=== design 1 ===
`config.mk`:
```
export PLATFORM = sky130hd
export DESIGN_NAME = switch_debounce
export DESIGN_NICKNAME = d
export VERILOG_FILES = /design/src/rtl/switch_debounce.sv
export SDC_FILE = /design/constraint.sdc
export NUM_CORES = 1
export LEC_CHECK = 0
export CAP_MARGIN = 40
export CORE_MARGIN = 2
export CORE_UTILIZATION = 61
export DETAILED_ROUTE_END_ITERATION = 16
export GPL_TIMING_DRIVEN = 0
export PLACE_DENSITY = 0.8
export SETUP_SLACK_MARGIN = 0.2
export SYNTH_ARGS = -nofsm -noshare
export SYNTH_HDL_FRONTEND = slang
export SYNTH_SLANG_ARGS = --single-unit
```
`constraint.sdc`:
```
create_clock -name i_clk -period 2.7 [get_ports i_clk]
set_input_delay 0.54 -clock i_clk [delete_from_list [all_inputs] [get_ports i_clk]]
set_output_delay 0.54 -clock i_clk [all_outputs]
set_load 0.1 [all_outputs]
```
`src/rtl/switch_debounce.sv`:
```
// switch_debounce -- multi-bit mechanical switch debouncer.
//
// Each switch bit is synchronised through two flops. A per-bit counter then
// tracks how many consecutive samples disagree with the accepted level. A new
// level is accepted only after STABLE_CYCLES agreeing samples. Edge pulses are
// produced for the display stage.
//
// Parameters
//   WIDTH          number of switch inputs
//   STABLE_CYCLES  consecutive disagreeing samples needed to accept a level (1..65535)
//   CNT_WIDTH      per-bit counter width, must hold STABLE_CYCLES-1
// Ports
//   i_clk      clock, all state on rising edge
//   i_reset    synchronous active-high reset
//   i_Switch   raw bouncing switch levels
//   o_Switch   debounced levels (registered)
//   o_Rise     per-bit one-cycle 0->1 pulse of o_Switch
//   o_Fall     per-bit one-cycle 1->0 pulse of o_Switch
//   o_Changed  one-cycle OR of all o_Rise/o_Fall bits
//   o_Idle     high when no per-bit counter is running

// Per-bit debounce lane: synchroniser, stable level, counter, edge pulses.
// o_nxt_idle / o_nxt_edge are the combinational next-state summaries the top
// level registers into o_Idle / o_Changed so they line up with this lane's
// registered outputs.
module switch_debounce_bit #(
    parameter int STABLE_CYCLES = 50000,
    parameter int CNT_WIDTH     = 16
) (
    input  logic i_clk,
    input  logic i_reset,
    input  logic i_raw,
    output logic o_level,
    output logic o_rise,
    output logic o_fall,
    output logic o_nxt_idle,
    output logic o_nxt_edge
);

    localparam logic [CNT_WIDTH-1:0] LP_LAST = CNT_WIDTH'(STABLE_CYCLES - 1);
    localparam logic [CNT_WIDTH-1:0] LP_ONE  = CNT_WIDTH'(1);

    logic                 r_sync1;
    logic                 r_sync2;
    logic                 r_level;
    logic [CNT_WIDTH-1:0] r_cnt;
    logic                 r_rise;
    logic                 r_fall;

    logic                 w_level_nxt;
    logic [CNT_WIDTH-1:0] w_cnt_nxt;
    logic                 w_rise_nxt;
    logic                 w_fall_nxt;

    always_comb begin
        w_level_nxt = r_level;
        w_cnt_nxt   = '0;
        w_rise_nxt  = 1'b0;
        w_fall_nxt  = 1'b0;
        if (r_sync2 != r_level) begin
            if (r_cnt == LP_LAST) begin
                // Enough agreeing samples: accept the new level.
                w_level_nxt = r_sync2;
                w_rise_nxt  = r_sync2;
                w_fall_nxt  = ~r_sync2;
            end else begin
                w_cnt_nxt = r_cnt + LP_ONE;
            end
        end
        // A sample matching the stable level leaves w_cnt_nxt at 0, which is
        // what throws away any partial count on a bounce.
    end

    always_ff @(posedge i_clk) begin
        if (i_reset) begin
            r_sync1 <= 1'b0;
            r_sync2 <= 1'b0;
            r_level <= 1'b0;
            r_cnt   <= '0;
            r_rise  <= 1'b0;
            r_fall  <= 1'b0;
        end else begin
            r_sync1 <= i_raw;
            r_sync2 <= r_sync1;
            r_level <= w_level_nxt;
            r_cnt   <= w_cnt_nxt;
            r_rise  <= w_rise_nxt;
            r_fall  <= w_fall_nxt;
        end
    end

    assign o_level    = r_level;
    assign o_rise     = r_rise;
    assign o_fall     = r_fall;
    assign o_nxt_idle = (w_cnt_nxt == '0);
    assign o_nxt_edge = w_rise_nxt | w_fall_nxt;

endmodule

module switch_debounce #(
    parameter int WIDTH         = 8,
    parameter int STABLE_CYCLES = 50000,
    parameter int CNT_WIDTH     = 16
) (
    input  logic             i_clk,
    input  logic             i_reset,
    input  logic [WIDTH-1:0] i_Switch,
    output logic [WIDTH-1:0] o_Switch,
    output logic [WIDTH-1:0] o_Rise,
    output logic [WIDTH-1:0] o_Fall,
    output logic             o_Changed,
    output logic             o_Idle
);

    logic [WIDTH-1:0] w_nxt_idle;
    logic [WIDTH-1:0] w_nxt_edge;
    logic             r_changed;
    logic             r_idle;

    for (genvar g = 0; g < WIDTH; g++) begin : g_lane
        switch_debounce_bit #(
            .STABLE_CYCLES (STABLE_CYCLES),
            .CNT_WIDTH     (CNT_WIDTH)
        ) u_bit (
            .i_clk      (i_clk),
            .i_reset    (i_reset),
            .i_raw      (i_Switch[g]),
            .o_level    (o_Switch[g]),
            .o_rise     (o_Rise[g]),
            .o_fall     (o_Fall[g]),
            .o_nxt_idle (w_nxt_idle[g]),
            .o_nxt_edge (w_nxt_edge[g])
        );
    end

    // Summaries are registered from the lanes' next-state values so they
    // assert in the same cycle as the per-bit registered outputs.
    always_ff @(posedge i_clk) begin
        if (i_reset) begin
            r_changed <= 1'b0;
            r_idle    <= 1'b1;
        end else begin
            r_changed <= |w_nxt_edge;
            r_idle    <= &w_nxt_idle;
        end
    end

    assign o_Changed = r_changed;
    assign o_Idle    = r_idle;

endmodule
```
**Design 1: supply network**

Pins as bars on the die edge. Tap cells in grey.
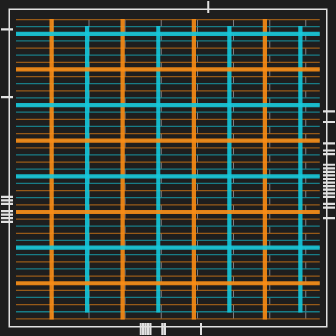
legend:
  orange:
    net: VSS
  cyan:
    net: VDD
met1 rails: 43
rows: 42
signal pins: 36
met5 straps: 8
placeable core area: 13,240 µm²
VDD IR-drop max: 473.9 µV
die y size: 120.6 µm
Die W: 120.6 µm

**Design 1: cells coloured by class**

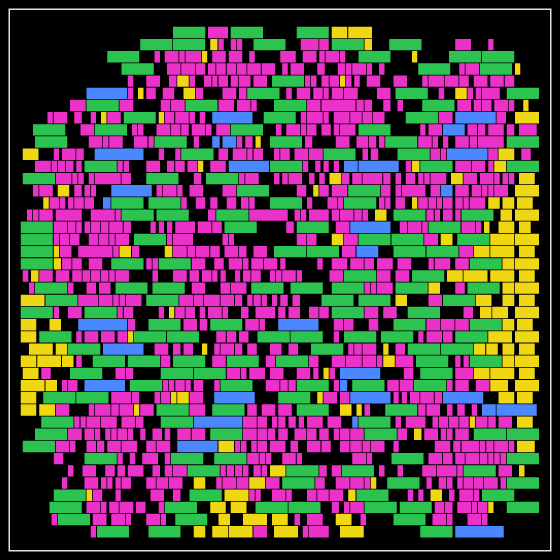
legend:
  green:
    class: flops
    cells: 170
    share_of_their_area: 35%
  yellow:
    class: other buffers and delay cells
    cells: 137
    share_of_their_area: 12%
  blue:
    class: clock drivers and dummy loads
    cells: 31
    share_of_their_area: 6.4%
  magenta:
    class: combinational and other logic
    cells: 729
    share_of_their_area: 47%
Seq/total area: 33.79%
post-route cell area: 10,070 µm²

**Design 1: clock network drawn from the DEF**

The bar under the picture is 20 µm long.
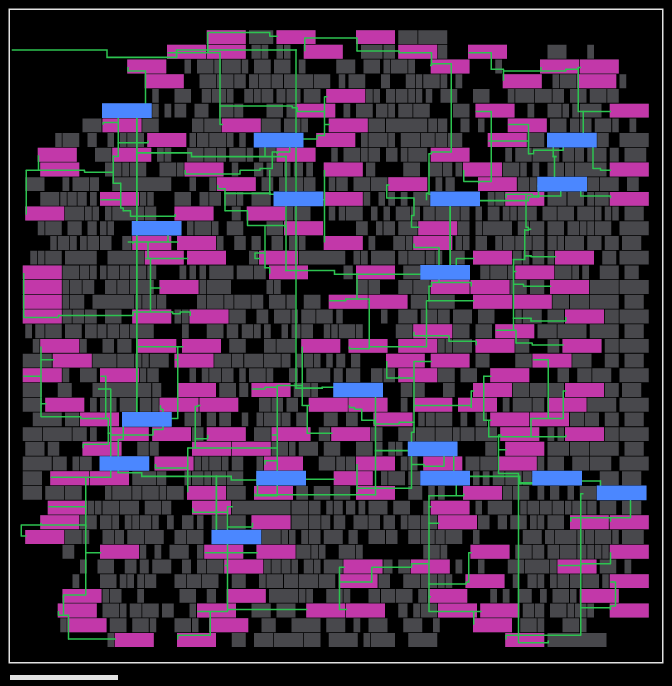
legend:
  magenta:
    item: flip-flops
    count: 170
  green:
    item: clock wires
    length: 1,970 µm
  blue:
    item: clock drivers
    count: 17
flops lie: all over the die
clock group power: 2.60 mW
Clk pwr share: 49.3%
Insertion Delay late pin: 0.43 ns

==> results_slide.txt <==
Physical Implementation Snapshot

Global route
  • Grt met1 use: 35.48%
  • Global-route wire length before repair: 31,510 µm
  • Initial antenna violation count: 0

Pwr
  • Total power: 5.269 mW
  • PwrDens: 523.2 nW/µm²
  • Lkg Pwr: 3.469 nW

Floorplanning
  • DIE AREA: 14,550 µm²

Final layout
  • Antenna Cells: 0
  • Seq. cell area: 3403 µm²
  • Number of non-clock inverters: 27
  • # nets final: 1,073
  • Comb_multi_in: 702
  • Top class by area: logic gates
  • Most numerous logic cell after layout: nor2_1
  • Share of layout cells above drive strength 1: 12.84%
  • Top Layout Cells: nor2_1, dfxtp_1, xnor2_1

Synthesis
  • YS warnings: 0
  • Yosys chip area: 8295 µm²
  • Syn_area_per_cell: 8.596 µm²
  • Syn Inst Count: 965
  • Area contributors post-synth: dfxtp_1, xnor2_1, nor2_1, xor2_1, nand4_1
  • Flops after synth: 170
  • Ys cells: 965

Drt
  • Top sig layer: met4
  • Routed met3 length: 1114 µm
  • Final ANT Viol Nets: 0

Setup path
  • Reg2reg setup slack: 0.15 ns
  • CP endpoint kind: flop
  • Buf/Inv on CP: 0
  • Critical path depth in cells: 8

Min path
  • Worst Hold End: g_lane[1].u_bit.r_sync2$_SDFF_PP0_
  • Hold path cells: 1
  • Hold Path Class: reg -> reg

STA
  • Fmax: 392.7 MHz
  • Endpoints failing setup: 0
  • Post-route setup slack: 0.1534 ns
  • Endpoints failing hold: 0

Clock tree
  • H-tree depth: 4
  • CTS root buf: clkbuf_16

Place
  • HPWL Detailed: 13,470 µm
  • I/O Buffers: 35

Job
  • Log Warnings: 27

Status
  • Outcome: finished clean

=== design 2 ===
**Design 2: supply network**

Pins as bars on the die edge. Tap cells in grey.
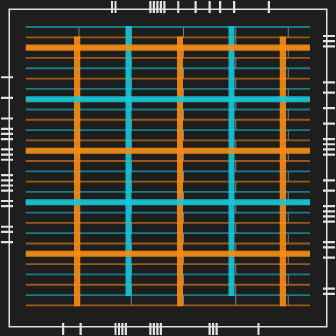
**Design 2: cells coloured by class**

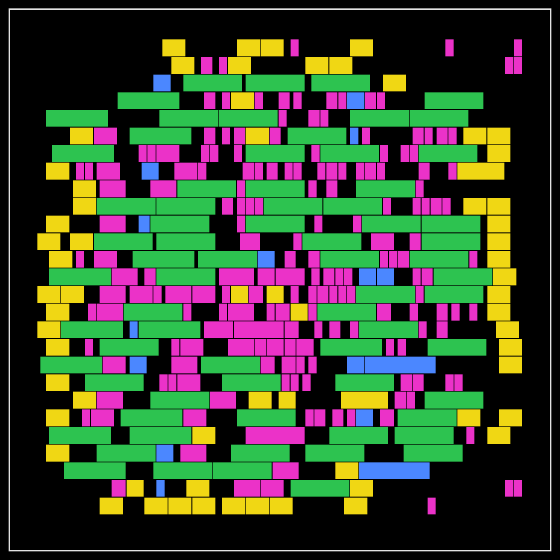
--- src/rtl/osc_cmd_pkg.sv ---
`default_nettype none
// ============================================================================
// Module      : osc_cmd_pkg
// Description : Shared constants for the oscillator command decoder: field
//               widths of the 16-bit SPI command word, register address map
//               and the soft-reset key.
// Revision    : 1.0 - initial release
// ============================================================================
package osc_cmd_pkg;

    // Field widths of the command word and of the oscillator registers
    localparam int ADDR_W = 4;
    localparam int VAL_W  = 12;
    localparam int FREQ_W = 24;
    localparam int WAVE_W = 2;
    localparam int WORD_W = ADDR_W + VAL_W;
    localparam int ERR_W  = 8;

    // Register address map (upper nibble of the command word)
    localparam logic [ADDR_W-1:0] ADDR_NOP      = 4'h0;
    localparam logic [ADDR_W-1:0] ADDR_FREQ_LO  = 4'h1;
    localparam logic [ADDR_W-1:0] ADDR_FREQ_HI  = 4'h2;
    localparam logic [ADDR_W-1:0] ADDR_WAVE     = 4'h3;
    localparam logic [ADDR_W-1:0] ADDR_AMP      = 4'h4;
    localparam logic [ADDR_W-1:0] ADDR_SYNC     = 4'h5;
    localparam logic [ADDR_W-1:0] ADDR_SOFT_RST = 4'hF;

    // Value that must accompany ADDR_SOFT_RST for the soft reset to take effect
    localparam logic [VAL_W-1:0]  SOFT_RST_KEY  = 12'hA5A;

endpackage : osc_cmd_pkg
`default_nettype wire

--- src/rtl/osc_cmd_edge.sv ---
`default_nettype none
// ============================================================================
// Module      : osc_cmd_edge
// Description : Rising-edge detector for the SPI receiver's data_valid level.
//               The delayed copy resets to 1 so a data_valid that is already
//               high when reset is released is not seen as a new word.
// Ports       : clock      - system clock, rising edge
//               reset      - asynchronous, active-high
//               data_valid - level from the SPI receiver
//               rise       - high for the cycle data_valid=1 and the delayed
//                            copy is 0 (combinational)
// Revision    : 1.0 - initial release
// ============================================================================
module osc_cmd_edge (
    input  logic clock,
    input  logic reset,
    input  logic data_valid,
    output logic rise
);

    logic r_data_valid_q;

    always_ff @(posedge clock or posedge reset) begin
        if (reset) begin
            r_data_valid_q <= 1'b1;
        end else begin
            r_data_valid_q <= data_valid;
        end
    end

    assign rise = data_valid & ~r_data_valid_q;

endmodule : osc_cmd_edge
`default_nettype wire

--- src/rtl/osc_cmd_decoder.sv ---
`default_nettype none
// ============================================================================
// Module      : osc_cmd_decoder
// Description : Decodes 16-bit SPI command words ({addr[3:0], value[11:0]})
//               into oscillator control registers. Stage 1 captures a word on
//               each data_valid rising edge, stage 2 decodes it, so register
//               outputs change two clocks after data_valid is first sampled.
// Build macro : OSC_CMD_ERRCNT_EN - when defined, err_count counts invalid
//               commands (saturating at 8'hFF); otherwise it is tied to 0.
// Ports       : clock        - system clock, rising edge
//               reset        - asynchronous, active-high
//               data_in      - received SPI word, stable while data_valid=1
//               data_valid   - level from SPI receiver, rising edge = new word
//               freq_inc     - oscillator phase increment
//               wave_sel     - waveform select
//               amplitude    - output amplitude
//               phase_reset  - one-clock phase accumulator clear request
//               param_update - one-clock pulse with any newly written value
//               err_count    - number of invalid commands
// Revision    : 1.0 - initial release
// ============================================================================
module osc_cmd_decoder
    import osc_cmd_pkg::*;
#(
    parameter logic [FREQ_W-1:0] DEF_FREQ = 24'h00_1000,
    parameter logic [VAL_W-1:0]  DEF_AMP  = 12'hFFF,
    parameter logic [WAVE_W-1:0] DEF_WAVE = 2'b00
) (
    input  logic              clock,
    input  logic              reset,
    input  logic [WORD_W-1:0] data_in,
    input  logic              data_valid,
    output logic [FREQ_W-1:0] freq_inc,
    output logic [WAVE_W-1:0] wave_sel,
    output logic [VAL_W-1:0]  amplitude,
    output logic              phase_reset,
    output logic              param_update,
    output logic [ERR_W-1:0]  err_count
);

    // ------------------------------------------------------------------------
    // Stage 1: edge detect and word capture
    // ------------------------------------------------------------------------
    logic              w_rise;
    logic [WORD_W-1:0] r_cmd_word;
    logic              r_cmd_valid;

    osc_cmd_edge u_edge (
        .clock      (clock),
        .reset      (reset),
        .data_valid (data_valid),
        .rise       (w_rise)
    );

    always_ff @(posedge clock or posedge reset) begin
        if (reset) begin
            r_cmd_word  <= '0;
            r_cmd_valid <= 1'b0;
        end else begin
            r_cmd_valid <= w_rise;
            if (w_rise) begin
                r_cmd_word <= data_in;
            end
        end
    end

    // ------------------------------------------------------------------------
    // Stage 2: command decode
    // ------------------------------------------------------------------------
    logic [ADDR_W-1:0] w_addr;
    logic [VAL_W-1:0]  w_value;
    logic              w_key_ok;
    logic              w_wr_lo;
    logic              w_wr_hi;
    logic              w_wr_wave;
    logic              w_wr_amp;
    logic              w_sync;
    logic              w_soft_rst;

    assign w_addr   = r_cmd_word[WORD_W-1:VAL_W];
    assign w_value  = r_cmd_word[VAL_W-1:0];
    assign w_key_ok = (w_value == SOFT_RST_KEY);

    always_comb begin
        w_wr_lo    = 1'b0;
        w_wr_hi    = 1'b0;
        w_wr_wave  = 1'b0;
        w_wr_amp   = 1'b0;
        w_sync     = 1'b0;
        w_soft_rst = 1'b0;
        if (r_cmd_valid) begin
            case (w_addr)
                ADDR_FREQ_LO:  w_wr_lo    = 1'b1;
                ADDR_FREQ_HI:  w_wr_hi    = 1'b1;
                ADDR_WAVE:     w_wr_wave  = 1'b1;
                ADDR_AMP:      w_wr_amp   = 1'b1;
                ADDR_SYNC:     w_sync     = 1'b1;
                ADDR_SOFT_RST: w_soft_rst = w_key_ok;
                default:       ;  // NOP and unmapped addresses: no action
            endcase
        end
    end

    // ------------------------------------------------------------------------
    // Control registers
    // ------------------------------------------------------------------------
    logic [VAL_W-1:0]  r_lo_shadow;
    logic [FREQ_W-1:0] r_freq_inc;
    logic [WAVE_W-1:0] r_wave_sel;
    logic [VAL_W-1:0]  r_amplitude;
    logic              r_phase_reset;
    logic              r_param_update;

    always_ff @(posedge clock or posedge reset) begin
        if (reset) begin
            r_lo_shadow    <= '0;
            r_freq_inc     <= DEF_FREQ;
            r_wave_sel     <= DEF_WAVE;
            r_amplitude    <= DEF_AMP;
            r_phase_reset  <= 1'b0;
            r_param_update <= 1'b0;
        end else begin
            r_phase_reset  <= w_sync;
            // Equal-value writes still pulse: the pulse marks a write, not a change
            r_param_update <= w_wr_hi | w_wr_wave | w_wr_amp | w_soft_rst;

            if (w_soft_rst) begin
                r_lo_shadow <= '0;
                r_freq_inc  <= DEF_FREQ;
                r_wave_sel  <= DEF_WAVE;
                r_amplitude <= DEF_AMP;
            end else begin
                if (w_wr_lo) begin
                    r_lo_shadow <= w_value;
                end
                // Low half comes from the shadow so both halves change together
                if (w_wr_hi) begin
                    r_freq_inc <= {w_value, r_lo_shadow};
                end
                if (w_wr_wave) begin
                    r_wave_sel <= w_value[WAVE_W-1:0];
                end
                if (w_wr_amp) begin
                    r_amplitude <= w_value;
                end
            end
        end
    end

    assign freq_inc     = r_freq_inc;
    assign wave_sel     = r_wave_sel;
    assign amplitude    = r_amplitude;
    assign phase_reset  = r_phase_reset;
    assign param_update = r_param_update;

    // ------------------------------------------------------------------------
    // Invalid-command counter (optional)
    // ------------------------------------------------------------------------
`ifdef OSC_CMD_ERRCNT_EN
    logic             w_invalid;
    logic [ERR_W-1:0] r_err_count;

    // Addresses above SYNC are unmapped except SOFT_RST, which needs the key
    assign w_invalid = r_cmd_valid &&
                       (w_addr > ADDR_SYNC) &&
                       !((w_addr == ADDR_SOFT_RST) && w_key_ok);

    always_ff @(posedge clock or posedge reset) begin
        if (reset) begin
            r_err_count <= '0;
        end else if (w_invalid && (r_err_count != {ERR_W{1'b1}})) begin
            r_err_count <= r_err_count + 8'd1;
        end
    end

    assign err_count = r_err_count;
`else
    assign err_count = '0;
`endif

endmodule : osc_cmd_decoder
`default_nettype wire

--- config.mk ---
export PLATFORM = sky130hd
export DESIGN_NAME = osc_cmd_decoder
export DESIGN_NICKNAME = d
export VERILOG_FILES = /design/src/rtl/osc_cmd_pkg.sv /design/src/rtl/osc_cmd_edge.sv /design/src/rtl/osc_cmd_decoder.sv
export SDC_FILE = /design/constraint.sdc
export NUM_CORES = 1
export LEC_CHECK = 0
export CORE_MARGIN = 4
export CORE_UTILIZATION = 51
export CTS_BUF_LIST = sky130_fd_sc_hd__clkbuf_4
export CTS_CLUSTER_SIZE = 24
export DETAILED_ROUTE_END_ITERATION = 10
export PLACE_DENSITY = 0.81
export SLEW_MARGIN = 20
export SYNTH_ARGS = -nofsm -noshare
export SYNTH_HDL_FRONTEND = slang
export SYNTH_SLANG_ARGS = --single-unit
--- constraint.sdc ---
create_clock -name clock -period 2.72 [get_ports clock]
set_input_delay 0.68 -clock clock [delete_from_list [all_inputs] [get_ports clock]]
set_output_delay 0.68 -clock clock [all_outputs]
set_load 0.01 [all_outputs]
==> results_slide.txt <==
Physical Implementation Snapshot

Status
  • Outcome: finished clean

Setup path
  • WS Path Type: reg -> out
  • Reg2reg setup slack: 0.77 ns
  • Crit path DRT: 2.04 ns

Final layout
  • Area grow syn2layout: 27.82%
  • Comb_multi_in: 180

Drt
  • Initial drt markers: 180

Clock tree
  • CTS root buf: clkbuf_4
  • Hold Buf Count CTS: 0

STA
  • Tmin final: 2.167 ns
  • Fmax: 461.6 MHz

Pwr
  • Clk pwr share: 21.8%
  • Comb power: 925 µW

Synthesis
  • Flops after synth: 70
  • Mux frac, synth: 10.32%
  • Xor/xnor share: 0%

Global route
  • GRT met2 Usage: 29.96%
  • Grt met1 use: 25.10%
Notes on 'supply network' of design 2 above:
legend:
  orange:
    net: VSS
  cyan:
    net: VDD
met5 straps: 5
met4 straps: 5
signal pins: 67
tap cells: 72
met1 rails: 28
placeable core area: 5507 µm²
Die W: 83.36 µm

Notes on 'cells coloured by class' of design 2 above:
legend:
  magenta:
    class: combinational and other logic
    cells: 182
    share_of_their_area: 29%
  green:
    class: flops
    cells: 70
    share_of_their_area: 49%
  blue:
    class: clock drivers and dummy loads
    cells: 16
    share_of_their_area: 4.2%
  yellow:
    class: other buffers and delay cells
    cells: 65
    share_of_their_area: 18%
Seq/total area: 47.79%
post-route cell area: 3702 µm²
Finished Core Util: 67.23%


=== design 3 ===
--- config.mk ---
export PLATFORM = sky130hd
export DESIGN_NAME = ofmap_writer
export DESIGN_NICKNAME = d
export VERILOG_FILES = /design/src/rtl/ofmap_writer_pkg.sv /design/src/rtl/ofmap_writer_requant_relu.sv /design/src/rtl/ofmap_writer.sv
export SDC_FILE = /design/constraint.sdc
export NUM_CORES = 1
export LEC_CHECK = 0
export CORE_UTILIZATION = 52
export CTS_CLUSTER_DIAMETER = 120
export DETAILED_ROUTE_END_ITERATION = 7
export DONT_BUFFER_PORTS = 1
export GPL_TIMING_DRIVEN = 0
export PLACE_DENSITY = 0.75
export RECOVER_POWER = 25
export SLEW_MARGIN = 20
export SYNTH_ARGS = -nofsm -noshare
export SYNTH_HDL_FRONTEND = slang
export SYNTH_SLANG_ARGS = --single-unit
--- constraint.sdc ---
create_clock -name clk -period 3.15 [get_ports clk]
set_input_delay 0.7875 -clock clk [delete_from_list [all_inputs] [get_ports clk]]
set_output_delay 0.7875 -clock clk [all_outputs]
set_load 0.05 [all_outputs]
--- src/rtl/ofmap_writer_pkg.sv ---
// ofmap_writer_pkg
//   Shared constants, FSM state type and the int8 saturation helper for the
//   ofmap write path (and later the psum path).
//   No ports: package only.
package ofmap_writer_pkg;

   localparam int ACC_W  = 21;              // signed accumulator width
   localparam int OUT_W  = 8;               // stored result width
   localparam int PACK   = 25;              // results per SRAM word
   localparam int DATA_W = PACK * OUT_W;    // 200-bit SRAM word
   localparam int ADDR_W = 6;               // SRAM word address width
   localparam int N_OUT  = 36;              // results per output map
   localparam int SHIFT  = 4;               // requantization right shift

   localparam int CNT_W  = $clog2(N_OUT + 1);
   localparam int LANE_W = $clog2(PACK);

   typedef enum logic [1:0] {
      ST_IDLE,
      ST_COLLECT,
      ST_FLUSH,
      ST_DONE
   } state_t;

   // Clamp a signed accumulator-width value into the int8 range.
   function automatic logic signed [OUT_W-1:0] sat8(input logic signed [ACC_W-1:0] v);
      localparam logic signed [ACC_W-1:0] MAX_V = 127;
      localparam logic signed [ACC_W-1:0] MIN_V = -128;
      if (v > MAX_V) begin
         return 8'sd127;
      end else if (v < MIN_V) begin
         return -8'sd128;
      end
      return v[OUT_W-1:0];
   endfunction

endpackage

--- src/rtl/ofmap_writer_requant_relu.sv ---
// requant_relu
//   Combinational requantization of one accumulator to int8:
//   arithmetic shift right by SHIFT, optional ReLU clamp, saturation.
//   Ports:
//     acc  in   ACC_W  signed accumulator
//     q    out  OUT_W  signed requantized result
module requant_relu
   import ofmap_writer_pkg::*;
#(
   parameter int RELU = 1
) (
   input  logic signed [ACC_W-1:0] acc,
   output logic signed [OUT_W-1:0] q
);

   logic signed [ACC_W-1:0] shifted;
   logic signed [ACC_W-1:0] clamped;

   assign shifted = acc >>> SHIFT;

   always_comb begin
      clamped = shifted;
      if ((RELU != 0) && shifted[ACC_W-1]) begin
         clamped = '0;
      end
   end

   assign q = sat8(clamped);

endmodule

--- src/rtl/ofmap_writer.sv ---
// ofmap_writer
//   Collects requantized conv results, packs PACK int8 lanes per SRAM word
//   (lane 0 in the low byte) and writes each word to the ofmap SRAM.
//   Ports:
//     clk          in   1       clock, rising edge
//     rst_n        in   1       asynchronous reset, active low
//     start        in   1       arm for a new map (ignored unless idle)
//     base_addr    in   ADDR_W  first word address, sampled on start
//     valid        in   1       acc carries a new result
//     acc          in   ACC_W   signed accumulator result
//     sram_cs      out  1       SRAM chip select
//     sram_we      out  1       SRAM write enable
//     sram_addr    out  ADDR_W  SRAM word address
//     sram_data_o  out  DATA_W  SRAM write data
//     busy         out  1       map in progress
//     done         out  1       one-cycle pulse after the last word write
//     overflow     out  1       sticky: result arrived while not collecting
module ofmap_writer
   import ofmap_writer_pkg::*;
#(
   parameter int RELU = 1
) (
   input  logic                    clk,
   input  logic                    rst_n,
   input  logic                    start,
   input  logic [ADDR_W-1:0]       base_addr,
   input  logic                    valid,
   input  logic signed [ACC_W-1:0] acc,
   output logic                    sram_cs,
   output logic                    sram_we,
   output logic [ADDR_W-1:0]       sram_addr,
   output logic [DATA_W-1:0]       sram_data_o,
   output logic                    busy,
   output logic                    done,
   output logic                    overflow
);

   // A trailing partial word exists when the map size is not a multiple of PACK.
   localparam bit PARTIAL = (N_OUT % PACK) != 0;

   state_t                   state;
   logic [CNT_W-1:0]         res_cnt;
   logic [LANE_W-1:0]        lane;
   logic [ADDR_W-1:0]        word_cnt;
   logic [ADDR_W-1:0]        base;
   logic [DATA_W-1:0]        pack;
   logic [DATA_W-1:0]        word_next;
   logic signed [OUT_W-1:0]  q;
   logic                     lane_full;
   logic                     last_res;

   requant_relu #(.RELU(RELU)) u_requant (
      .acc (acc),
      .q   (q)
   );

   // Current pack register with the incoming result dropped into its lane.
   genvar gi;
   generate
      for (gi = 0; gi < PACK; gi++) begin : g_lane
         assign word_next[gi*OUT_W +: OUT_W] =
            (lane == LANE_W'(gi)) ? q : pack[gi*OUT_W +: OUT_W];
      end
   endgenerate

   assign lane_full = (lane == LANE_W'(PACK - 1));
   assign last_res  = (res_cnt == CNT_W'(N_OUT - 1));

   always_ff @(posedge clk or negedge rst_n) begin
      if (!rst_n) begin
         state       <= ST_IDLE;
         res_cnt     <= '0;
         lane        <= '0;
         word_cnt    <= '0;
         base        <= '0;
         pack        <= '0;
         sram_cs     <= 1'b0;
         sram_we     <= 1'b0;
         sram_addr   <= '0;
         sram_data_o <= '0;
         busy        <= 1'b0;
         done        <= 1'b0;
         overflow    <= 1'b0;
      end else begin
         sram_cs <= 1'b0;
         sram_we <= 1'b0;
         done    <= 1'b0;
         case (state)
            ST_IDLE: begin
               if (start) begin
                  base     <= base_addr;
                  res_cnt  <= '0;
                  lane     <= '0;
                  word_cnt <= '0;
                  pack     <= '0;
                  overflow <= 1'b0;
                  busy     <= 1'b1;
                  state    <= ST_COLLECT;
               end else if (valid) begin
                  overflow <= 1'b1;
               end
            end

            ST_COLLECT: begin
               if (valid) begin
                  res_cnt <= res_cnt + 1'b1;
                  if (lane_full || last_res) begin
                     // The output data register is the second buffer: the
                     // finished word moves there while pack restarts empty,
                     // so a result arriving during the write cycle is kept.
                     sram_cs     <= 1'b1;
                     sram_we     <= 1'b1;
                     sram_addr   <= base + word_cnt;
                     sram_data_o <= word_next;
                     word_cnt    <= word_cnt + 1'b1;
                     pack        <= '0;
                     lane        <= '0;
                  end else begin
                     pack <= word_next;
                     lane <= lane + 1'b1;
                  end
                  if (last_res) begin
                     if (PARTIAL) begin
                        state <= ST_FLUSH;
                     end else begin
                        state <= ST_DONE;
                        done  <= 1'b1;
                        busy  <= 1'b0;
                     end
                  end
               end
            end

            // The partial word's strobe is on the bus during this state;
            // done follows in the next cycle.
            ST_FLUSH: begin
               state <= ST_DONE;
               done  <= 1'b1;
               busy  <= 1'b0;
               if (valid) begin
                  overflow <= 1'b1;
               end
            end

            ST_DONE: begin
               state <= ST_IDLE;
               if (valid) begin
                  overflow <= 1'b1;
               end
            end

            default: state <= ST_IDLE;
         endcase
      end
   end

endmodule
**Design 3: supply network**

Pins as bars on the die edge. Tap cells in grey.
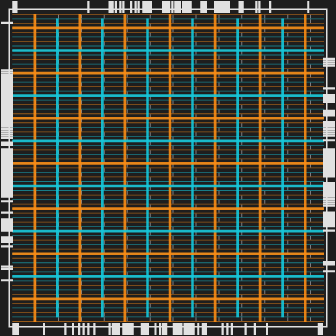
legend:
  cyan:
    net: VDD
  orange:
    net: VSS
met5 straps: 13
rows: 68
VDD IR-drop max: 665.3 µV
die y size: 190.3 µm
Die W: 190.3 µm
placeable core area: 34,710 µm²

==> results_slide.txt <==
Physical Implementation Snapshot

STA
  • RSZ-0062 raised after global routing: yes
  • Slew Limit Fails: 78
  • Hold_ws: -0.04428 ns
  • Endpoints failing hold: 43
  • Tmin final: 3.013 ns
  • Endpoints failing setup: 0

Setup path
  • CP peak stage delay: 0.56 ns
  • Buf/Inv on CP: 3
  • CP Capture Point: pack[13]$_DFFE_PN0P_

Drt
  • Final ANT Viol Nets: 0
  • Post-Route M1 WL: 22,720 µm
  • Initial drt markers: 1,285
  • Total number of vias: 13,860
  • Routed WL: 53,910 µm

Synthesis
  • Synth area leader: dfrtp_1
  • Adder share: 1.262%
  • Distinct cells, synth: 53
  • Syn_area_per_cell: 10.68 µm²
  • Top-area cell share: 59.03%
  • AND-OR/OR-AND Cells, Area Fraction: 18.25%
  • Yosys chip area: 18,440 µm²
  • Mapped Nets: 1,775
  • Synth async-reset ratio: 100.0%
  • Syn Inst Count: 1,726
  • Commonest cells post-synth: dfrtp_1, a21oi_1, nor2_1

Global route
  • GRT met3 Usage: 7.453%
  • Initial antenna violation count: 0
  • Total track usage: 29.81%
  • Vias in the first global route: 13,710
  • Grt met1 use: 41.31%
  • Largest net degree at the start of global routing: 436

Pwr
  • Sw Pwr: 9.721 mW
  • Lkg Pwr: 9.461 nW
  • PwrDens: 1010 nW/µm²
  • Seq group: 12.0 mW
  • Combinational power share: 17.2%

Final layout
  • Fillers: 2,895
  • Top class by area: registers
  • Share of layout cells above drive strength 1: 7.620%
  • # nets final: 1,820
  • Antenna Cells: 0
  • Seq/total area: 53.34%
  • Area grow syn2layout: 10.67%
  • Flip-flops: 435

Status
  • Outcome: complete, but fails checks
  • Failing checks: negative hold slack, max-slew violations

Place
  • Routability Congestion: 0.8522
  • I/O Buffers: 0

Clock tree
  • CTS tree: yes
  • Clock Tree Buf Depth: 3
  • Post-CTS Resized: 5
  • Post-CTS setup buffer count: 0

Floorplanning
  • Row count: 68
  • I/O Pins: 242

Job
  • Log Warnings: 42

Min path
  • Hold Path Class: in -> async

=== design 4 ===
**Design 4: supply network**

Pins as bars on the die edge. Tap cells in grey.
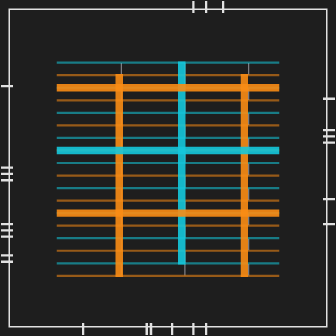
## src/rtl/player_position_pkg.sv

```systemverilog
// Shared video-block constants: line geometry, NUSIZ copy codes, HMOVE states.
// Imported by the player and missile position counters.
package player_position_pkg;

    localparam int DEF_LINE_WIDTH = 160;
    localparam int DEF_POS_BITS   = 8;

    // Copy offsets from the main copy, in pixel clocks
    localparam int OFS_CLOSE  = 16;
    localparam int OFS_MEDIUM = 32;
    localparam int OFS_WIDE   = 64;

    localparam logic [2:0] NUSIZ_ONE         = 3'b000;
    localparam logic [2:0] NUSIZ_TWO_CLOSE   = 3'b001;
    localparam logic [2:0] NUSIZ_TWO_MEDIUM  = 3'b010;
    localparam logic [2:0] NUSIZ_THREE_CLOSE = 3'b011;
    localparam logic [2:0] NUSIZ_TWO_WIDE    = 3'b100;
    localparam logic [2:0] NUSIZ_DOUBLE      = 3'b101;
    localparam logic [2:0] NUSIZ_THREE_MED   = 3'b110;
    localparam logic [2:0] NUSIZ_QUAD        = 3'b111;

    typedef enum logic [1:0] {
        IDLE    = 2'd0,
        ADVANCE = 2'd1,
        HOLD    = 2'd2
    } hm_state_t;

    // Magnitude of a 4-bit two's-complement motion value; -8 yields 8
    function automatic logic [3:0] motion_mag(input logic [3:0] m);
        return m[3] ? (~m + 4'd1) : m;
    endfunction

endpackage

```

## src/rtl/player_position_match.sv

```systemverilog
// Combinational NUSIZ copy decoder: flags counter values that start a copy.
// Shared by the player and missile position counters.
module copy_match
    import player_position_pkg::*;
#(
    parameter int POS_BITS = DEF_POS_BITS
) (
    input  logic [POS_BITS-1:0] counter,
    input  logic [2:0]          copies,
    output logic                match
);

    logic at_main;
    logic at_close;
    logic at_medium;
    logic at_wide;

    assign at_main   = (counter == '0);
    assign at_close  = (counter == POS_BITS'(OFS_CLOSE));
    assign at_medium = (counter == POS_BITS'(OFS_MEDIUM));
    assign at_wide   = (counter == POS_BITS'(OFS_WIDE));

    always_comb begin
        match = at_main;
        case (copies)
            NUSIZ_TWO_CLOSE:   match = at_main | at_close;
            NUSIZ_TWO_MEDIUM:  match = at_main | at_medium;
            NUSIZ_THREE_CLOSE: match = at_main | at_close | at_medium;
            NUSIZ_TWO_WIDE:    match = at_main | at_wide;
            NUSIZ_THREE_MED:   match = at_main | at_medium | at_wide;
            default:           match = at_main;
        endcase
    end

endmodule

```

## src/rtl/player_position.sv

```systemverilog
// Player horizontal position counter with RESPx reset, HMOVE fine motion
// and NUSIZ copy start strobes for the sprite serializer.
module player_position
    import player_position_pkg::*;
#(
    parameter int LINE_WIDTH = DEF_LINE_WIDTH,
    parameter int POS_BITS   = DEF_POS_BITS
) (
    input  logic                clk,
    input  logic                reset,
    input  logic                hblank,
    input  logic                resp,
    input  logic                motion_write,
    input  logic [3:0]          motion_data,
    input  logic                motion_clear,
    input  logic                hmove,
    input  logic [2:0]          copies,
    output logic                strobe,
    output logic [POS_BITS-1:0] position,
    output logic                moving
);

    localparam logic [POS_BITS-1:0] LAST = POS_BITS'(LINE_WIDTH - 1);

    hm_state_t           state;
    hm_state_t           state_n;
    logic [3:0]          remaining;
    logic [3:0]          remaining_n;
    logic [3:0]          motion;
    logic [POS_BITS-1:0] counter;
    logic [POS_BITS-1:0] counter_n;
    logic [POS_BITS-1:0] counter_inc;
    logic                tick;
    logic                match;
    logic                strobe_n;

    assign counter_inc = (counter == LAST) ? '0 : counter + POS_BITS'(1);

    // ADVANCE ticks every clock; HOLD swallows the visible-line ticks
    assign tick = (state == ADVANCE) || (!hblank && state != HOLD);

    copy_match #(
        .POS_BITS(POS_BITS)
    ) u_copy_match (
        .counter(counter_inc),
        .copies (copies),
        .match  (match)
    );

    always_comb begin
        state_n     = state;
        remaining_n = remaining;
        counter_n   = counter;
        strobe_n    = 1'b0;
        if (resp) begin
            counter_n   = '0;
            state_n     = IDLE;
            remaining_n = '0;
        end else begin
            if (tick) begin
                counter_n = counter_inc;
                strobe_n  = match;
            end
            if (hmove && motion != 4'd0) begin
                state_n     = motion[3] ? HOLD : ADVANCE;
                remaining_n = motion_mag(motion);
            end else begin
                unique case (state)
                    ADVANCE: begin
                        remaining_n = remaining - 4'd1;
                        if (remaining == 4'd1) state_n = IDLE;
                    end
                    HOLD: begin
                        if (!hblank) begin
                            remaining_n = remaining - 4'd1;
                            if (remaining == 4'd1) state_n = IDLE;
                        end
                    end
                    default: ;
                endcase
            end
        end
    end

    always_ff @(posedge clk) begin
        if (!reset) begin
            state     <= IDLE;
            remaining <= '0;
            counter   <= '0;
            strobe    <= 1'b0;
        end else begin
            state     <= state_n;
            remaining <= remaining_n;
            counter   <= counter_n;
            strobe    <= strobe_n;
        end
    end

    // Motion writes never touch an adjustment already in flight
    always_ff @(posedge clk) begin
        if (!reset) begin
            motion <= '0;
        end else if (motion_clear) begin
            motion <= '0;
        end else if (motion_write) begin
            motion <= motion_data;
        end
    end

    assign position = counter;
    assign moving   = (state != IDLE);

endmodule
```

## config.mk

```make
export PLATFORM = sky130hd
export DESIGN_NAME = player_position
export DESIGN_NICKNAME = d
export VERILOG_FILES = /design/src/rtl/player_position_pkg.sv /design/src/rtl/player_position_match.sv /design/src/rtl/player_position.sv
export SDC_FILE = /design/constraint.sdc
export NUM_CORES = 1
export LEC_CHECK = 0
export ABC_AREA = 1
export CAP_MARGIN = 20
export CORE_MARGIN = 10
export CORE_UTILIZATION = 50
export DETAILED_ROUTE_END_ITERATION = 16
export PLACE_DENSITY_LB_ADDON = 0.15
export SLEW_MARGIN = 20
export SYNTH_ARGS = -nofsm -noshare
export SYNTH_HDL_FRONTEND = slang
export SYNTH_SLANG_ARGS = --single-unit
```

## constraint.sdc

```tcl
create_clock -name clk -period 1.7 [get_ports clk]
set_input_delay 0.34 -clock clk [delete_from_list [all_inputs] [get_ports clk]]
set_output_delay 0.34 -clock clk [all_outputs]
set_load 0.02 [all_outputs]
```

==> results_slide.txt <==
Physical Implementation Snapshot

Final layout
  • Seq/total area: 25.42%
  • Number of non-clock inverters: 32
  • Bufs w/o clock: 27
  • Finished Core Util: 67.00%
  • Seq. cell area: 380.4 µm²
  • Fillers: 207

Place
  • HPWL Detailed: 2218 µm

Clock tree
  • Post-CTS setup buffer count: 0
  • Hold Buf Count CTS: 0
  • Insertion Delay late pin: 0.29 ns

Drt
  • # DRC: 0

Global route
  • Initial antenna violation count: 0
  • GRT met3 Usage: 2.899%

Status
  • Outcome: finished clean

Synthesis
  • Commonest cells post-synth: nand2_1, inv_1, dfxtp_1
  • Top-area cell share: 32.27%
  • Sequential fraction of the synthesis area: 32.27%

Min path
  • Hold path cells: 2

Setup path
  • CP peak stage delay: 0.62 ns
Notes on 'supply network' of design 4 above:
legend:
  cyan:
    net: VDD
  orange:
    net: VSS
signal pins: 24
tap cells: 28
met1 rails: 18
met4 straps: 3
met5 straps: 3
VDD IR-drop max: 416.8 µV
placeable core area: 2233 µm²
Die W: 68.55 µm


=== design 5 ===
**Design 5: track usage over the die**

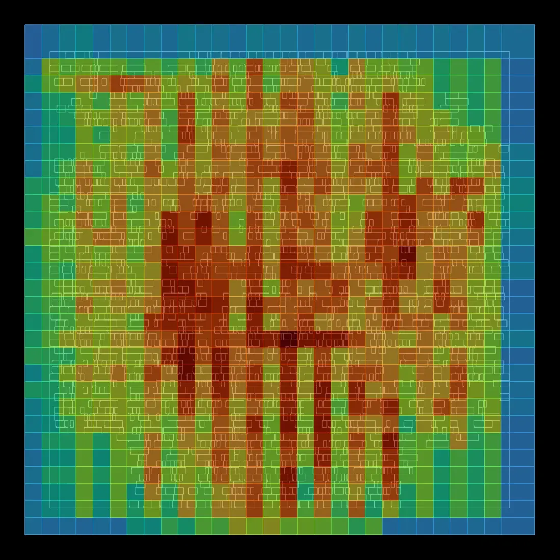
**src/rtl/descarrega_matriz.sv**
```systemverilog
`default_nettype none
// ============================================================================
// Module      : descarrega_matriz
// Description : Matrix writeback engine. On start it captures the packed 5x5
//               result matrix, size N and base address, then writes the N x N
//               active elements (stride-5 address layout) one per accepted
//               cycle through a we/ready memory handshake.
//               Optional macro DESCARREGA_ZERA_EN: always write all 25
//               positions, with inactive positions written as zero.
// Revision    : 1.0 - initial release
// ============================================================================
module descarrega_matriz #(
  parameter int ELEM_W = 9,
  parameter int ADDR_W = 8
) (
  input  logic                  clk,
  input  logic                  rst,
  input  logic                  start,
  input  logic [4:0]            tamanho,
  input  logic [ADDR_W-1:0]     base_addr,
  input  logic [25*ELEM_W-1:0]  matriz_resultante,
  output logic                  mem_we,
  output logic [ADDR_W-1:0]     mem_addr,
  output logic [ELEM_W-1:0]     mem_wdata,
  input  logic                  mem_ready,
  output logic                  busy,
  output logic                  done,
  output logic                  erro
);

  localparam logic [1:0] c_IDLE  = 2'd0;
  localparam logic [1:0] c_WRITE = 2'd1;
  localparam logic [1:0] c_DONE  = 2'd2;

  logic [1:0]           r_state;
  logic [25*ELEM_W-1:0] r_mat;
  logic [2:0]           r_n;
  logic [ADDR_W-1:0]    r_base;
  logic [2:0]           r_i;
  logic [2:0]           r_j;

  logic                 w_valid_n;
  logic [2:0]           w_lim;
  logic                 w_last_col;
  logic                 w_last;
  logic [2:0]           w_ni;
  logic [2:0]           w_nj;
  logic [4:0]           w_idx;
  logic [ELEM_W-1:0]    w_elem;
  logic [ELEM_W-1:0]    w_wdata;
  logic [ADDR_W-1:0]    w_addr;

  // Next position, address and data for the element after the current one
  always_comb begin
    w_valid_n = (tamanho != 5'd0) && (tamanho <= 5'd5);
`ifdef DESCARREGA_ZERA_EN
    w_lim = 3'd5;
`else
    w_lim = r_n;
`endif
    w_last_col = (r_j == (w_lim - 3'd1));
    w_last     = w_last_col && (r_i == (w_lim - 3'd1));
    w_ni       = w_last_col ? (r_i + 3'd1) : r_i;
    w_nj       = w_last_col ? 3'd0 : (r_j + 3'd1);
    // Linear index of (i,j) in the stride-5 layout; only used when not last,
    // so it always lies in 0..24
    w_idx      = (5'(w_ni) * 5'd5) + 5'(w_nj);
    w_elem     = '0;
    for (int k = 0; k < 25; k++) begin
      if (w_idx == 5'(k)) begin
        w_elem = r_mat[k*ELEM_W +: ELEM_W];
      end
    end
`ifdef DESCARREGA_ZERA_EN
    w_wdata = ((w_ni < r_n) && (w_nj < r_n)) ? w_elem : '0;
`else
    w_wdata = w_elem;
`endif
    // Address wraps silently modulo 2^ADDR_W
    w_addr = r_base + ADDR_W'(w_idx);
  end

  // Control FSM with registered memory-port and status outputs
  always_ff @(posedge clk) begin
    if (rst) begin
      r_state   <= c_IDLE;
      r_mat     <= '0;
      r_n       <= 3'd0;
      r_base    <= '0;
      r_i       <= 3'd0;
      r_j       <= 3'd0;
      mem_we    <= 1'b0;
      mem_addr  <= '0;
      mem_wdata <= '0;
      busy      <= 1'b0;
      done      <= 1'b0;
      erro      <= 1'b0;
    end else begin
      done <= 1'b0;
      erro <= 1'b0;
      case (r_state)
        c_IDLE: begin
          if (start) begin
            if (w_valid_n) begin
              r_mat     <= matriz_resultante;
              r_n       <= tamanho[2:0];
              r_base    <= base_addr;
              r_i       <= 3'd0;
              r_j       <= 3'd0;
              // Element (0,0) is always active, so it comes straight off the bus
              mem_we    <= 1'b1;
              mem_addr  <= base_addr;
              mem_wdata <= matriz_resultante[ELEM_W-1:0];
              busy      <= 1'b1;
              r_state   <= c_WRITE;
            end else begin
              erro <= 1'b1;
            end
          end
        end
        c_WRITE: begin
          if (mem_ready) begin
            if (w_last) begin
              mem_we  <= 1'b0;
              busy    <= 1'b0;
              done    <= 1'b1;
              r_state <= c_DONE;
            end else begin
              r_i       <= w_ni;
              r_j       <= w_nj;
              mem_addr  <= w_addr;
              mem_wdata <= w_wdata;
            end
          end
        end
        c_DONE: begin
          r_state <= c_IDLE;
        end
        default: begin
          r_state <= c_IDLE;
        end
      endcase
    end
  end

endmodule
`default_nettype wire

```
**config.mk**
```make
export PLATFORM = sky130hd
export DESIGN_NAME = descarrega_matriz
export DESIGN_NICKNAME = d
export VERILOG_FILES = /design/src/rtl/descarrega_matriz.sv
export SDC_FILE = /design/constraint.sdc
export NUM_CORES = 1
export LEC_CHECK = 0
export CAP_MARGIN = 10
export CORE_MARGIN = 10
export CORE_UTILIZATION = 35
export DETAILED_ROUTE_END_ITERATION = 10
export GPL_TIMING_DRIVEN = 0
export HOLD_SLACK_MARGIN = 0.03
export PLACE_DENSITY = 0.58
export SYNTH_ARGS = -nofsm -noshare
export SYNTH_HDL_FRONTEND = slang
export SYNTH_SLANG_ARGS = --single-unit
```
**constraint.sdc**
```tcl
create_clock -name clk -period 6 [get_ports clk]
set_clock_uncertainty 0.15 [all_clocks]
set_input_delay 0.6 -clock clk [delete_from_list [all_inputs] [get_ports clk]]
set_output_delay 0.6 -clock clk [all_outputs]
set_load 0.02 [all_outputs]
```
==> results_slide.txt <==
Physical Implementation Snapshot

Final layout
  • Clock buffers: 42
  • # nets final: 2,176
  • Fillers: 3,540

Synthesis
  • YS warnings: 0
  • Synth area leader: dfxtp_1
  • Syn Inst Count: 1,626

Pwr
  • Total power: 4.114 mW
  • VDD IR-drop max: 194.6 µV
  • Combinational power share: 11.2%

Setup path
  • R2r endpoint: mem_wdata[2]$_SDFFE_PP0P_
  • Worst path most repeated cell: ha_1
  • Critical path data arrival time: 6.03 ns
  • Crit path DRT: 6.29 ns
  • CP Capture Point: mem_wdata[2]$_SDFFE_PP0P_
  • CP peak stage delay: 0.65 ns
  • Critical path depth in cells: 17

STA
  • Worst slew pin tran: 1.150 ns

Global route
  • Vias in the first global route: 12,820
  • GRT met2 Usage: 40.99%

Place
  • I/O Buffers: 262
  • Pre-CTS WS: -0.2243 ns

Clock tree
  • Cts bufs inserted: 28
  • CTS root buf: clkbuf_16
  • Clock-pin slew on the worst setup and hold paths: 0.06 ns

Drt
  • DRT Pass-1 Iters: 6
  • Final ANT Viol Nets: 0

Status
  • Outcome: finished clean
Notes on 'track usage over the die' of design 5 above:
total track usage: 24.35%
grt met1 use: 29.29%
Finished Core Util: 47.65%
WL/cell: 22.70 µm
grt peak-use layer: met2


=== design 6 ===
## config.mk

```make
export PLATFORM = sky130hd
export DESIGN_NAME = fill_sequencer
export DESIGN_NICKNAME = d
export VERILOG_FILES = /design/src/rtl/fill_pkg.sv /design/src/rtl/bcd_digit.sv /design/src/rtl/fill_sequencer.sv
export SDC_FILE = /design/constraint.sdc
export NUM_CORES = 1
export LEC_CHECK = 0
export ABC_AREA = 1
export CAP_MARGIN = 20
export CORE_AREA = 2 2 122 124
export DETAILED_ROUTE_END_ITERATION = 8
export DIE_AREA = 0 0 124 126
export PLACE_DENSITY = 0.53
export SYNTH_ARGS = -nofsm -noshare
export SYNTH_HDL_FRONTEND = slang
export SYNTH_HIERARCHICAL = 1
export SYNTH_SLANG_ARGS = --single-unit
```

## constraint.sdc

```tcl
create_clock -name clk_1khz -period 2.5 [get_ports clk_1khz]
set_input_delay 0.5 -clock clk_1khz [delete_from_list [all_inputs] [get_ports clk_1khz]]
set_output_delay 0.5 -clock clk_1khz [all_outputs]
set_load 0.02 [all_outputs]
```

## src/rtl/fill_pkg.sv

```systemverilog
// Shared encodings for the pill-bottling fill sequencer.
package fill_pkg;

  // Width of one BCD digit.
  localparam int BCD_W = 4;

  // The state encoding drives the status digit and beeper, so the values are fixed.
  typedef enum logic [2:0] {
    ST_SETTING   = 3'd0,
    ST_RUNNING   = 3'd1,
    ST_SWITCHING = 3'd2,
    ST_DONE      = 3'd3,
    ST_ERROR     = 3'd4,
    ST_FATAL     = 3'd5
  } fill_state_e;

  // Error codes reported while in ERROR.
  localparam logic [1:0] ERR_NONE     = 2'd0;
  localparam logic [1:0] ERR_HOPPER   = 2'd1;
  localparam logic [1:0] ERR_CONVEYOR = 2'd2;

endpackage

```

## src/rtl/bcd_digit.sv

```systemverilog
// One BCD digit counter (0..9) with clear, increment and carry to the next digit.
module bcd_digit
  import fill_pkg::*;
(
  input  logic             clk_1khz,
  input  logic             switch_clr,
  input  logic             inc,
  input  logic             clr,
  output logic [BCD_W-1:0] q,
  output logic [BCD_W-1:0] q_succ,
  output logic             carry_out
);

  logic [BCD_W-1:0] q_next;

  // Successor of the current digit (9 wraps to 0) and the registered next value; clear wins.
  always_comb begin
    q_succ    = (q == 4'd9) ? '0 : q + 4'd1;
    carry_out = inc && (q == 4'd9);
    q_next    = q;
    if (clr) begin
      q_next = '0;
    end else if (inc) begin
      q_next = q_succ;
    end
  end

  // Digit register.
  always_ff @(posedge clk_1khz or negedge switch_clr) begin
    if (!switch_clr) begin
      q <= '0;
    end else begin
      q <= q_next;
    end
  end

endmodule

```

## src/rtl/fill_sequencer.sv

```systemverilog
// Fill sequencer: counts pills into bottles, times conveyor switch-over and
// hopper starvation, and handles error, done and e-stop recovery.
// Strobe handshake: pill_pulse, tick_1s, start and ack are single-cycle
// strobes; each is consumed on the clock edge where it is high, there is no
// ready/back-pressure, and a strobe arriving in a state that ignores it is lost.
module fill_sequencer
  import fill_pkg::*;
#(
  parameter int HOP_TIMEOUT = 5,
  parameter int SWITCH_SEC  = 2,
  parameter int TW          = 4
) (
  input  logic        clk_1khz,
  input  logic        switch_clr,
  input  logic        tick_1s,
  input  logic        pill_pulse,
  input  logic        conveyor_ok,
  input  logic        estop,
  input  logic        start,
  input  logic        ack,
  input  logic [11:0] tgt_pills,
  input  logic [7:0]  tgt_bottles,
  output logic [2:0]  state,
  output logic [11:0] now_pills,
  output logic [7:0]  now_bottles,
  output logic [1:0]  err_code,
  output logic        hopper_en,
  output logic        conveyor_en,
  output logic        done_pulse
);

  localparam logic [TW-1:0] HOP_RELOAD = TW'(HOP_TIMEOUT);
  localparam logic [TW-1:0] SW_RELOAD  = TW'(SWITCH_SEC);
  localparam logic [TW-1:0] TIMER_ONE  = TW'(1);

  fill_state_e   state_r, state_n;
  logic [TW-1:0] hop_r, hop_n;
  logic [TW-1:0] sw_r, sw_n;
  logic [1:0]    err_r, err_n;
  logic [11:0]   tp_r, tp_n;
  logic [7:0]    tb_r, tb_n;
  logic          hopper_en_r, conveyor_en_r, done_r, done_n;
  logic          pill_inc, pill_clr, bot_inc, bot_clr, take_pill;

  // Digit chains: pills (3 digits) and completed bottles (2 digits).
  logic [3:0] p0_q, p1_q, p2_q, p0_s, p1_s, p2_s;
  logic       p0_cy, p1_cy, p2_cy;
  logic [3:0] b0_q, b1_q, b0_s, b1_s;
  logic       b0_cy, b1_cy;
  logic [11:0] pills_succ;
  logic [7:0]  bots_succ;

  bcd_digit u_p0 (.clk_1khz(clk_1khz), .switch_clr(switch_clr), .inc(pill_inc), .clr(pill_clr),
                  .q(p0_q), .q_succ(p0_s), .carry_out(p0_cy));
  bcd_digit u_p1 (.clk_1khz(clk_1khz), .switch_clr(switch_clr), .inc(p0_cy), .clr(pill_clr),
                  .q(p1_q), .q_succ(p1_s), .carry_out(p1_cy));
  bcd_digit u_p2 (.clk_1khz(clk_1khz), .switch_clr(switch_clr), .inc(p1_cy), .clr(pill_clr),
                  .q(p2_q), .q_succ(p2_s), .carry_out(p2_cy));
  bcd_digit u_b0 (.clk_1khz(clk_1khz), .switch_clr(switch_clr), .inc(bot_inc), .clr(bot_clr),
                  .q(b0_q), .q_succ(b0_s), .carry_out(b0_cy));
  bcd_digit u_b1 (.clk_1khz(clk_1khz), .switch_clr(switch_clr), .inc(b0_cy), .clr(bot_clr),
                  .q(b1_q), .q_succ(b1_s), .carry_out(b1_cy));

  // Value each count would take after one increment, built from registers only
  // so the target comparison does not loop back through the increment enables.
  // The top-digit carries (p2_cy, b1_cy) are unused: 999 and 99 simply wrap.
  assign pills_succ = {(p0_q == 4'd9 && p1_q == 4'd9) ? p2_s : p2_q,
                       (p0_q == 4'd9) ? p1_s : p1_q,
                       p0_s};
  assign bots_succ  = {(b0_q == 4'd9) ? b1_s : b1_q, b0_s};

  // Next-state, timer, error and counter-control decode; estop > ack > pill > tick.
  always_comb begin
    state_n   = state_r;
    hop_n     = hop_r;
    sw_n      = sw_r;
    err_n     = err_r;
    tp_n      = tp_r;
    tb_n      = tb_r;
    done_n    = 1'b0;
    pill_inc  = 1'b0;
    pill_clr  = 1'b0;
    bot_inc   = 1'b0;
    bot_clr   = 1'b0;
    take_pill = 1'b0;
    if (estop) begin
      state_n = ST_FATAL;
    end else begin
      unique case (state_r)
        ST_SETTING: begin
          if (start && tgt_pills != 12'd0 && tgt_bottles != 8'd0) begin
            tp_n     = tgt_pills;
            tb_n     = tgt_bottles;
            pill_clr = 1'b1;
            bot_clr  = 1'b1;
            hop_n    = HOP_RELOAD;
            state_n  = ST_RUNNING;
          end
        end
        ST_RUNNING: begin
          if (pill_pulse) begin
            take_pill = 1'b1;
          end else if (tick_1s) begin
            if (hop_r <= TIMER_ONE) begin
              hop_n   = '0;
              err_n   = ERR_HOPPER;
              state_n = ST_ERROR;
            end else begin
              hop_n = hop_r - TIMER_ONE;
            end
          end
        end
        ST_SWITCHING: begin
          if (tick_1s) begin
            if (sw_r <= TIMER_ONE) begin
              sw_n = '0;
              if (conveyor_ok) begin
                pill_clr = 1'b1;
                hop_n    = HOP_RELOAD;
                state_n  = ST_RUNNING;
              end else begin
                err_n   = ERR_CONVEYOR;
                state_n = ST_ERROR;
              end
            end else begin
              sw_n = sw_r - TIMER_ONE;
            end
          end
        end
        ST_ERROR: begin
          if (ack) begin
            err_n   = ERR_NONE;
            state_n = ST_SETTING;
          end else if (err_r == ERR_HOPPER && pill_pulse) begin
            err_n     = ERR_NONE;
            take_pill = 1'b1;
          end else if (err_r == ERR_CONVEYOR && conveyor_ok) begin
            err_n    = ERR_NONE;
            pill_clr = 1'b1;
            hop_n    = HOP_RELOAD;
            state_n  = ST_RUNNING;
          end
        end
        ST_DONE: begin
          if (ack) begin
            state_n = ST_SETTING;
          end
        end
        ST_FATAL: begin
          if (ack) begin
            pill_clr = 1'b1;
            bot_clr  = 1'b1;
            err_n    = ERR_NONE;
            hop_n    = '0;
            sw_n     = '0;
            state_n  = ST_SETTING;
          end
        end
        default: begin
          state_n = ST_SETTING;
        end
      endcase

      // A counted pill may complete the bottle and the whole run in the same cycle.
      if (take_pill) begin
        pill_inc = 1'b1;
        hop_n    = HOP_RELOAD;
        state_n  = ST_RUNNING;
        if (pills_succ == tp_r) begin
          bot_inc = 1'b1;
          if (bots_succ == tb_r) begin
            done_n  = 1'b1;
            state_n = ST_DONE;
          end else begin
            sw_n    = SW_RELOAD;
            state_n = ST_SWITCHING;
          end
        end
      end
    end
  end

  // State, timers, latched targets and registered enables.
  always_ff @(posedge clk_1khz or negedge switch_clr) begin
    if (!switch_clr) begin
      state_r       <= ST_SETTING;
      hop_r         <= '0;
      sw_r          <= '0;
      err_r         <= ERR_NONE;
      tp_r          <= '0;
      tb_r          <= '0;
      hopper_en_r   <= 1'b0;
      conveyor_en_r <= 1'b0;
      done_r        <= 1'b0;
    end else begin
      state_r       <= state_n;
      hop_r         <= hop_n;
      sw_r          <= sw_n;
      err_r         <= err_n;
      tp_r          <= tp_n;
      tb_r          <= tb_n;
      hopper_en_r   <= (state_n == ST_RUNNING);
      conveyor_en_r <= (state_n == ST_SWITCHING);
      done_r        <= done_n;
    end
  end

  assign state       = state_r;
  assign now_pills   = {p2_q, p1_q, p0_q};
  assign now_bottles = {b1_q, b0_q};
  assign err_code    = err_r;
  assign hopper_en   = hopper_en_r;
  assign conveyor_en = conveyor_en_r;
  assign done_pulse  = done_r;

endmodule
```

**Design 6: supply network**

Pins as bars on the die edge. Tap cells in grey.
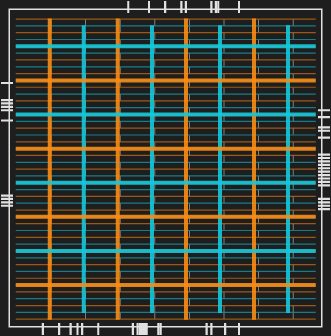
legend:
  orange:
    net: VSS
  cyan:
    net: VDD
met4 straps: 8
met1 rails: 45
signal pins: 56
rows: 44
die y size: 126 µm
VDD IR-drop max: 429.3 µV

==> results_slide.txt <==
Physical Implementation Snapshot

Clock tree
  • Insertion Delay late pin: 0.30 ns
  • Hold Buf Count CTS: 0
  • CTS Sinks: 56

Final layout
  • Final Instance Count excl. Fillers: 853
  • Antenna Cells: 0
  • Largest regs: tp_r (12), tb_r (8)
  • Seq. cell area: 1405 µm²

Pwr
  • Lkg Pwr: 2.442 nW
  • Seq group: 1.29 mW

Setup path
  • Critical R2R Launch: u_p0/q[1]$_DFFE_PN0P_
  • Crit path DRT: 2.74 ns

Drt
  • # DRC: 0
  • Initial drt markers: 172

Min path
  • Hold Path Class: in -> async

Synthesis
  • YS warnings: 6
  • Synth Cell Area: 3951 µm²

Floorplanning
  • Init Core Util: 27.60%
  • Row count: 44

Status
  • Outcome: finished clean

STA
  • Endpoints failing setup: 0

Job
  • Max Cap Viol: 0

Global route
  • Vias in the first global route: 3,796

=== design 7 ===
**src/rtl/icache_param.sv**
```systemverilog
// Direct-mapped instruction cache with BLOCK_WORDS-word lines, zero-latency hits and word-by-word refill.
// Optional hit/miss statistics ports are enabled by defining ICACHE_STATS_EN.
module icache_param #(
   parameter int CACHE_BYTES = 128,
   parameter int BLOCK_WORDS = 4
) (
   input  logic        clk,
   input  logic        reset,
   input  logic [31:0] A,
   output logic [31:0] RD,
   input  logic        RE,
   output logic        RDY,
   output logic [31:0] MAddr,
   input  logic [31:0] MData,
   output logic        MRead,
`ifdef ICACHE_STATS_EN
   output logic [31:0] HitCount,
   output logic [31:0] MissCount,
`endif
   input  logic        MRdy
);

   localparam int NUM_LINES = CACHE_BYTES / (4 * BLOCK_WORDS);
   localparam int OFF_W     = $clog2(BLOCK_WORDS);
   localparam int IDX_W     = $clog2(NUM_LINES);
   localparam int TAG_W     = 32 - IDX_W - OFF_W - 2;
   localparam int CTR_W     = (OFF_W > 0) ? OFF_W : 1;
   localparam logic [CTR_W-1:0] LAST_WORD = CTR_W'(BLOCK_WORDS - 1);

   typedef enum logic [1:0] {S_IDLE, S_REQ, S_GAP} state_t;

   state_t               state_q, state_d;
   logic [NUM_LINES-1:0] valid_q, valid_d;
   logic [CTR_W-1:0]     ctr_q, ctr_d;
   logic [TAG_W-1:0]     mtag_q, mtag_d;
   logic [IDX_W-1:0]     midx_q, midx_d;

   logic [TAG_W-1:0]     tag_q  [NUM_LINES];
   logic [31:0]          data_q [NUM_LINES][BLOCK_WORDS];

   logic [TAG_W-1:0]     tag_a;
   logic [IDX_W-1:0]     idx_a;
   logic [CTR_W-1:0]     word_a;
   logic                 hit;
   logic                 data_we, tag_we, miss_start;
   logic                 unused_a;

   assign tag_a    = A[31:IDX_W+OFF_W+2];
   assign idx_a    = A[IDX_W+OFF_W+1:OFF_W+2];
   assign unused_a = ^A[1:0];

   // With single-word lines there are no offset bits; the word index is constant zero.
   generate
      if (OFF_W > 0) begin : g_off
         assign word_a = A[OFF_W+1:2];
         assign MAddr  = {mtag_q, midx_q, ctr_q, 2'b00};
      end else begin : g_no_off
         assign word_a = '0;
         assign MAddr  = {mtag_q, midx_q, 2'b00};
      end
   endgenerate

   assign hit = valid_q[idx_a] && (tag_q[idx_a] == tag_a);

   always_comb begin
      state_d    = state_q;
      valid_d    = valid_q;
      ctr_d      = ctr_q;
      mtag_d     = mtag_q;
      midx_d     = midx_q;
      data_we    = 1'b0;
      tag_we     = 1'b0;
      miss_start = 1'b0;
      RDY        = 1'b0;
      MRead      = 1'b0;
      case (state_q)
         S_IDLE: begin
            RDY = RE && hit;
            // Invalidate up front so a partially refilled line can never hit.
            if (RE && !hit) begin
               miss_start     = 1'b1;
               mtag_d         = tag_a;
               midx_d         = idx_a;
               valid_d[idx_a] = 1'b0;
               ctr_d          = '0;
               state_d        = S_REQ;
            end
         end
         S_REQ: begin
            MRead = 1'b1;
            if (MRdy) begin
               data_we = 1'b1;
               state_d = S_GAP;
            end
         end
         S_GAP: begin
            if (ctr_q == LAST_WORD) begin
               valid_d[midx_q] = 1'b1;
               tag_we          = 1'b1;
               ctr_d           = '0;
               state_d         = S_IDLE;
            end else begin
               ctr_d   = ctr_q + CTR_W'(1);
               state_d = S_REQ;
            end
         end
         default: state_d = S_IDLE;
      endcase
      RD = RDY ? data_q[idx_a][word_a] : '0;
   end

   always_ff @(posedge clk or posedge reset) begin
      if (reset) begin
         state_q <= S_IDLE;
         valid_q <= '0;
         ctr_q   <= '0;
         mtag_q  <= '0;
         midx_q  <= '0;
      end else begin
         state_q <= state_d;
         valid_q <= valid_d;
         ctr_q   <= ctr_d;
         mtag_q  <= mtag_d;
         midx_q  <= midx_d;
      end
   end

   // Tag and data storage carry no reset; valid bits alone gate hits.
   always_ff @(posedge clk) begin
      if (data_we) data_q[midx_q][ctr_q] <= MData;
      if (tag_we)  tag_q[midx_q]         <= mtag_q;
   end

`ifdef ICACHE_STATS_EN
   logic [31:0] hit_cnt_q, hit_cnt_d;
   logic [31:0] miss_cnt_q, miss_cnt_d;

   always_comb begin
      hit_cnt_d  = hit_cnt_q;
      miss_cnt_d = miss_cnt_q;
      if (RDY && hit_cnt_q != 32'hFFFF_FFFF)         hit_cnt_d  = hit_cnt_q + 32'd1;
      if (miss_start && miss_cnt_q != 32'hFFFF_FFFF) miss_cnt_d = miss_cnt_q + 32'd1;
   end

   always_ff @(posedge clk or posedge reset) begin
      if (reset) begin
         hit_cnt_q  <= '0;
         miss_cnt_q <= '0;
      end else begin
         hit_cnt_q  <= hit_cnt_d;
         miss_cnt_q <= miss_cnt_d;
      end
   end

   assign HitCount  = hit_cnt_q;
   assign MissCount = miss_cnt_q;
`endif

endmodule

```
**config.mk**
```make
export PLATFORM = sky130hd
export DESIGN_NAME = icache_param
export DESIGN_NICKNAME = d
export VERILOG_FILES = /design/src/rtl/icache_param.sv
export SDC_FILE = /design/constraint.sdc
export NUM_CORES = 1
export LEC_CHECK = 0
export CELL_PAD_IN_SITES_DETAIL_PLACEMENT = 2
export CELL_PAD_IN_SITES_GLOBAL_PLACEMENT = 2
export CORE_MARGIN = 4
export CORE_UTILIZATION = 36
export DETAILED_ROUTE_END_ITERATION = 8
export PLACE_DENSITY = 0.62
export RECOVER_POWER = 100
export SYNTH_ARGS = -nofsm -noshare
export SYNTH_HDL_FRONTEND = slang
export SYNTH_SLANG_ARGS = --single-unit
```
**constraint.sdc**
```tcl
create_clock -name clk -period 5.25 [get_ports clk]
set_input_delay 1.3125 -clock clk [delete_from_list [all_inputs] [get_ports clk]]
set_output_delay 1.3125 -clock clk [all_outputs]
set_load 0.02 [all_outputs]
```
**Design 7: supply network**

Pins as bars on the die edge. Tap cells in grey.
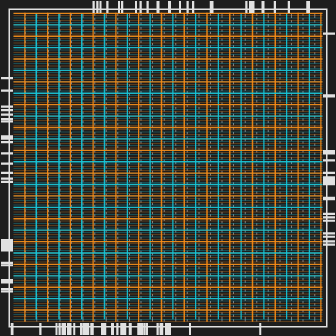
legend:
  orange:
    net: VSS
  cyan:
    net: VDD
tap cells: 1,781
met4 straps: 27
met1 rails: 136
signal pins: 134
rows: 135
die y size: 376.7 µm
Die W: 376.7 µm
VDD IR-drop max: 308.6 µV

==> results_slide.txt <==
Physical Implementation Snapshot

Job
  • Max Cap Viol: 51

Global route
  • Largest net degree at the start of global routing: 72
  • GRT met3 Usage: 4.419%

Pwr
  • Top Consumer: registers
  • Net Sw Frac: 24.80%
  • Comb power: 2.23 mW
  • Clock group power: 9.48 mW

Drt
  • Vias per cell: 5.866
  • Routed WL: 172,300 µm
  • Met2 WL: 84,410 µm
  • Initial drt markers: 3,036
  • DRT Pass-1 Iters: 5
  • Total number of vias: 29,070

Setup path
  • Crit path DRT: 3.94 ns
  • Critical R2R Launch: state_q[1]$_DFFE_PP0P_
  • Maximum net fanout on the critical path: 6
  • Worst Setup SP: A[4]
  • Reg2reg setup slack: 0.51 ns
  • Worst path cell trace: buf_16 -> buf_4 -> buf_4 -> nor2_1 -> a221o_1 -> a222oi_1 -> xnor2_1 -> or2_1 -> nor4_2 -> nand4_1 -> buf_6 -> buf_16 -> buf_8 -> a311oi_2 -> buf_4 -> buf_6
  • CP endpoint kind: primary output
  • Worst path top cell family by delay: buffers and inverters
  • Buf/Inv on CP: 8

Synthesis
  • Sequential fraction of the synthesis area: 77.15%
  • Adder share: 0.1023%
  • Yosys top cell by instances: edfxtp_1
  • Syn Inst Count: 2,681
  • Synth async-reset ratio: 3.165%
  • Top non-seq family: multiplexers
  • Commonest cells post-synth: edfxtp_1, nor2_1, o22ai_1
  • Top-area cell share: 75.10%
  • AND-OR/OR-AND Cells, Area Fraction: 7.072%
  • Yosys chip area: 48,940 µm²

STA
  • Slew Limit Fails: 1,168
  • Post-route setup slack: -0.5485 ns
  • Sum Neg Setup Slack: -14.55 ns
  • Fmax: 172.5 MHz
  • RSZ-0062 raised after global routing: yes
  • Worst slew pin tran: 3.602 ns
  • Endpoints failing setup: 33
  • Hold_ws: 0.5014 ns
  • Endpoints failing hold: 0

Final layout
  • Flip-flops: 1,264
  • # nets final: 3,141
  • Antenna Cells: 2
  • Post-route cell area: 59,160 µm²
  • Clk cell area share: 7.322%
  • Area grow syn2layout: 20.88%

Floorplanning
  • Row count: 135
  • DIE AREA: 141,900 µm²
  • Placeable core area: 135,300 µm²

Min path
  • Hold path cells: 1
  • Hold Path Class: reg -> reg
  • Worst Hold End: valid_q[3]$_DFFE_PP0P_

Place
  • Inst Count DP: 4,687
  • Routability Congestion: 0.7583
  • I/O Buffers: 129
  • HPWL Detailed: 97,590 µm

Status
  • Failing checks: max-capacitance violations, max-slew violations, negative setup slack
  • Outcome: complete, but fails checks

Clock tree
  • CTS Sinks: 1,264
  • Insertion Delay late pin: 0.78 ns
  • Hold Buf Count CTS: 0

=== design 8 ===
**Design 8: supply network**

Pins as bars on the die edge. Tap cells in grey.
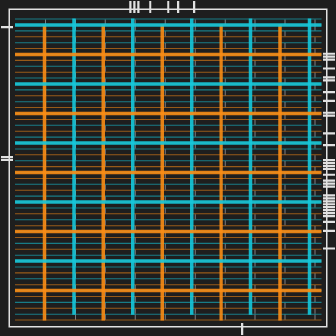
**Design 8: cells coloured by class**

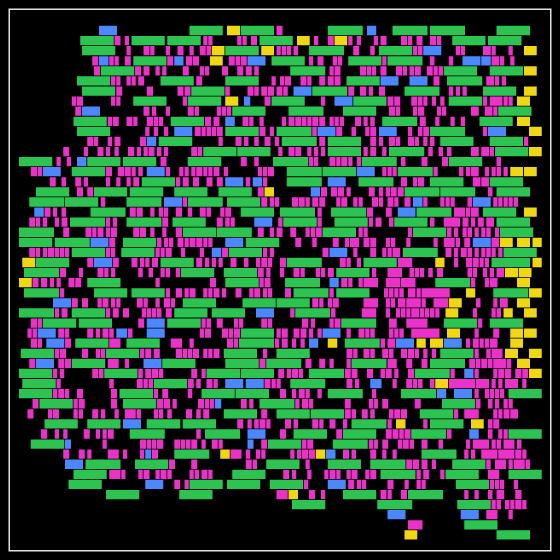
**Design 8: clock network drawn from the DEF**

The bar under the picture is 50 µm long.
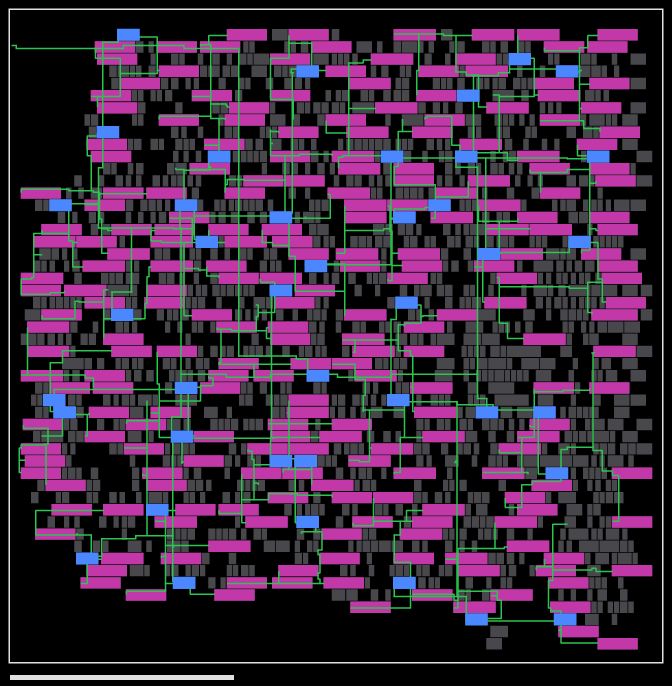
$ cat config.mk
export PLATFORM = sky130hd
export DESIGN_NAME = cpu_program_sequencer_flat
export DESIGN_NICKNAME = d
export VERILOG_FILES = /design/src/rtl/cpu_seq_pkg.sv /design/src/rtl/cpu_program_sequencer_if.sv /design/src/rtl/cpu_seq_prog_mem.sv /design/src/rtl/cpu_program_sequencer.sv /design/src/flat_wrapper.sv
export SDC_FILE = /design/constraint.sdc
export NUM_CORES = 1
export LEC_CHECK = 0
export ABC_AREA = 1
export CAP_MARGIN = 15
export CORE_MARGIN = 2
export CORE_UTILIZATION = 55
export CTS_BUF_LIST = sky130_fd_sc_hd__clkbuf_4 sky130_fd_sc_hd__clkbuf_8
export DETAILED_ROUTE_END_ITERATION = 8
export GPL_ROUTABILITY_DRIVEN = 0
export PLACE_DENSITY = 0.73
export SYNTH_ARGS = -nofsm -noshare
export SYNTH_HDL_FRONTEND = slang
export SYNTH_SLANG_ARGS = --single-unit
$ cat constraint.sdc
create_clock -name clock -period 24 [get_ports clock]
set_input_delay 4.8 -clock clock [delete_from_list [all_inputs] [get_ports clock]]
set_output_delay 4.8 -clock clock [all_outputs]
set_load 0.05 [all_outputs]
$ cat src/rtl/cpu_seq_pkg.sv
// cpu_seq_pkg: shared types and constants for the program sequencer.
package cpu_seq_pkg;
  typedef enum logic [2:0] {IDLE, FETCH, DECODE, SETUP, EXEC, RECOVER, DONE} state_t;
  localparam logic [3:0] OP_JMP  = 4'hC;
  localparam logic [3:0] OP_JZ   = 4'hD;
  localparam logic [3:0] OP_JC   = 4'hE;
  localparam logic [3:0] OP_HALT = 4'hF;
  typedef struct packed {
    logic [3:0] opcode;
    logic [7:0] operand;
  } instr_t;
  localparam instr_t RESET_WORD = 12'hF00;
endpackage

$ cat src/rtl/cpu_program_sequencer_if.sv
// cpu_program_sequencer_if: board/CPU-facing signals of the program sequencer.
interface cpu_program_sequencer_if;
  logic        start;
  logic        halt_req;
  logic        load_en;
  logic [3:0]  load_addr;
  logic [11:0] load_word;
  logic        c_flag;
  logic        z_flag;
  logic        key_0;
  logic [3:0]  opcode;
  logic [7:0]  switch_input;
  logic [3:0]  pc;
  logic        busy;
  logic        done;
  modport master (
    output start, halt_req, load_en, load_addr, load_word, c_flag, z_flag,
    input  key_0, opcode, switch_input, pc, busy, done
  );
  modport slave (
    input  start, halt_req, load_en, load_addr, load_word, c_flag, z_flag,
    output key_0, opcode, switch_input, pc, busy, done
  );
endinterface

$ cat src/rtl/cpu_seq_prog_mem.sv
// cpu_seq_prog_mem: 16x12 program store, one write port, registered read port.
module cpu_seq_prog_mem
  import cpu_seq_pkg::*;
(
  input  logic       clock,
  input  logic       reset,
  input  logic       we,
  input  logic [3:0] waddr,
  input  instr_t     wdata,
  input  logic       re,
  input  logic [3:0] raddr,
  output instr_t     rdata
);
  instr_t mem [16];
  always_ff @(posedge clock or posedge reset)
    if (reset) for (int i = 0; i < 16; i++) mem[i] <= RESET_WORD;
    else if (we) mem[waddr] <= wdata;
  always_ff @(posedge clock or posedge reset)
    if (reset) rdata <= RESET_WORD;
    else if (re) rdata <= mem[raddr];
endmodule

$ cat src/rtl/cpu_program_sequencer.sv
// cpu_program_sequencer: replays a stored program into the CPU control inputs,
// resolving jumps and halts locally.
module cpu_program_sequencer
  import cpu_seq_pkg::*;
#(
  parameter int SETUP_CYCLES = 1,
  parameter int PULSE_CYCLES = 2
) (
  input logic clock,
  input logic reset,
  cpu_program_sequencer_if.slave bus
);
  localparam logic [7:0] SETUP_LAST = 8'(SETUP_CYCLES - 1);
  localparam logic [7:0] PULSE_LAST = 8'(PULSE_CYCLES - 1);
  state_t     state, state_n;
  instr_t     ir;
  logic [7:0] cnt;
  logic       halt_l;
  logic       taken;
  logic       key_0;
  logic [3:0] opcode;
  logic [7:0] switch_input;
  logic [3:0] pc;
  cpu_seq_prog_mem mem (
    .clock(clock),
    .reset(reset),
    .we(bus.load_en && state == IDLE),
    .waddr(bus.load_addr),
    .wdata(bus.load_word),
    .re(state == FETCH),
    .raddr(pc),
    .rdata(ir)
  );
  always_ff @(posedge clock or posedge reset)
    if (reset) state <= IDLE;
    else state <= state_n;
  always_comb begin
    state_n = state;
    case (state)
      IDLE:    state_n = bus.start ? FETCH : IDLE;
      FETCH:   state_n = DECODE;
      DECODE:  state_n = (halt_l || ir.opcode == OP_HALT) ? DONE : ir.opcode >= OP_JMP ? FETCH : SETUP;
      SETUP:   state_n = cnt == SETUP_LAST ? EXEC : SETUP;
      EXEC:    state_n = cnt == PULSE_LAST ? RECOVER : EXEC;
      RECOVER: state_n = halt_l ? DONE : FETCH;
      DONE:    state_n = IDLE;
      default: state_n = IDLE;
    endcase
  end
  always_comb begin
    taken = ir.opcode == OP_JMP || (ir.opcode == OP_JZ && bus.z_flag) || (ir.opcode == OP_JC && bus.c_flag);
    bus.busy = state != IDLE;
    bus.done = state == DONE;
    bus.key_0 = key_0;
    bus.opcode = opcode;
    bus.switch_input = switch_input;
    bus.pc = pc;
  end
  // key_0 is registered from the next state so the strobe edge is glitch-free
  always_ff @(posedge clock or posedge reset)
    if (reset) begin
      key_0        <= 1'b1;
      opcode       <= '0;
      switch_input <= '0;
      pc           <= '0;
      cnt          <= '0;
      halt_l       <= 1'b0;
    end else begin
      key_0  <= state_n != EXEC;
      cnt    <= (state_n == state && (state == SETUP || state == EXEC)) ? cnt + 8'd1 : 8'd0;
      halt_l <= (state == IDLE) ? halt_l && !bus.start : halt_l || bus.halt_req;
      if (state == IDLE && bus.start) pc <= '0;
      if (state == DECODE && state_n == FETCH) pc <= taken ? ir.operand[3:0] : pc + 4'd1;
      if (state == DECODE && state_n == SETUP) begin
        opcode       <= ir.opcode;
        switch_input <= ir.operand;
      end
      if (state == RECOVER) pc <= pc + 4'd1;
    end
endmodule
$ cat src/flat_wrapper.sv
// flat-port wrapper written by rule: the top's interface ports become plain ports
module cpu_program_sequencer_flat import cpu_seq_pkg::*;
#(
  parameter int SETUP_CYCLES = 1,
  parameter int PULSE_CYCLES = 2
)
  (clock, reset, bus_start, bus_halt_req, bus_load_en, bus_load_addr, bus_load_word, bus_c_flag, bus_z_flag, bus_key_0, bus_opcode, bus_switch_input, bus_pc, bus_busy, bus_done);
  cpu_program_sequencer_if bus_i ();
  input logic clock;
  input logic reset;
  input wire logic [$bits(bus_i.start)-1:0] bus_start;
  input wire logic [$bits(bus_i.halt_req)-1:0] bus_halt_req;
  input wire logic [$bits(bus_i.load_en)-1:0] bus_load_en;
  input wire logic [$bits(bus_i.load_addr)-1:0] bus_load_addr;
  input wire logic [$bits(bus_i.load_word)-1:0] bus_load_word;
  input wire logic [$bits(bus_i.c_flag)-1:0] bus_c_flag;
  input wire logic [$bits(bus_i.z_flag)-1:0] bus_z_flag;
  output wire logic [$bits(bus_i.key_0)-1:0] bus_key_0;
  output wire logic [$bits(bus_i.opcode)-1:0] bus_opcode;
  output wire logic [$bits(bus_i.switch_input)-1:0] bus_switch_input;
  output wire logic [$bits(bus_i.pc)-1:0] bus_pc;
  output wire logic [$bits(bus_i.busy)-1:0] bus_busy;
  output wire logic [$bits(bus_i.done)-1:0] bus_done;
  assign bus_i.start = bus_start;
  assign bus_i.halt_req = bus_halt_req;
  assign bus_i.load_en = bus_load_en;
  assign bus_i.load_addr = bus_load_addr;
  assign bus_i.load_word = bus_load_word;
  assign bus_i.c_flag = bus_c_flag;
  assign bus_i.z_flag = bus_z_flag;
  assign bus_key_0 = bus_i.key_0;
  assign bus_opcode = bus_i.opcode;
  assign bus_switch_input = bus_i.switch_input;
  assign bus_pc = bus_i.pc;
  assign bus_busy = bus_i.busy;
  assign bus_done = bus_i.done;
  cpu_program_sequencer #(.SETUP_CYCLES(SETUP_CYCLES), .PULSE_CYCLES(PULSE_CYCLES)) u_core (.clock(clock), .reset(reset), .bus(bus_i));
endmodule
==> results_slide.txt <==
Physical Implementation Snapshot

Status
  • Outcome: finished clean

Setup path
  • Crit path DRT: 19.20 ns
  • Maximum net fanout on the critical path: 46
  • CP Capture Point: bus_pc[1]
  • Critical path data arrival time: 2.30 ns

Synthesis
  • AND-OR/OR-AND Cells, Area Fraction: 11.74%
  • Top-area cell share: 37.21%

Final layout
  • Most numerous logic cell after layout: nand2_1
  • Clk cell area share: 6.809%
  • Fraction of area in multi-input gates: 36.23%
  • Fillers: 1,758

STA
  • Period Utilization, post-route: 29.58%

Clock tree
  • Post-CTS Resized: 0

Global route
  • GRT met3 Usage: 3.605%

Drt
  • Vias per cell: 5.401

Pwr
  • Sw Pwr: 661.2 µW

Job
  • Max Cap Viol: 0
## Picture notes: 'supply network' of design 8
legend:
  orange:
    net: VSS
  cyan:
    net: VDD
met5 straps: 10
signal pins: 42
tap cells: 265
met4 straps: 10
VDD IR-drop max: 70.35 µV
placeable core area: 19,590 µm²
Die W: 145.6 µm

## Picture notes: 'cells coloured by class' of design 8
legend:
  magenta:
    class: combinational and other logic
    cells: 1,040
    share_of_their_area: 39%
  yellow:
    class: other buffers and delay cells
    cells: 53
    share_of_their_area: 4.2%
  green:
    class: flops
    cells: 233
    share_of_their_area: 49%
  blue:
    class: clock drivers and dummy loads
    cells: 73
    share_of_their_area: 7.0%
row count: 51
Seq/total area: 48.09%
post-route cell area: 12,310 µm²
Finished Core Util: 62.85%

## Picture notes: 'clock network drawn from the DEF' of design 8
legend:
  magenta:
    item: flip-flops
    count: 233
  blue:
    item: clock drivers
    count: 40
  green:
    item: clock wires
    length: 3,100 µm
routed clock nets: 41
clock group power: 370 µW
Clk pwr share: 22.0%
Clock Skews: 0.01478 ns
Insertion Delay late pin: 0.55 ns


=== design 9 ===
**Design 9: supply network**

Pins as bars on the die edge. Tap cells in grey.
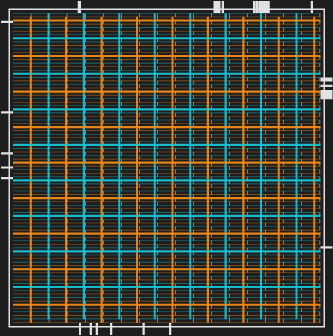
**Design 9: cells coloured by class**

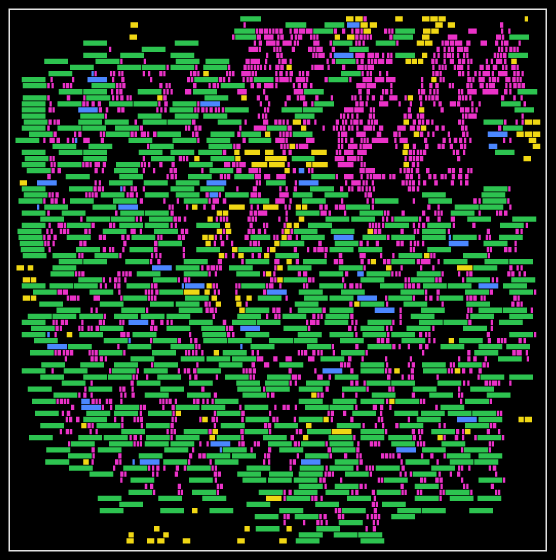
**src/rtl/gfp8_pkg.sv**
```systemverilog
// rtl/gfp8_pkg.sv - shared GFP8/FP16 constants, state type and exponent helpers
package gfp8_pkg;

    localparam int GFP_MANT_W   = 8;
    localparam int GFP_EXP_W    = 8;
    localparam int GFP_MANT_MAX = 127;
    localparam int GFP_ALIGN    = 6;

    localparam int FP16_BIAS     = 15;
    localparam int FP16_EMIN     = -14;
    localparam int FP16_SIGN_BIT = 15;
    localparam int FP16_EXP_MSB  = 14;
    localparam int FP16_EXP_LSB  = 10;
    localparam int FP16_FRAC_MSB = 9;
    localparam int FP16_FRAC_LSB = 0;

    typedef enum logic [0:0] {
        ST_COLLECT = 1'b0,
        ST_EMIT    = 1'b1
    } gfp8_state_e;

    // Exponent field all ones: Inf or NaN.
    function automatic logic fp16_is_special(input logic [15:0] x);
        return &x[FP16_EXP_MSB:FP16_EXP_LSB];
    endfunction

    // Unbiased exponent of a finite element; denormals and zero share EMIN.
    function automatic logic signed [GFP_EXP_W-1:0] fp16_exp(input logic [15:0] x);
        logic [4:0] ef;
        ef = x[FP16_EXP_MSB:FP16_EXP_LSB];
        if (ef == 5'd0)
            return GFP_EXP_W'(FP16_EMIN);
        else
            return {3'b000, ef} - GFP_EXP_W'(FP16_BIAS);
    endfunction

endpackage

```
**src/rtl/fp16_to_gfp8_if.sv**
```systemverilog
// rtl/fp16_to_gfp8_if.sv - FP16 input stream and GFP8 output stream bundle
// Ports (slave = quantizer side):
//   i_fp16/i_valid -> o_ready       FP16 element stream into the block
//   o_mant/o_exp/o_last/o_special/o_valid -> i_ready   GFP8 stream out
interface fp16_to_gfp8_if;
    import gfp8_pkg::*;

    logic [15:0]                  i_fp16;
    logic                         i_valid;
    logic                         o_ready;
    logic signed [GFP_MANT_W-1:0] o_mant;
    logic signed [GFP_EXP_W-1:0]  o_exp;
    logic                         o_valid;
    logic                         i_ready;
    logic                         o_last;
    logic                         o_special;

    modport master (
        output i_fp16, i_valid, i_ready,
        input  o_ready, o_mant, o_exp, o_valid, o_last, o_special
    );

    modport slave (
        input  i_fp16, i_valid, i_ready,
        output o_ready, o_mant, o_exp, o_valid, o_last, o_special
    );
endinterface

```
**src/rtl/fp16_gfp8_quant.sv**
```systemverilog
// rtl/fp16_gfp8_quant.sv - combinational align, round-to-nearest-even and saturate of one element
// Ports:
//   fp16   in   FP16 element
//   e_max  in   group maximum unbiased exponent E
//   mant   out  signed GFP8 mantissa, -127..127
module fp16_gfp8_quant
    import gfp8_pkg::*;
(
    input  logic [15:0]                  fp16,
    input  logic signed [GFP_EXP_W-1:0]  e_max,
    output logic signed [GFP_MANT_W-1:0] mant
);

    logic                         sign;
    logic                         special;
    logic [10:0]                  sig;
    logic signed [GFP_EXP_W-1:0]  e_i;
    logic signed [8:0]            sh_full;
    logic [3:0]                   sh;
    logic [25:0]                  aligned;
    logic [10:0]                  int_part;
    logic                         guard;
    logic                         sticky;
    logic [11:0]                  rounded;
    logic [6:0]                   mag;
    logic [GFP_MANT_W-1:0]        mag8;

    always_comb begin
        sign    = fp16[FP16_SIGN_BIT];
        special = fp16_is_special(fp16);
        sig     = {|fp16[FP16_EXP_MSB:FP16_EXP_LSB], fp16[FP16_FRAC_MSB:FP16_FRAC_LSB]};
        e_i     = fp16_exp(fp16);

        // Shift puts the group's largest element in the 64..127 band.
        sh_full = 9'sd4 + {e_max[GFP_EXP_W-1], e_max} - {e_i[GFP_EXP_W-1], e_i};
        if (sh_full > 9'sd15)
            sh = 4'd15;
        else if (sh_full < 9'sd0)
            sh = 4'd0;
        else
            sh = sh_full[3:0];

        // 15 fraction bits below the binary point hold guard and sticky for any sh <= 15.
        aligned  = {sig, 15'd0} >> sh;
        int_part = aligned[25:15];
        guard    = aligned[14];
        sticky   = |aligned[13:0];
        rounded  = {1'b0, int_part} + {11'd0, guard & (sticky | int_part[0])};

        if (special || rounded > 12'(GFP_MANT_MAX))
            mag = 7'(GFP_MANT_MAX);
        else
            mag = rounded[6:0];

        mag8 = {1'b0, mag};
        mant = sign ? (~mag8 + 8'd1) : mag8;
    end

endmodule

```
**src/rtl/fp16_to_gfp8.sv**
```systemverilog
// rtl/fp16_to_gfp8.sv - FP16 stream to block-floating-point GFP8 group quantizer
// Ports:
//   i_clk      in   clock
//   i_reset_n  in   asynchronous active-low reset
//   bus        slave modport: FP16 input stream, GFP8 output stream with
//              shared exponent o_exp, group end o_last and Inf/NaN flag o_special
module fp16_to_gfp8
    import gfp8_pkg::*;
#(
    parameter int GROUP_SIZE = 32
) (
    input  logic           i_clk,
    input  logic           i_reset_n,
    fp16_to_gfp8_if.slave  bus
);

    localparam int             IDX_W    = $clog2(GROUP_SIZE);
    localparam logic [IDX_W-1:0] LAST_IDX = IDX_W'(GROUP_SIZE - 1);

    gfp8_state_e                  state;
    logic [15:0]                  grp_buf [GROUP_SIZE];
    logic [IDX_W-1:0]             wr_idx;
    logic [IDX_W-1:0]             rd_idx;
    logic signed [GFP_EXP_W-1:0]  e_run;
    logic                         flag_run;

    logic                         in_fire;
    logic                         in_special;
    logic signed [GFP_EXP_W-1:0]  e_in;
    logic signed [GFP_EXP_W-1:0]  e_next;
    logic                         flag_next;
    logic signed [GFP_EXP_W-1:0]  e_grp;
    logic                         advance;
    logic signed [GFP_MANT_W-1:0] q_mant;

    assign bus.o_ready = (state == ST_COLLECT);

    always_comb begin
        in_fire    = bus.i_valid && (state == ST_COLLECT);
        in_special = fp16_is_special(bus.i_fp16);
        e_in       = fp16_exp(bus.i_fp16);
        e_next     = (!in_special && (e_in > e_run)) ? e_in : e_run;
        flag_next  = flag_run | in_special;
        // o_exp is held for the whole emit phase, so E is recovered from it.
        e_grp      = bus.o_exp + GFP_EXP_W'(GFP_ALIGN);
        advance    = !bus.o_valid || bus.i_ready;
    end

    fp16_gfp8_quant u_quant (
        .fp16  (grp_buf[rd_idx]),
        .e_max (e_grp),
        .mant  (q_mant)
    );

    // Group storage needs no reset: it is always fully rewritten before being read.
    always_ff @(posedge i_clk) begin
        if (in_fire)
            grp_buf[wr_idx] <= bus.i_fp16;
    end

    always_ff @(posedge i_clk or negedge i_reset_n) begin
        if (!i_reset_n) begin
            state         <= ST_COLLECT;
            wr_idx        <= '0;
            rd_idx        <= '0;
            e_run         <= GFP_EXP_W'(FP16_EMIN);
            flag_run      <= 1'b0;
            bus.o_mant    <= '0;
            bus.o_exp     <= '0;
            bus.o_valid   <= 1'b0;
            bus.o_last    <= 1'b0;
            bus.o_special <= 1'b0;
        end else begin
            case (state)
                ST_COLLECT: begin
                    if (in_fire) begin
                        wr_idx <= wr_idx + 1'b1;
                        if (wr_idx == LAST_IDX) begin
                            bus.o_exp     <= e_next - GFP_EXP_W'(GFP_ALIGN);
                            bus.o_special <= flag_next;
                            e_run         <= GFP_EXP_W'(FP16_EMIN);
                            flag_run      <= 1'b0;
                            rd_idx        <= '0;
                            state         <= ST_EMIT;
                        end else begin
                            e_run    <= e_next;
                            flag_run <= flag_next;
                        end
                    end
                end
                ST_EMIT: begin
                    if (advance) begin
                        if (bus.o_valid && bus.o_last) begin
                            // Final handshake of the group: buffer is free again.
                            bus.o_valid   <= 1'b0;
                            bus.o_last    <= 1'b0;
                            bus.o_special <= 1'b0;
                            state         <= ST_COLLECT;
                        end else begin
                            bus.o_mant  <= q_mant;
                            bus.o_last  <= (rd_idx == LAST_IDX);
                            bus.o_valid <= 1'b1;
                            rd_idx      <= rd_idx + 1'b1;
                        end
                    end
                end
                default: state <= ST_COLLECT;
            endcase
        end
    end

endmodule

```
**src/flat_wrapper.sv**
```systemverilog
// flat-port wrapper written by rule: the top's interface ports become plain ports
module fp16_to_gfp8_flat import gfp8_pkg::*;
#(
    parameter int GROUP_SIZE = 32
)
  (i_clk, i_reset_n, bus_i_fp16, bus_i_valid, bus_i_ready, bus_o_ready, bus_o_mant, bus_o_exp, bus_o_valid, bus_o_last, bus_o_special);
  fp16_to_gfp8_if bus_i ();
  input  logic i_clk;
  input  logic i_reset_n;
  input wire logic [$bits(bus_i.i_fp16)-1:0] bus_i_fp16;
  input wire logic [$bits(bus_i.i_valid)-1:0] bus_i_valid;
  input wire logic [$bits(bus_i.i_ready)-1:0] bus_i_ready;
  output wire logic [$bits(bus_i.o_ready)-1:0] bus_o_ready;
  output wire logic [$bits(bus_i.o_mant)-1:0] bus_o_mant;
  output wire logic [$bits(bus_i.o_exp)-1:0] bus_o_exp;
  output wire logic [$bits(bus_i.o_valid)-1:0] bus_o_valid;
  output wire logic [$bits(bus_i.o_last)-1:0] bus_o_last;
  output wire logic [$bits(bus_i.o_special)-1:0] bus_o_special;
  assign bus_i.i_fp16 = bus_i_fp16;
  assign bus_i.i_valid = bus_i_valid;
  assign bus_i.i_ready = bus_i_ready;
  assign bus_o_ready = bus_i.o_ready;
  assign bus_o_mant = bus_i.o_mant;
  assign bus_o_exp = bus_i.o_exp;
  assign bus_o_valid = bus_i.o_valid;
  assign bus_o_last = bus_i.o_last;
  assign bus_o_special = bus_i.o_special;
  fp16_to_gfp8 #(.GROUP_SIZE(GROUP_SIZE)) u_core (.i_clk(i_clk), .i_reset_n(i_reset_n), .bus(bus_i));
endmodule
```
**config.mk**
```make
export PLATFORM = sky130hd
export DESIGN_NAME = fp16_to_gfp8_flat
export DESIGN_NICKNAME = d
export VERILOG_FILES = /design/src/rtl/gfp8_pkg.sv /design/src/rtl/fp16_to_gfp8_if.sv /design/src/rtl/fp16_gfp8_quant.sv /design/src/rtl/fp16_to_gfp8.sv /design/src/flat_wrapper.sv
export SDC_FILE = /design/constraint.sdc
export NUM_CORES = 1
export LEC_CHECK = 0
export ABC_AREA = 1
export CORE_AREA = 2 2 238 240
export CTS_CLUSTER_DIAMETER = 100
export CTS_CLUSTER_SIZE = 25
export DETAILED_ROUTE_END_ITERATION = 8
export DIE_AREA = 0 0 240 242
export HOLD_SLACK_MARGIN = 0.08
export PLACE_DENSITY_LB_ADDON = 0.15
export SLEW_MARGIN = 10
export SYNTH_ARGS = -nofsm -noshare
export SYNTH_HDL_FRONTEND = slang
export SYNTH_SLANG_ARGS = --single-unit
export TNS_END_PERCENT = 10
```
**constraint.sdc**
```tcl
create_clock -name i_clk -period 7.26 [get_ports i_clk]
set_input_delay 2.178 -clock i_clk [delete_from_list [all_inputs] [get_ports i_clk]]
set_output_delay 2.178 -clock i_clk [all_outputs]
set_load 0.05 [all_outputs]
```
==> results_slide.txt <==
Physical Implementation Snapshot

Status
  • Outcome: finished clean

Floorplanning
  • DIE AREA: 58,080 µm²
  • Well Taps: 756

Synthesis
  • Syn_area_per_cell: 10.68 µm²

Final layout
  • Bufs w/o clock: 148
  • Final Instance Count excl. Fillers: 3,154
  • Seq/total area: 60.17%
  • Top reg by flops: u_core.grp_buf
  • Most numerous logic cell after layout: nand2_1
  • Fraction of area in multi-input gates: 26.51%

Place
  • Placed cell areas: 26,230 µm²

Clock tree
  • CTS tree: yes
  • Clock Tree Buf Depth: 3

Global route
  • Total track usage: 22.82%
  • GRT met3 Usage: 2.211%

Setup path
  • CP Launch Type: flop
  • Buf/Inv on CP: 8
  • Worst path top cell family by delay: simple AND/OR/NAND/NOR gates
  • R2r endpoint: u_core.bus.o_mant[4]$_DFFE_PN0P_
  • Critical path data arrival time: 7.08 ns
  • CP Capture Point: u_core.bus.o_mant[4]$_DFFE_PN0P_

Min path
  • Min-delay src: u_core.bus.o_mant[7]$_DFFE_PN0P_

Drt
  • Routed met3 length: 3281 µm

Job
  • Log Warnings: 31
Notes on 'supply network' of design 9 above:
legend:
  cyan:
    net: VDD
  orange:
    net: VSS
tap cells: 756
rows: 87
signal pins: 40
met5 straps: 17
die y size: 242 µm

Notes on 'cells coloured by class' of design 9 above:
legend:
  blue:
    class: clock drivers and dummy loads
    cells: 44
    share_of_their_area: 3.0%
  yellow:
    class: other buffers and delay cells
    cells: 148
    share_of_their_area: 5.2%
  green:
    class: flops
    cells: 551
    share_of_their_area: 62%
  magenta:
    class: combinational and other logic
    cells: 1,655
    share_of_their_area: 29%
post-route cell area: 27,200 µm²
row count: 87
Finished Core Util: 48.80%


=== design 10 ===
**Design 10: track usage over the die**

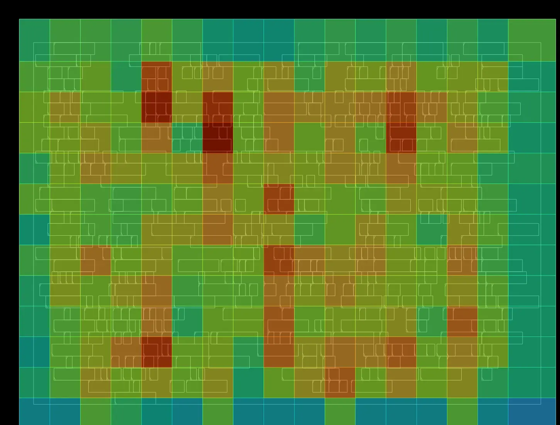
**Design 10: supply network**

Pins as bars on the die edge. Tap cells in grey.
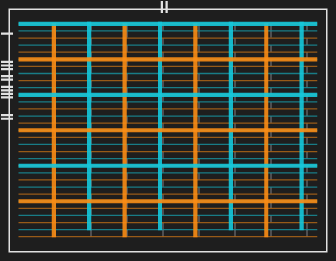
**Design 10: clock network drawn from the DEF**

The bar under the picture is 20 µm long.
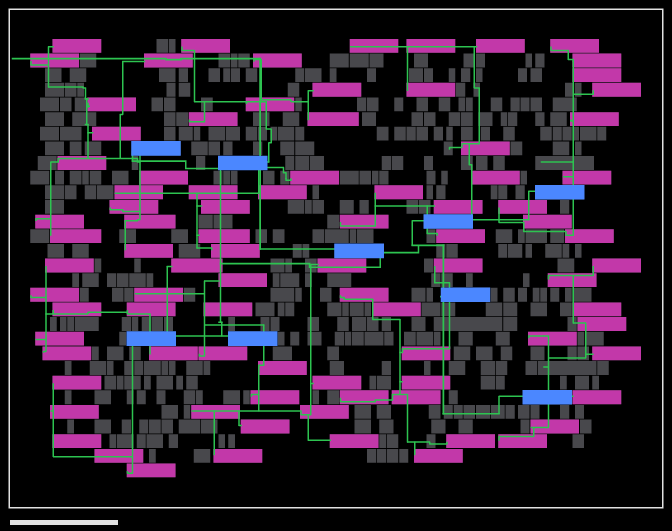
<file path="config.mk">
export PLATFORM = sky130hd
export DESIGN_NAME = yaya_istek_denetleyici
export DESIGN_NICKNAME = d
export VERILOG_FILES = /design/src/rtl/yaya_istek_denetleyici.sv
export SDC_FILE = /design/constraint.sdc
export NUM_CORES = 1
export LEC_CHECK = 0
export CAP_MARGIN = 20
export CORE_ASPECT_RATIO = 0.75
export CORE_MARGIN = 3
export CORE_UTILIZATION = 45
export DETAILED_ROUTE_END_ITERATION = 8
export PLACE_DENSITY = 0.58
export REMOVE_ABC_BUFFERS = 1
export SYNTH_ARGS = -nofsm -noshare
export SYNTH_HDL_FRONTEND = slang
export SYNTH_SLANG_ARGS = --single-unit
</file>
<file path="constraint.sdc">
create_clock -name clk -period 4.3 [get_ports clk]
set_input_delay 0.43 -clock clk [delete_from_list [all_inputs] [get_ports clk]]
set_output_delay 0.43 -clock clk [all_outputs]
set_load 0.02 [all_outputs]
</file>
<file path="src/rtl/yaya_istek_denetleyici.sv">
// Pedestrian-request front end: synchronises and debounces the push-button, then hands one
// crossing request to the traffic-light sequencer. A cooldown follows each served request.
module yaya_istek_denetleyici #(
  parameter int DEBOUNCE_CYCLES = 400_000,
  parameter int COOLDOWN_CYCLES = 200_000_000,
  parameter int BLINK_CYCLES    = 10_000_000
) (
  input  logic       clk,
  input  logic       rst,
  input  logic       btn_n,
  input  logic       ped_ack,
  output logic       ped_req,
  output logic       led_wait,
  output logic [7:0] press_count
);

  localparam int DEB_W   = $clog2(DEBOUNCE_CYCLES);
  localparam int COOL_W  = $clog2(COOLDOWN_CYCLES);
  localparam int BLINK_W = $clog2(BLINK_CYCLES);

  localparam logic [DEB_W-1:0]   DEB_LAST   = DEB_W'(DEBOUNCE_CYCLES - 1);
  localparam logic [COOL_W-1:0]  COOL_LOAD  = COOL_W'(COOLDOWN_CYCLES - 1);
  localparam logic [BLINK_W-1:0] BLINK_LAST = BLINK_W'(BLINK_CYCLES - 1);

  typedef enum logic [1:0] {
    IDLE  = 2'd0,
    PEND  = 2'd1,
    ACKLO = 2'd2,
    COOL  = 2'd3
  } state_t;

  state_t state, state_d;

  logic s1, s2, deb, deb_d;
  logic [DEB_W-1:0] deb_cnt;
  logic press;

  logic [COOL_W-1:0]  cool_cnt;
  logic [BLINK_W-1:0] blink_cnt, blink_cnt_d;
  logic blink, blink_d;
  logic req_d, led_d;

  // Input conditioning: every level is 1 (released) out of reset.
  always_ff @(posedge clk or posedge rst) begin
    if (rst) begin
      s1      <= 1'b1;
      s2      <= 1'b1;
      deb     <= 1'b1;
      deb_d   <= 1'b1;
      deb_cnt <= '0;
    end else begin
      s1    <= btn_n;
      s2    <= s1;
      deb_d <= deb;
      if (s2 != deb) begin
        if (deb_cnt == DEB_LAST) begin
          deb     <= s2;
          deb_cnt <= '0;
        end else begin
          deb_cnt <= deb_cnt + 1'b1;
        end
      end else begin
        deb_cnt <= '0;
      end
    end
  end

  // Single-cycle pulse on the debounced press edge; releases are silent.
  assign press = deb_d & ~deb;

  // Four-phase handshake: ped_req rises and holds until ped_ack is seen high, then drops;
  // the sequencer must lower ped_ack before the cooldown starts and a new request may follow.
  always_comb begin
    state_d = state;
    unique case (state)
      IDLE:    if (press)            state_d = PEND;
      PEND:    if (ped_ack)          state_d = ACKLO;
      ACKLO:   if (!ped_ack)         state_d = COOL;
      COOL:    if (cool_cnt == '0)   state_d = IDLE;
      default:                       state_d = IDLE;
    endcase
  end

  always_comb begin
    blink_cnt_d = blink_cnt;
    blink_d     = blink;
    if (state_d == PEND && state != PEND) begin
      blink_cnt_d = '0;
      blink_d     = 1'b0;
    end else if (state == PEND) begin
      if (blink_cnt == BLINK_LAST) begin
        blink_cnt_d = '0;
        blink_d     = ~blink;
      end else begin
        blink_cnt_d = blink_cnt + 1'b1;
      end
    end
    req_d = (state_d == PEND);
    unique case (state_d)
      IDLE:    led_d = 1'b1;
      PEND:    led_d = blink_d;
      ACKLO:   led_d = 1'b0;
      COOL:    led_d = 1'b1;
      default: led_d = 1'b1;
    endcase
  end

  always_ff @(posedge clk or posedge rst) begin
    if (rst) begin
      state       <= IDLE;
      cool_cnt    <= '0;
      blink_cnt   <= '0;
      blink       <= 1'b0;
      ped_req     <= 1'b0;
      led_wait    <= 1'b1;
      press_count <= '0;
    end else begin
      state     <= state_d;
      blink_cnt <= blink_cnt_d;
      blink     <= blink_d;
      ped_req   <= req_d;
      led_wait  <= led_d;
      if (state == ACKLO && state_d == COOL) begin
        cool_cnt <= COOL_LOAD;
      end else if (state == COOL && cool_cnt != '0) begin
        cool_cnt <= cool_cnt - 1'b1;
      end
      if (state == IDLE && press && press_count != 8'd255) begin
        press_count <= press_count + 8'd1;
      end
    end
  end

endmodule

</file>
==> results_slide.txt <==
Physical Implementation Snapshot

Synthesis
  • Syn_area_per_cell: 9.558 µm²
  • Yosys chip area: 4473 µm²
  • Count of library flops with an enable pin: 0
  • Sequential fraction of the synthesis area: 49.37%
  • Top non-seq family: simple AND/OR/NAND/NOR gates
  • YS warnings: 0
  • Top-area cell share: 46.43%
  • Distinct cells, synth: 49
  • Top_reg_cell synth: dfrtp_1
  • Synth Cell Area: 4473 µm²
  • Area contributors post-synth: dfrtp_1, xor2_1, nor2_1, o21ai_0, nand2_1
  • Mux frac, synth: 1.846%
  • Flops after synth: 88
  • And+or+nand+nor area frac: 25.15%
  • AND-OR/OR-AND Cells, Area Fraction: 13.20%
  • Commonest cells post-synth: dfrtp_1, nor2_1, nand2_1

Setup path
  • R2R depth: 10
  • CP Capture Point: blink_cnt[13]$_DFFE_PP0P_
  • CP endpoint kind: flop
  • Worst path cell trace: or4_1 -> or4_1 -> nor3_1 -> buf_4 -> nand2_1 -> a22oi_1 -> ha_1 -> nand2b_1 -> o21ai_0 -> a21o_1
  • Worst Setup SP: cool_cnt[15]$_DFFE_PP0P_
  • CP Launch Type: flop
  • Crit path DRT: 4.53 ns
  • Reg2reg setup slack: 0.45 ns
  • Buf/Inv on CP: 1

Clock tree
  • CTS Sinks: 88
  • CTS tree: yes
  • Cts bufs inserted: 9
  • Post-CTS setup buffer count: 0
  • CTS root buf: clkbuf_16
  • Hold Buf Count CTS: 0
  • Post-CTS Resized: 0

Pwr
  • Combinational power share: 1.7%
  • Lkg Pwr: 1.979 nW
  • Sw Pwr: 335.5 µW
  • Sequential power share: 48.0%
  • Int Pwr: 1.406 mW
  • Net Sw Frac: 19.26%
  • Seq group: 835 µW
  • Total power: 1.742 mW
  • PwrDens: 343.3 nW/µm²

Drt
  • DRT Pass-1 Iters: 4
  • Met2 WL: 4030 µm
  • Total number of vias: 3,538

Place
  • HPWL Detailed: 6425 µm
  • Placed cell areas: 4743 µm²
  • Pre-CTS WS: 0.5130 ns

Final layout
  • Fraction of area in multi-input gates: 42.43%
  • Clock buffers: 12
  • Share of layout cells above drive strength 1: 6.996%
  • Largest register FFs: 28
  • Flip-flops: 88
  • Area grow syn2layout: 13.45%
  • Seq/total area: 43.52%
  • Most numerous logic cell after layout: dfrtp_1
  • Post-route cell area: 5075 µm²

Job
  • Max Cap Viol: 0

STA
  • Fmax: 259.6 MHz
  • Post-route setup slack: 0.4481 ns
  • Worst slew pin tran: 1.068 ns
  • Endpoints failing setup: 0

Global route
  • Global-route wire length before repair: 16,260 µm
  • Vias in the first global route: 3,324
  • Largest net degree at the start of global routing: 36
  • Grt met1 use: 27.09%

Floorplanning
  • Row count: 30
  • Init Core Util: 47.86%
  • DIE AREA: 11,180 µm²

Status
  • Outcome: finished clean
Notes on 'track usage over the die' of design 10 above:
GRT met3 Usage: 4.762%
GRT met2 Usage: 25.43%
grt peak-use layer: met1
Finished Core Util: 54.30%

Notes on 'supply network' of design 10 above:
legend:
  cyan:
    net: VDD
  orange:
    net: VSS
rows: 30
met1 rails: 31
met4 straps: 8
VDD IR-drop max: 250.5 µV
placeable core area: 9346 µm²
Die W: 121.1 µm

Notes on 'clock network drawn from the DEF' of design 10 above:
legend:
  green:
    item: clock wires
    length: 1,160 µm
  blue:
    item: clock drivers
    count: 9
  magenta:
    item: flip-flops
    count: 88
routed clock nets: 10
Clk pwr share: 50.4%
Insertion Delay late pin: 0.33 ns
Clock Skews: 0.007152 ns
clock group power: 878 µW


=== design 11 ===
**Design 11: routed metal, one colour a layer**

The bar under the picture is 20 µm long.
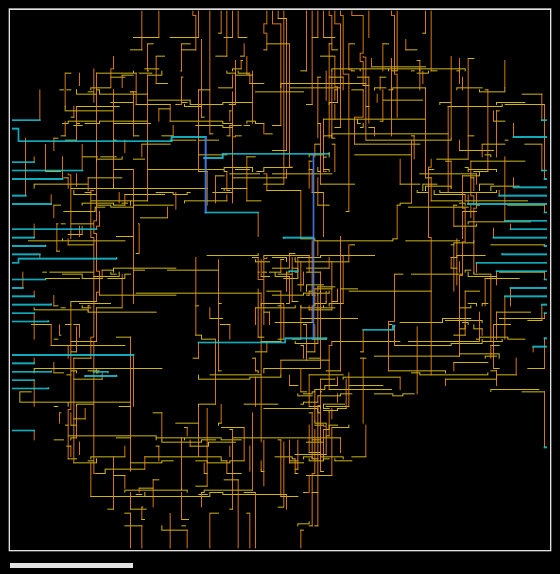
**Design 11: supply network**

Pins as bars on the die edge. Tap cells in grey.
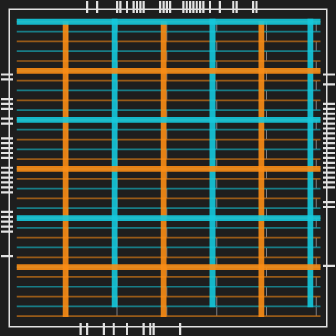
**Design 11: cells coloured by class**

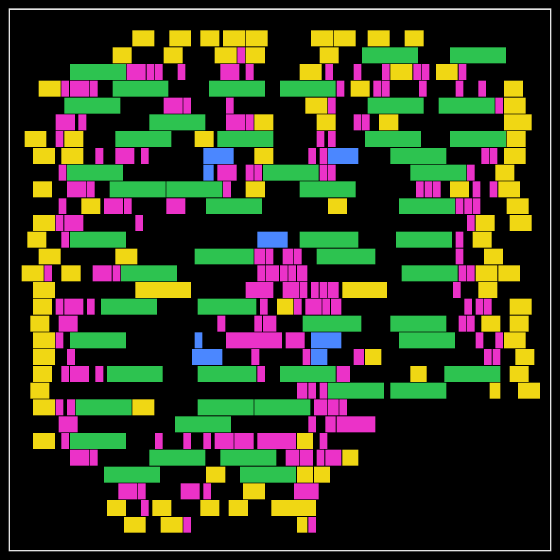
**src/rtl/dram_pkg.sv**
```systemverilog
// Shared types and defaults for the DRAM access controller and its refresh timer.
package dram_pkg;

   localparam int DATA_W_DEF = 16;
   localparam int ADDR_W_DEF = 4;

   typedef enum logic [2:0] {
      IDLE    = 3'd0,
      WRITE   = 3'd1,
      READ    = 3'd2,
      RD_WAIT = 3'd3,
      REFRESH = 3'd4
   } state_t;

   function automatic logic [15:0] sat_inc16(input logic [15:0] v);
      return (v == 16'hFFFF) ? v : v + 16'd1;
   endfunction

endpackage

```
**src/rtl/dram_refresh_timer.sv**
```systemverilog
// Free-running refresh down-counter; raises refresh_pending on expiry until cleared.
module dram_refresh_timer
   import dram_pkg::*;
#(
   parameter int REFRESH_INTERVAL = 64
) (
   input  logic clk,
   input  logic rst_n,
   input  logic clear,
   output logic refresh_pending
);

   localparam int CW = (REFRESH_INTERVAL > 1) ? $clog2(REFRESH_INTERVAL) : 1;
   localparam logic [CW-1:0] RELOAD = CW'(REFRESH_INTERVAL - 1);

   logic [CW-1:0] r_timer;
   logic          r_pending;
   logic          w_expire;

   assign w_expire        = (r_timer == {CW{1'b0}});
   assign refresh_pending = r_pending;

   // Countdown with reload; a clear on REFRESH entry wins, and an expiry while pending is dropped.
   always_ff @(posedge clk or negedge rst_n) begin
      if (!rst_n) begin
         r_timer   <= RELOAD;
         r_pending <= 1'b0;
      end else begin
         r_timer <= w_expire ? RELOAD : (r_timer - CW'(1));
         if (clear) begin
            r_pending <= 1'b0;
         end else if (w_expire) begin
            r_pending <= 1'b1;
         end else begin
            r_pending <= r_pending;
         end
      end
   end

endmodule

```
**src/rtl/dram_access_ctrl.sv**
```systemverilog
// Request/refresh sequencer for one DRAM array port with registered mem_*/rsp_* outputs.
// Optional access statistics: define DRAM_ACCESS_CTRL_STATS_EN.
module dram_access_ctrl
   import dram_pkg::*;
#(
   parameter int DATA_W           = DATA_W_DEF,
   parameter int ADDR_W           = ADDR_W_DEF,
   parameter int REFRESH_INTERVAL = 64,
   parameter int REFRESH_CYCLES   = 2
) (
   input  logic              clk,
   input  logic              rst_n,
   input  logic              req_valid,
   output logic              req_ready,
   input  logic              req_we,
   input  logic [ADDR_W-1:0] req_addr,
   input  logic [DATA_W-1:0] req_wdata,
   output logic              rsp_valid,
   output logic [DATA_W-1:0] rsp_rdata,
   output logic              mem_we,
   output logic              mem_enable,
   output logic              mem_refresh_en,
   output logic [ADDR_W-1:0] mem_addr,
   output logic [DATA_W-1:0] mem_wdata,
   input  logic [DATA_W-1:0] mem_rdata,
   output logic              refresh_busy
`ifdef DRAM_ACCESS_CTRL_STATS_EN
   ,
   output logic [15:0]       rd_count,
   output logic [15:0]       wr_count,
   output logic [15:0]       ref_count
`endif
);

   localparam int CNT_W = (REFRESH_CYCLES > 1) ? $clog2(REFRESH_CYCLES) : 1;
   localparam logic [CNT_W-1:0] REF_LAST = CNT_W'(REFRESH_CYCLES - 1);

   state_t            r_state, w_state_nxt;
   logic [CNT_W-1:0]  r_ref_cnt, w_ref_cnt_nxt;
   logic              r_mem_we, w_mem_we_nxt;
   logic              r_mem_enable, w_mem_enable_nxt;
   logic              r_refresh_en, w_refresh_en_nxt;
   logic              r_busy, w_busy_nxt;
   logic              r_rsp_valid, w_rsp_valid_nxt;
   logic [DATA_W-1:0] r_rsp_rdata, w_rsp_rdata_nxt;
   logic [ADDR_W-1:0] r_mem_addr, w_mem_addr_nxt;
   logic [DATA_W-1:0] r_mem_wdata, w_mem_wdata_nxt;
   logic              w_pending;
   logic              w_clear;
   logic              w_rd_acc;
   logic              w_wr_acc;

   dram_refresh_timer #(
      .REFRESH_INTERVAL (REFRESH_INTERVAL)
   ) u_timer (
      .clk             (clk),
      .rst_n           (rst_n),
      .clear           (w_clear),
      .refresh_pending (w_pending)
   );

   assign req_ready      = (r_state == IDLE) & ~w_pending;
   assign mem_we         = r_mem_we;
   assign mem_enable     = r_mem_enable;
   assign mem_refresh_en = r_refresh_en;
   assign mem_addr       = r_mem_addr;
   assign mem_wdata      = r_mem_wdata;
   assign rsp_valid      = r_rsp_valid;
   assign rsp_rdata      = r_rsp_rdata;
   assign refresh_busy   = r_busy;

   // Next-state and next-output decode; strobes default low, address/data/rdata hold.
   always_comb begin
      w_state_nxt      = r_state;
      w_ref_cnt_nxt    = r_ref_cnt;
      w_mem_we_nxt     = 1'b0;
      w_mem_enable_nxt = 1'b0;
      w_refresh_en_nxt = 1'b0;
      w_busy_nxt       = 1'b0;
      w_rsp_valid_nxt  = 1'b0;
      w_rsp_rdata_nxt  = r_rsp_rdata;
      w_mem_addr_nxt   = r_mem_addr;
      w_mem_wdata_nxt  = r_mem_wdata;
      w_clear          = 1'b0;
      w_rd_acc         = 1'b0;
      w_wr_acc         = 1'b0;
      case (r_state)
         IDLE: begin
            if (w_pending) begin
               w_state_nxt      = REFRESH;
               w_ref_cnt_nxt    = {CNT_W{1'b0}};
               w_refresh_en_nxt = 1'b1;
               w_busy_nxt       = 1'b1;
               w_clear          = 1'b1;
            end else if (req_valid) begin
               w_mem_addr_nxt  = req_addr;
               w_mem_wdata_nxt = req_wdata;
               if (req_we) begin
                  w_mem_we_nxt = 1'b1;
                  w_wr_acc     = 1'b1;
                  w_state_nxt  = WRITE;
               end else begin
                  w_mem_enable_nxt = 1'b1;
                  w_rd_acc         = 1'b1;
                  w_state_nxt      = READ;
               end
            end else begin
               w_state_nxt = IDLE;
            end
         end
         WRITE:   w_state_nxt = IDLE;
         READ:    w_state_nxt = RD_WAIT;
         RD_WAIT: begin
            w_rsp_valid_nxt = 1'b1;
            w_rsp_rdata_nxt = mem_rdata;
            w_state_nxt     = IDLE;
         end
         REFRESH: begin
            if (r_ref_cnt == REF_LAST) begin
               w_state_nxt = IDLE;
            end else begin
               w_ref_cnt_nxt    = r_ref_cnt + CNT_W'(1);
               w_refresh_en_nxt = 1'b1;
               w_busy_nxt       = 1'b1;
            end
         end
         default: w_state_nxt = IDLE;
      endcase
   end

   // State and output registers.
   always_ff @(posedge clk or negedge rst_n) begin
      if (!rst_n) begin
         r_state      <= IDLE;
         r_ref_cnt    <= {CNT_W{1'b0}};
         r_mem_we     <= 1'b0;
         r_mem_enable <= 1'b0;
         r_refresh_en <= 1'b0;
         r_busy       <= 1'b0;
         r_rsp_valid  <= 1'b0;
         r_rsp_rdata  <= {DATA_W{1'b0}};
         r_mem_addr   <= {ADDR_W{1'b0}};
         r_mem_wdata  <= {DATA_W{1'b0}};
      end else begin
         r_state      <= w_state_nxt;
         r_ref_cnt    <= w_ref_cnt_nxt;
         r_mem_we     <= w_mem_we_nxt;
         r_mem_enable <= w_mem_enable_nxt;
         r_refresh_en <= w_refresh_en_nxt;
         r_busy       <= w_busy_nxt;
         r_rsp_valid  <= w_rsp_valid_nxt;
         r_rsp_rdata  <= w_rsp_rdata_nxt;
         r_mem_addr   <= w_mem_addr_nxt;
         r_mem_wdata  <= w_mem_wdata_nxt;
      end
   end

`ifdef DRAM_ACCESS_CTRL_STATS_EN
   logic [15:0] r_rd_count, r_wr_count, r_ref_count;

   assign rd_count  = r_rd_count;
   assign wr_count  = r_wr_count;
   assign ref_count = r_ref_count;

   // Saturating access/refresh counters.
   always_ff @(posedge clk or negedge rst_n) begin
      if (!rst_n) begin
         r_rd_count  <= 16'd0;
         r_wr_count  <= 16'd0;
         r_ref_count <= 16'd0;
      end else begin
         r_rd_count  <= w_rd_acc ? sat_inc16(r_rd_count)  : r_rd_count;
         r_wr_count  <= w_wr_acc ? sat_inc16(r_wr_count)  : r_wr_count;
         r_ref_count <= w_clear  ? sat_inc16(r_ref_count) : r_ref_count;
      end
   end
`else
   logic w_unused_stats;
   assign w_unused_stats = w_rd_acc ^ w_wr_acc;
`endif

endmodule
```
**config.mk**
```make
export PLATFORM = sky130hd
export DESIGN_NAME = dram_access_ctrl
export DESIGN_NICKNAME = d
export VERILOG_FILES = /design/src/rtl/dram_pkg.sv /design/src/rtl/dram_refresh_timer.sv /design/src/rtl/dram_access_ctrl.sv
export SDC_FILE = /design/constraint.sdc
export NUM_CORES = 1
export LEC_CHECK = 0
export ABC_AREA = 1
export CORE_MARGIN = 1.5
export CORE_UTILIZATION = 30
export DETAILED_ROUTE_END_ITERATION = 10
export SYNTH_ARGS = -nofsm -noshare
export SYNTH_HDL_FRONTEND = slang
export SYNTH_SLANG_ARGS = --single-unit
```
**constraint.sdc**
```tcl
create_clock -name clk -period 1.3 [get_ports clk]
set_input_delay 0.13 -clock clk [delete_from_list [all_inputs] [get_ports clk]]
set_output_delay 0.13 -clock clk [all_outputs]
set_load 0.01 [all_outputs]
```
==> results_slide.txt <==
Physical Implementation Snapshot

Status
  • Outcome: finished clean

Setup path
  • Worst path top cell family by delay: flip-flops
  • CP peak stage delay: 0.40 ns
  • Crit path DRT: 1.17 ns
  • Worst Setup SP: r_state[0]$_DFFE_PN0P_
  • Critical-path top delay cell: dfrtp_1
  • CP Launch Type: flop
  • Reg2reg setup slack: 0.08 ns

Job
  • Max Cap Viol: 0

Final layout
  • Bufs w/o clock: 92
  • Area grow syn2layout: 48.57%
  • Seq. cell area: 1284 µm²
  • Top Layout Cells: nand2_1, dfrtp_1, dlygate4sd2_1
  • Signal buf overhead: 27.63%
  • Clock buffers: 6
  • Fraction of area in multi-input gates: 22.10%
  • Comb area: 704.4 µm²

Global route
  • Grt peak-use layer: met2
  • Global-route wire length before repair: 6879 µm
  • GRT met3 Usage: 4.336%

Clock tree
  • Clock-pin slew on the worst setup and hold paths: 0.09 ns
  • Clock Tree Buf Depth: 2

Drt
  • Routed WL: 4354 µm
  • Met2 WL: 2058 µm
  • Final ANT Viol Nets: 0
  • Vias per cell: 4.074
  • DRT Pass-1 Iters: 4

Floorplanning
  • Well Taps: 96

Place
  • Placed cell areas: 3095 µm²
  • Inst Count DP: 397

Pwr
  • Top Consumer: combinational cells
  • Lkg Pwr: 1.649 nW
  • Comb power: 2.55 mW
  • VDD IR-drop max: 613.2 µV
  • Net Sw Frac: 35.59%
  • Total power: 5.874 mW
  • PwrDens: 1842 nW/µm²

Synthesis
  • Mapped Nets: 260
  • Syn_area_per_cell: 9.843 µm²
  • Synth Cell Area: 2146 µm²
  • Count of library flops with an enable pin: 0
  • Sequential fraction of the synthesis area: 59.83%

STA
  • Period Utilization, post-route: 95.65%
About 'routed metal, one colour a layer' of design 11:
legend:
  blue:
    layer: metal 4
    wire_length: 42.2 µm
  cyan:
    layer: metal 3
    wire_length: 348 µm
  orange:
    layer: metal 2
    wire_length: 2,060 µm
  yellow:
    layer: metal 1
    wire_length: 1,910 µm
total track usage: 11.42%
total number of vias: 1,658

About 'supply network' of design 11:
legend:
  cyan:
    net: VDD
  orange:
    net: VSS
met5 straps: 6
met1 rails: 31
rows: 30
signal pins: 82
met4 straps: 6
placeable core area: 6869 µm²
Die W: 87.58 µm

About 'cells coloured by class' of design 11:
legend:
  green:
    class: flops
    cells: 51
    share_of_their_area: 42%
  magenta:
    class: combinational and other logic
    cells: 160
    share_of_their_area: 27%
  blue:
    class: clock drivers and dummy loads
    cells: 8
    share_of_their_area: 2.8%
  yellow:
    class: other buffers and delay cells
    cells: 92
    share_of_their_area: 29%
row count: 30
Seq/total area: 40.27%
post-route cell area: 3188 µm²
Finished Core Util: 46.41%



==> gallery <==
Clock network drawn from the DEF.
(a)
The bar under the picture is 100 µm long.
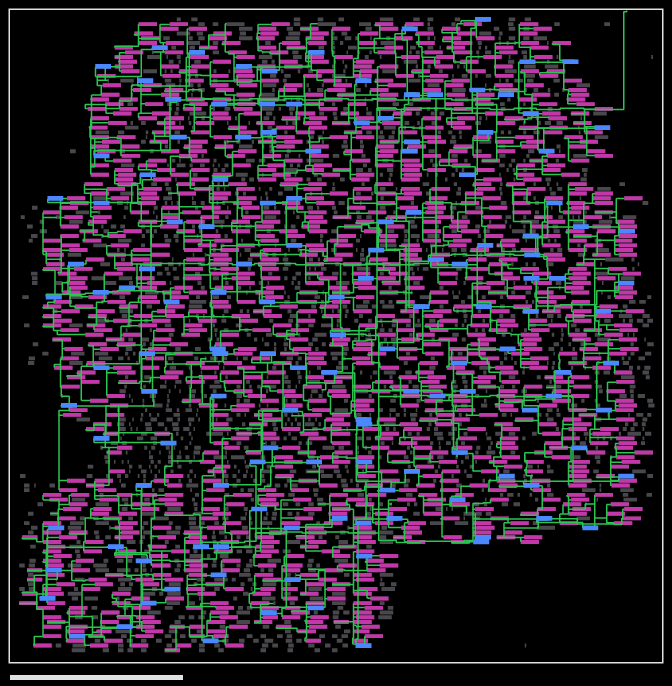
(b)
The bar under the picture is 50 µm long.
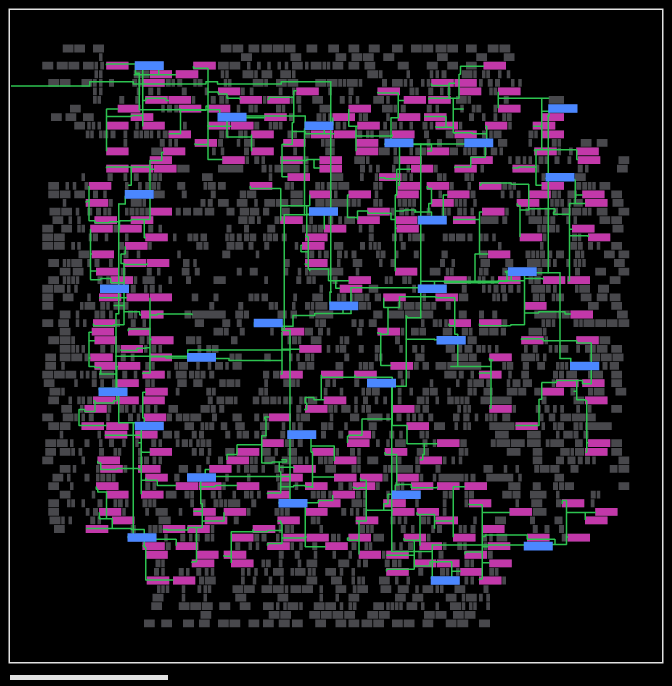
(c)
The bar under the picture is 20 µm long.
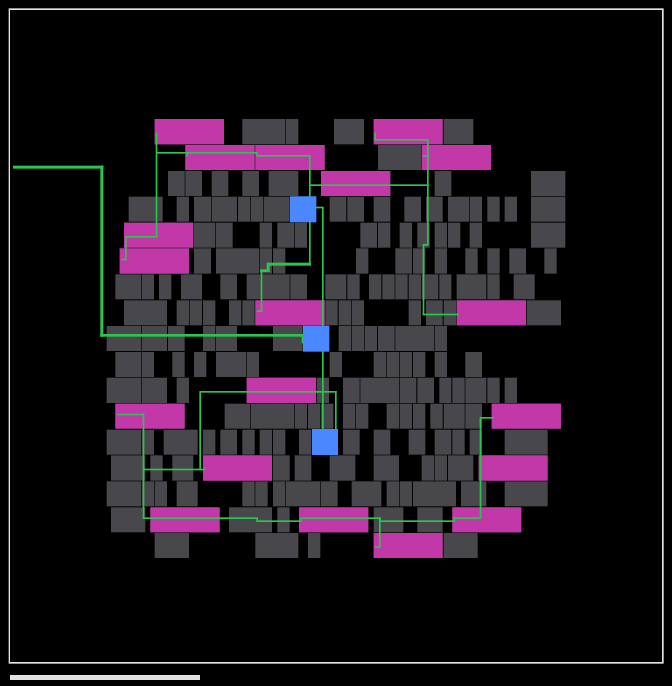
(d)
The bar under the picture is 20 µm long.
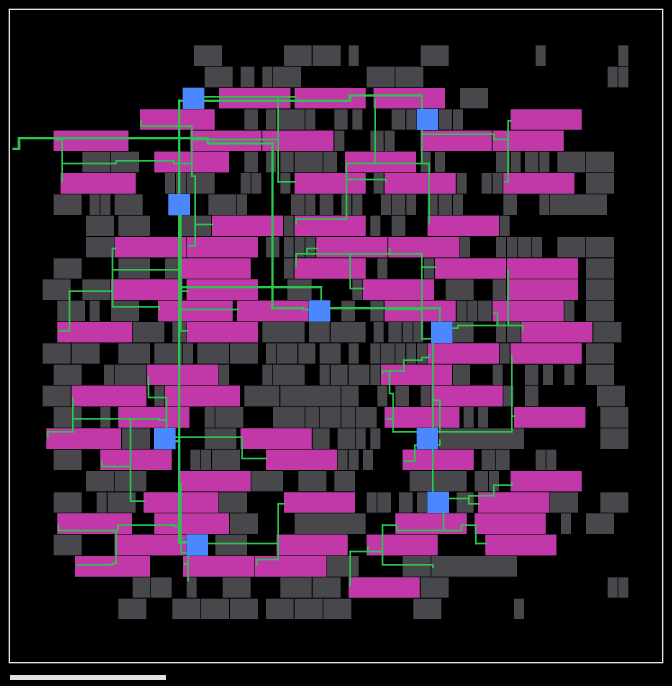
(e)
The bar under the picture is 20 µm long.
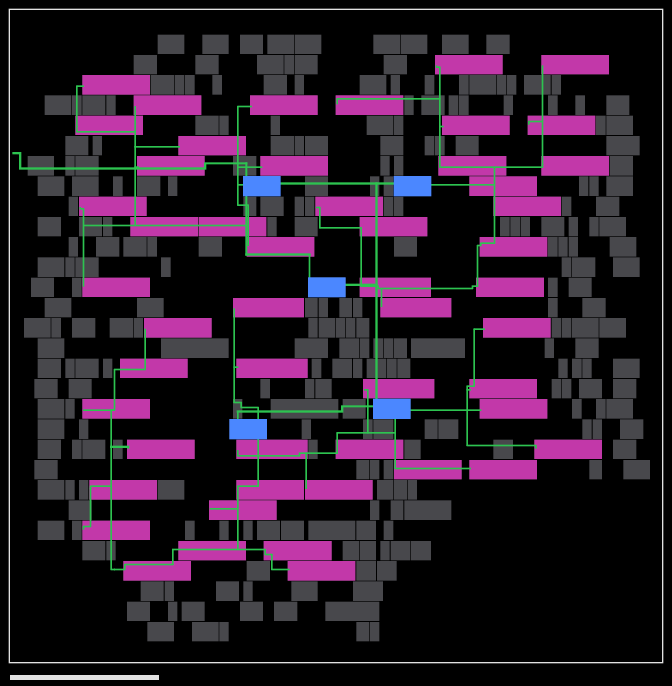
(f)
The bar under the picture is 20 µm long.
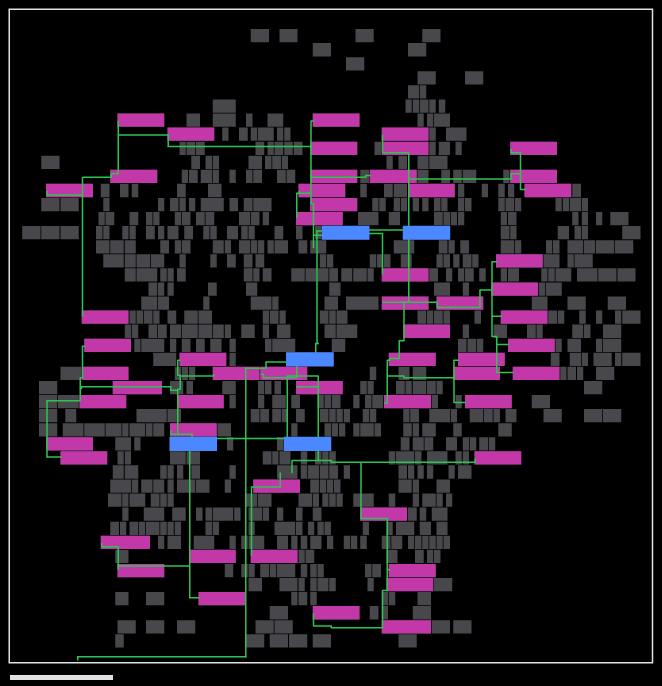
- fewest sequential cells: (c)
- smallest die: (c)
Design 6 is (f).
Design 7 is (a).
Design 5 is (b).
Design 2 is (d).
Design 4 is (c).
Design 11 is (e).

Key to (a):
legend:
  green:
    item: clock wires
    length: 16,600 µm
  blue:
    item: clock drivers
    count: 140
  magenta:
    item: flip-flops
    count: 1,264
flops lie: all over the die


==> gallery <==
Routed metal, one colour a layer.
image #1
The bar under the picture is 50 µm long.
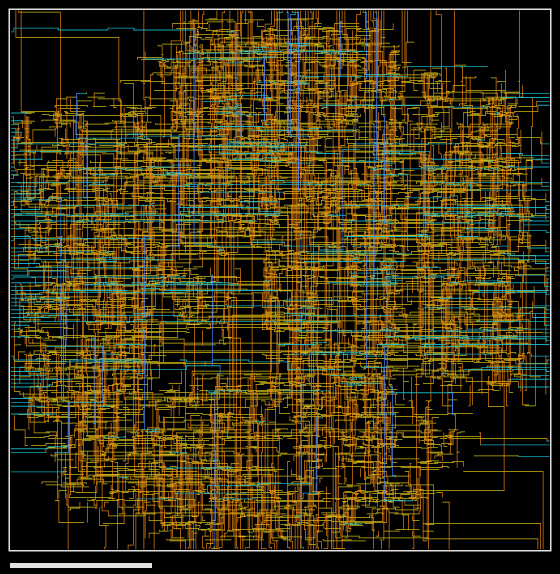
image #2
The bar under the picture is 50 µm long.
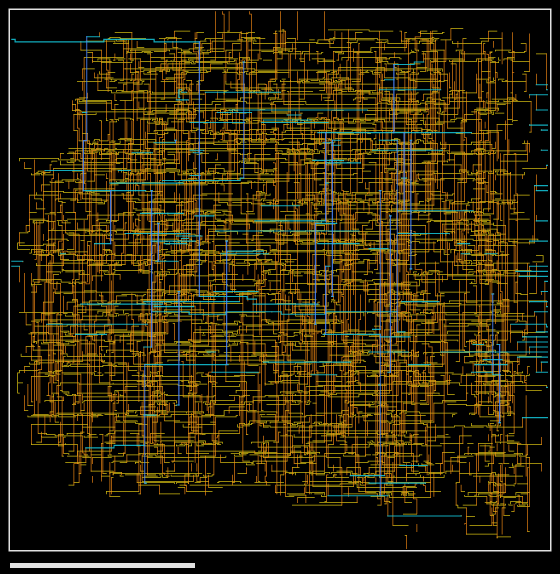
image #3
The bar under the picture is 100 µm long.
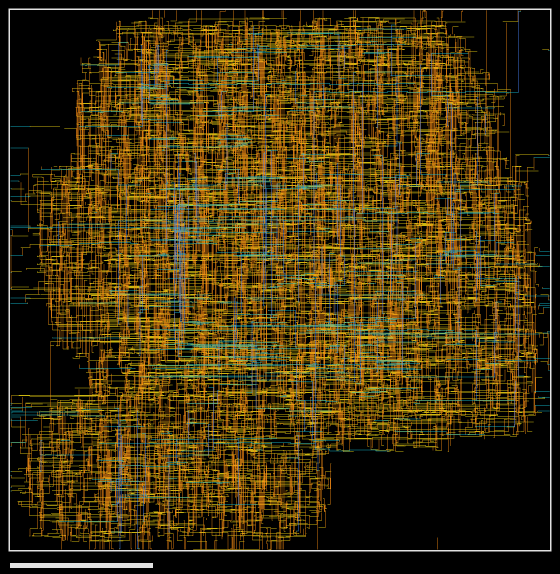
image #4
The bar under the picture is 50 µm long.
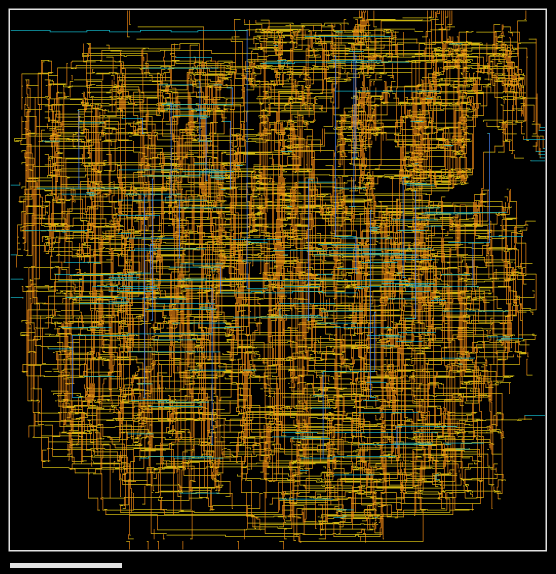
image #5
The bar under the picture is 20 µm long.
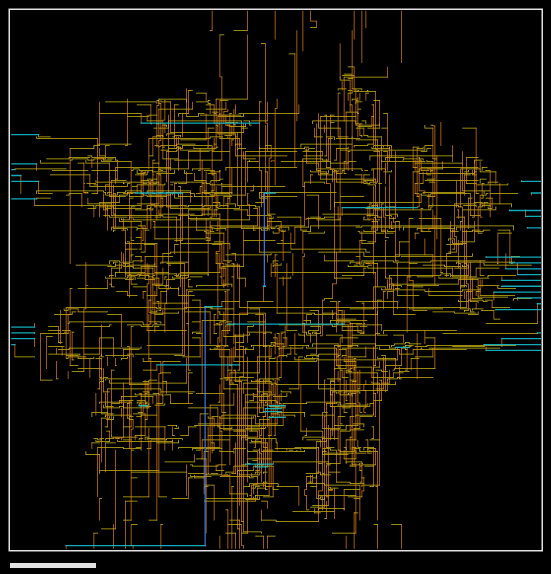
image #6
The bar under the picture is 20 µm long.
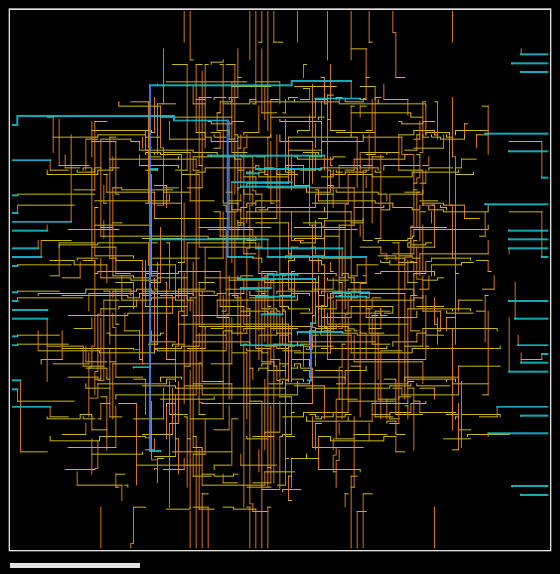
| picture | from |
|---|---|
| image #6 | design 2 |
| image #1 | design 3 |
| image #5 | design 6 |
| image #4 | design 9 |
| image #3 | design 7 |
| image #2 | design 8 |
The one with the least wire is image #6.
The one with the largest die is image #3.

Key to image #4:
legend:
  yellow:
    layer: metal 1
    wire_length: 30.1 mm
  cyan:
    layer: metal 3
    wire_length: 3,280 µm
  orange:
    layer: metal 2
    wire_length: 32.2 mm
  blue:
    layer: metal 4
    wire_length: 1,200 µm

Power is estimated from default activity; no workload was simulated.
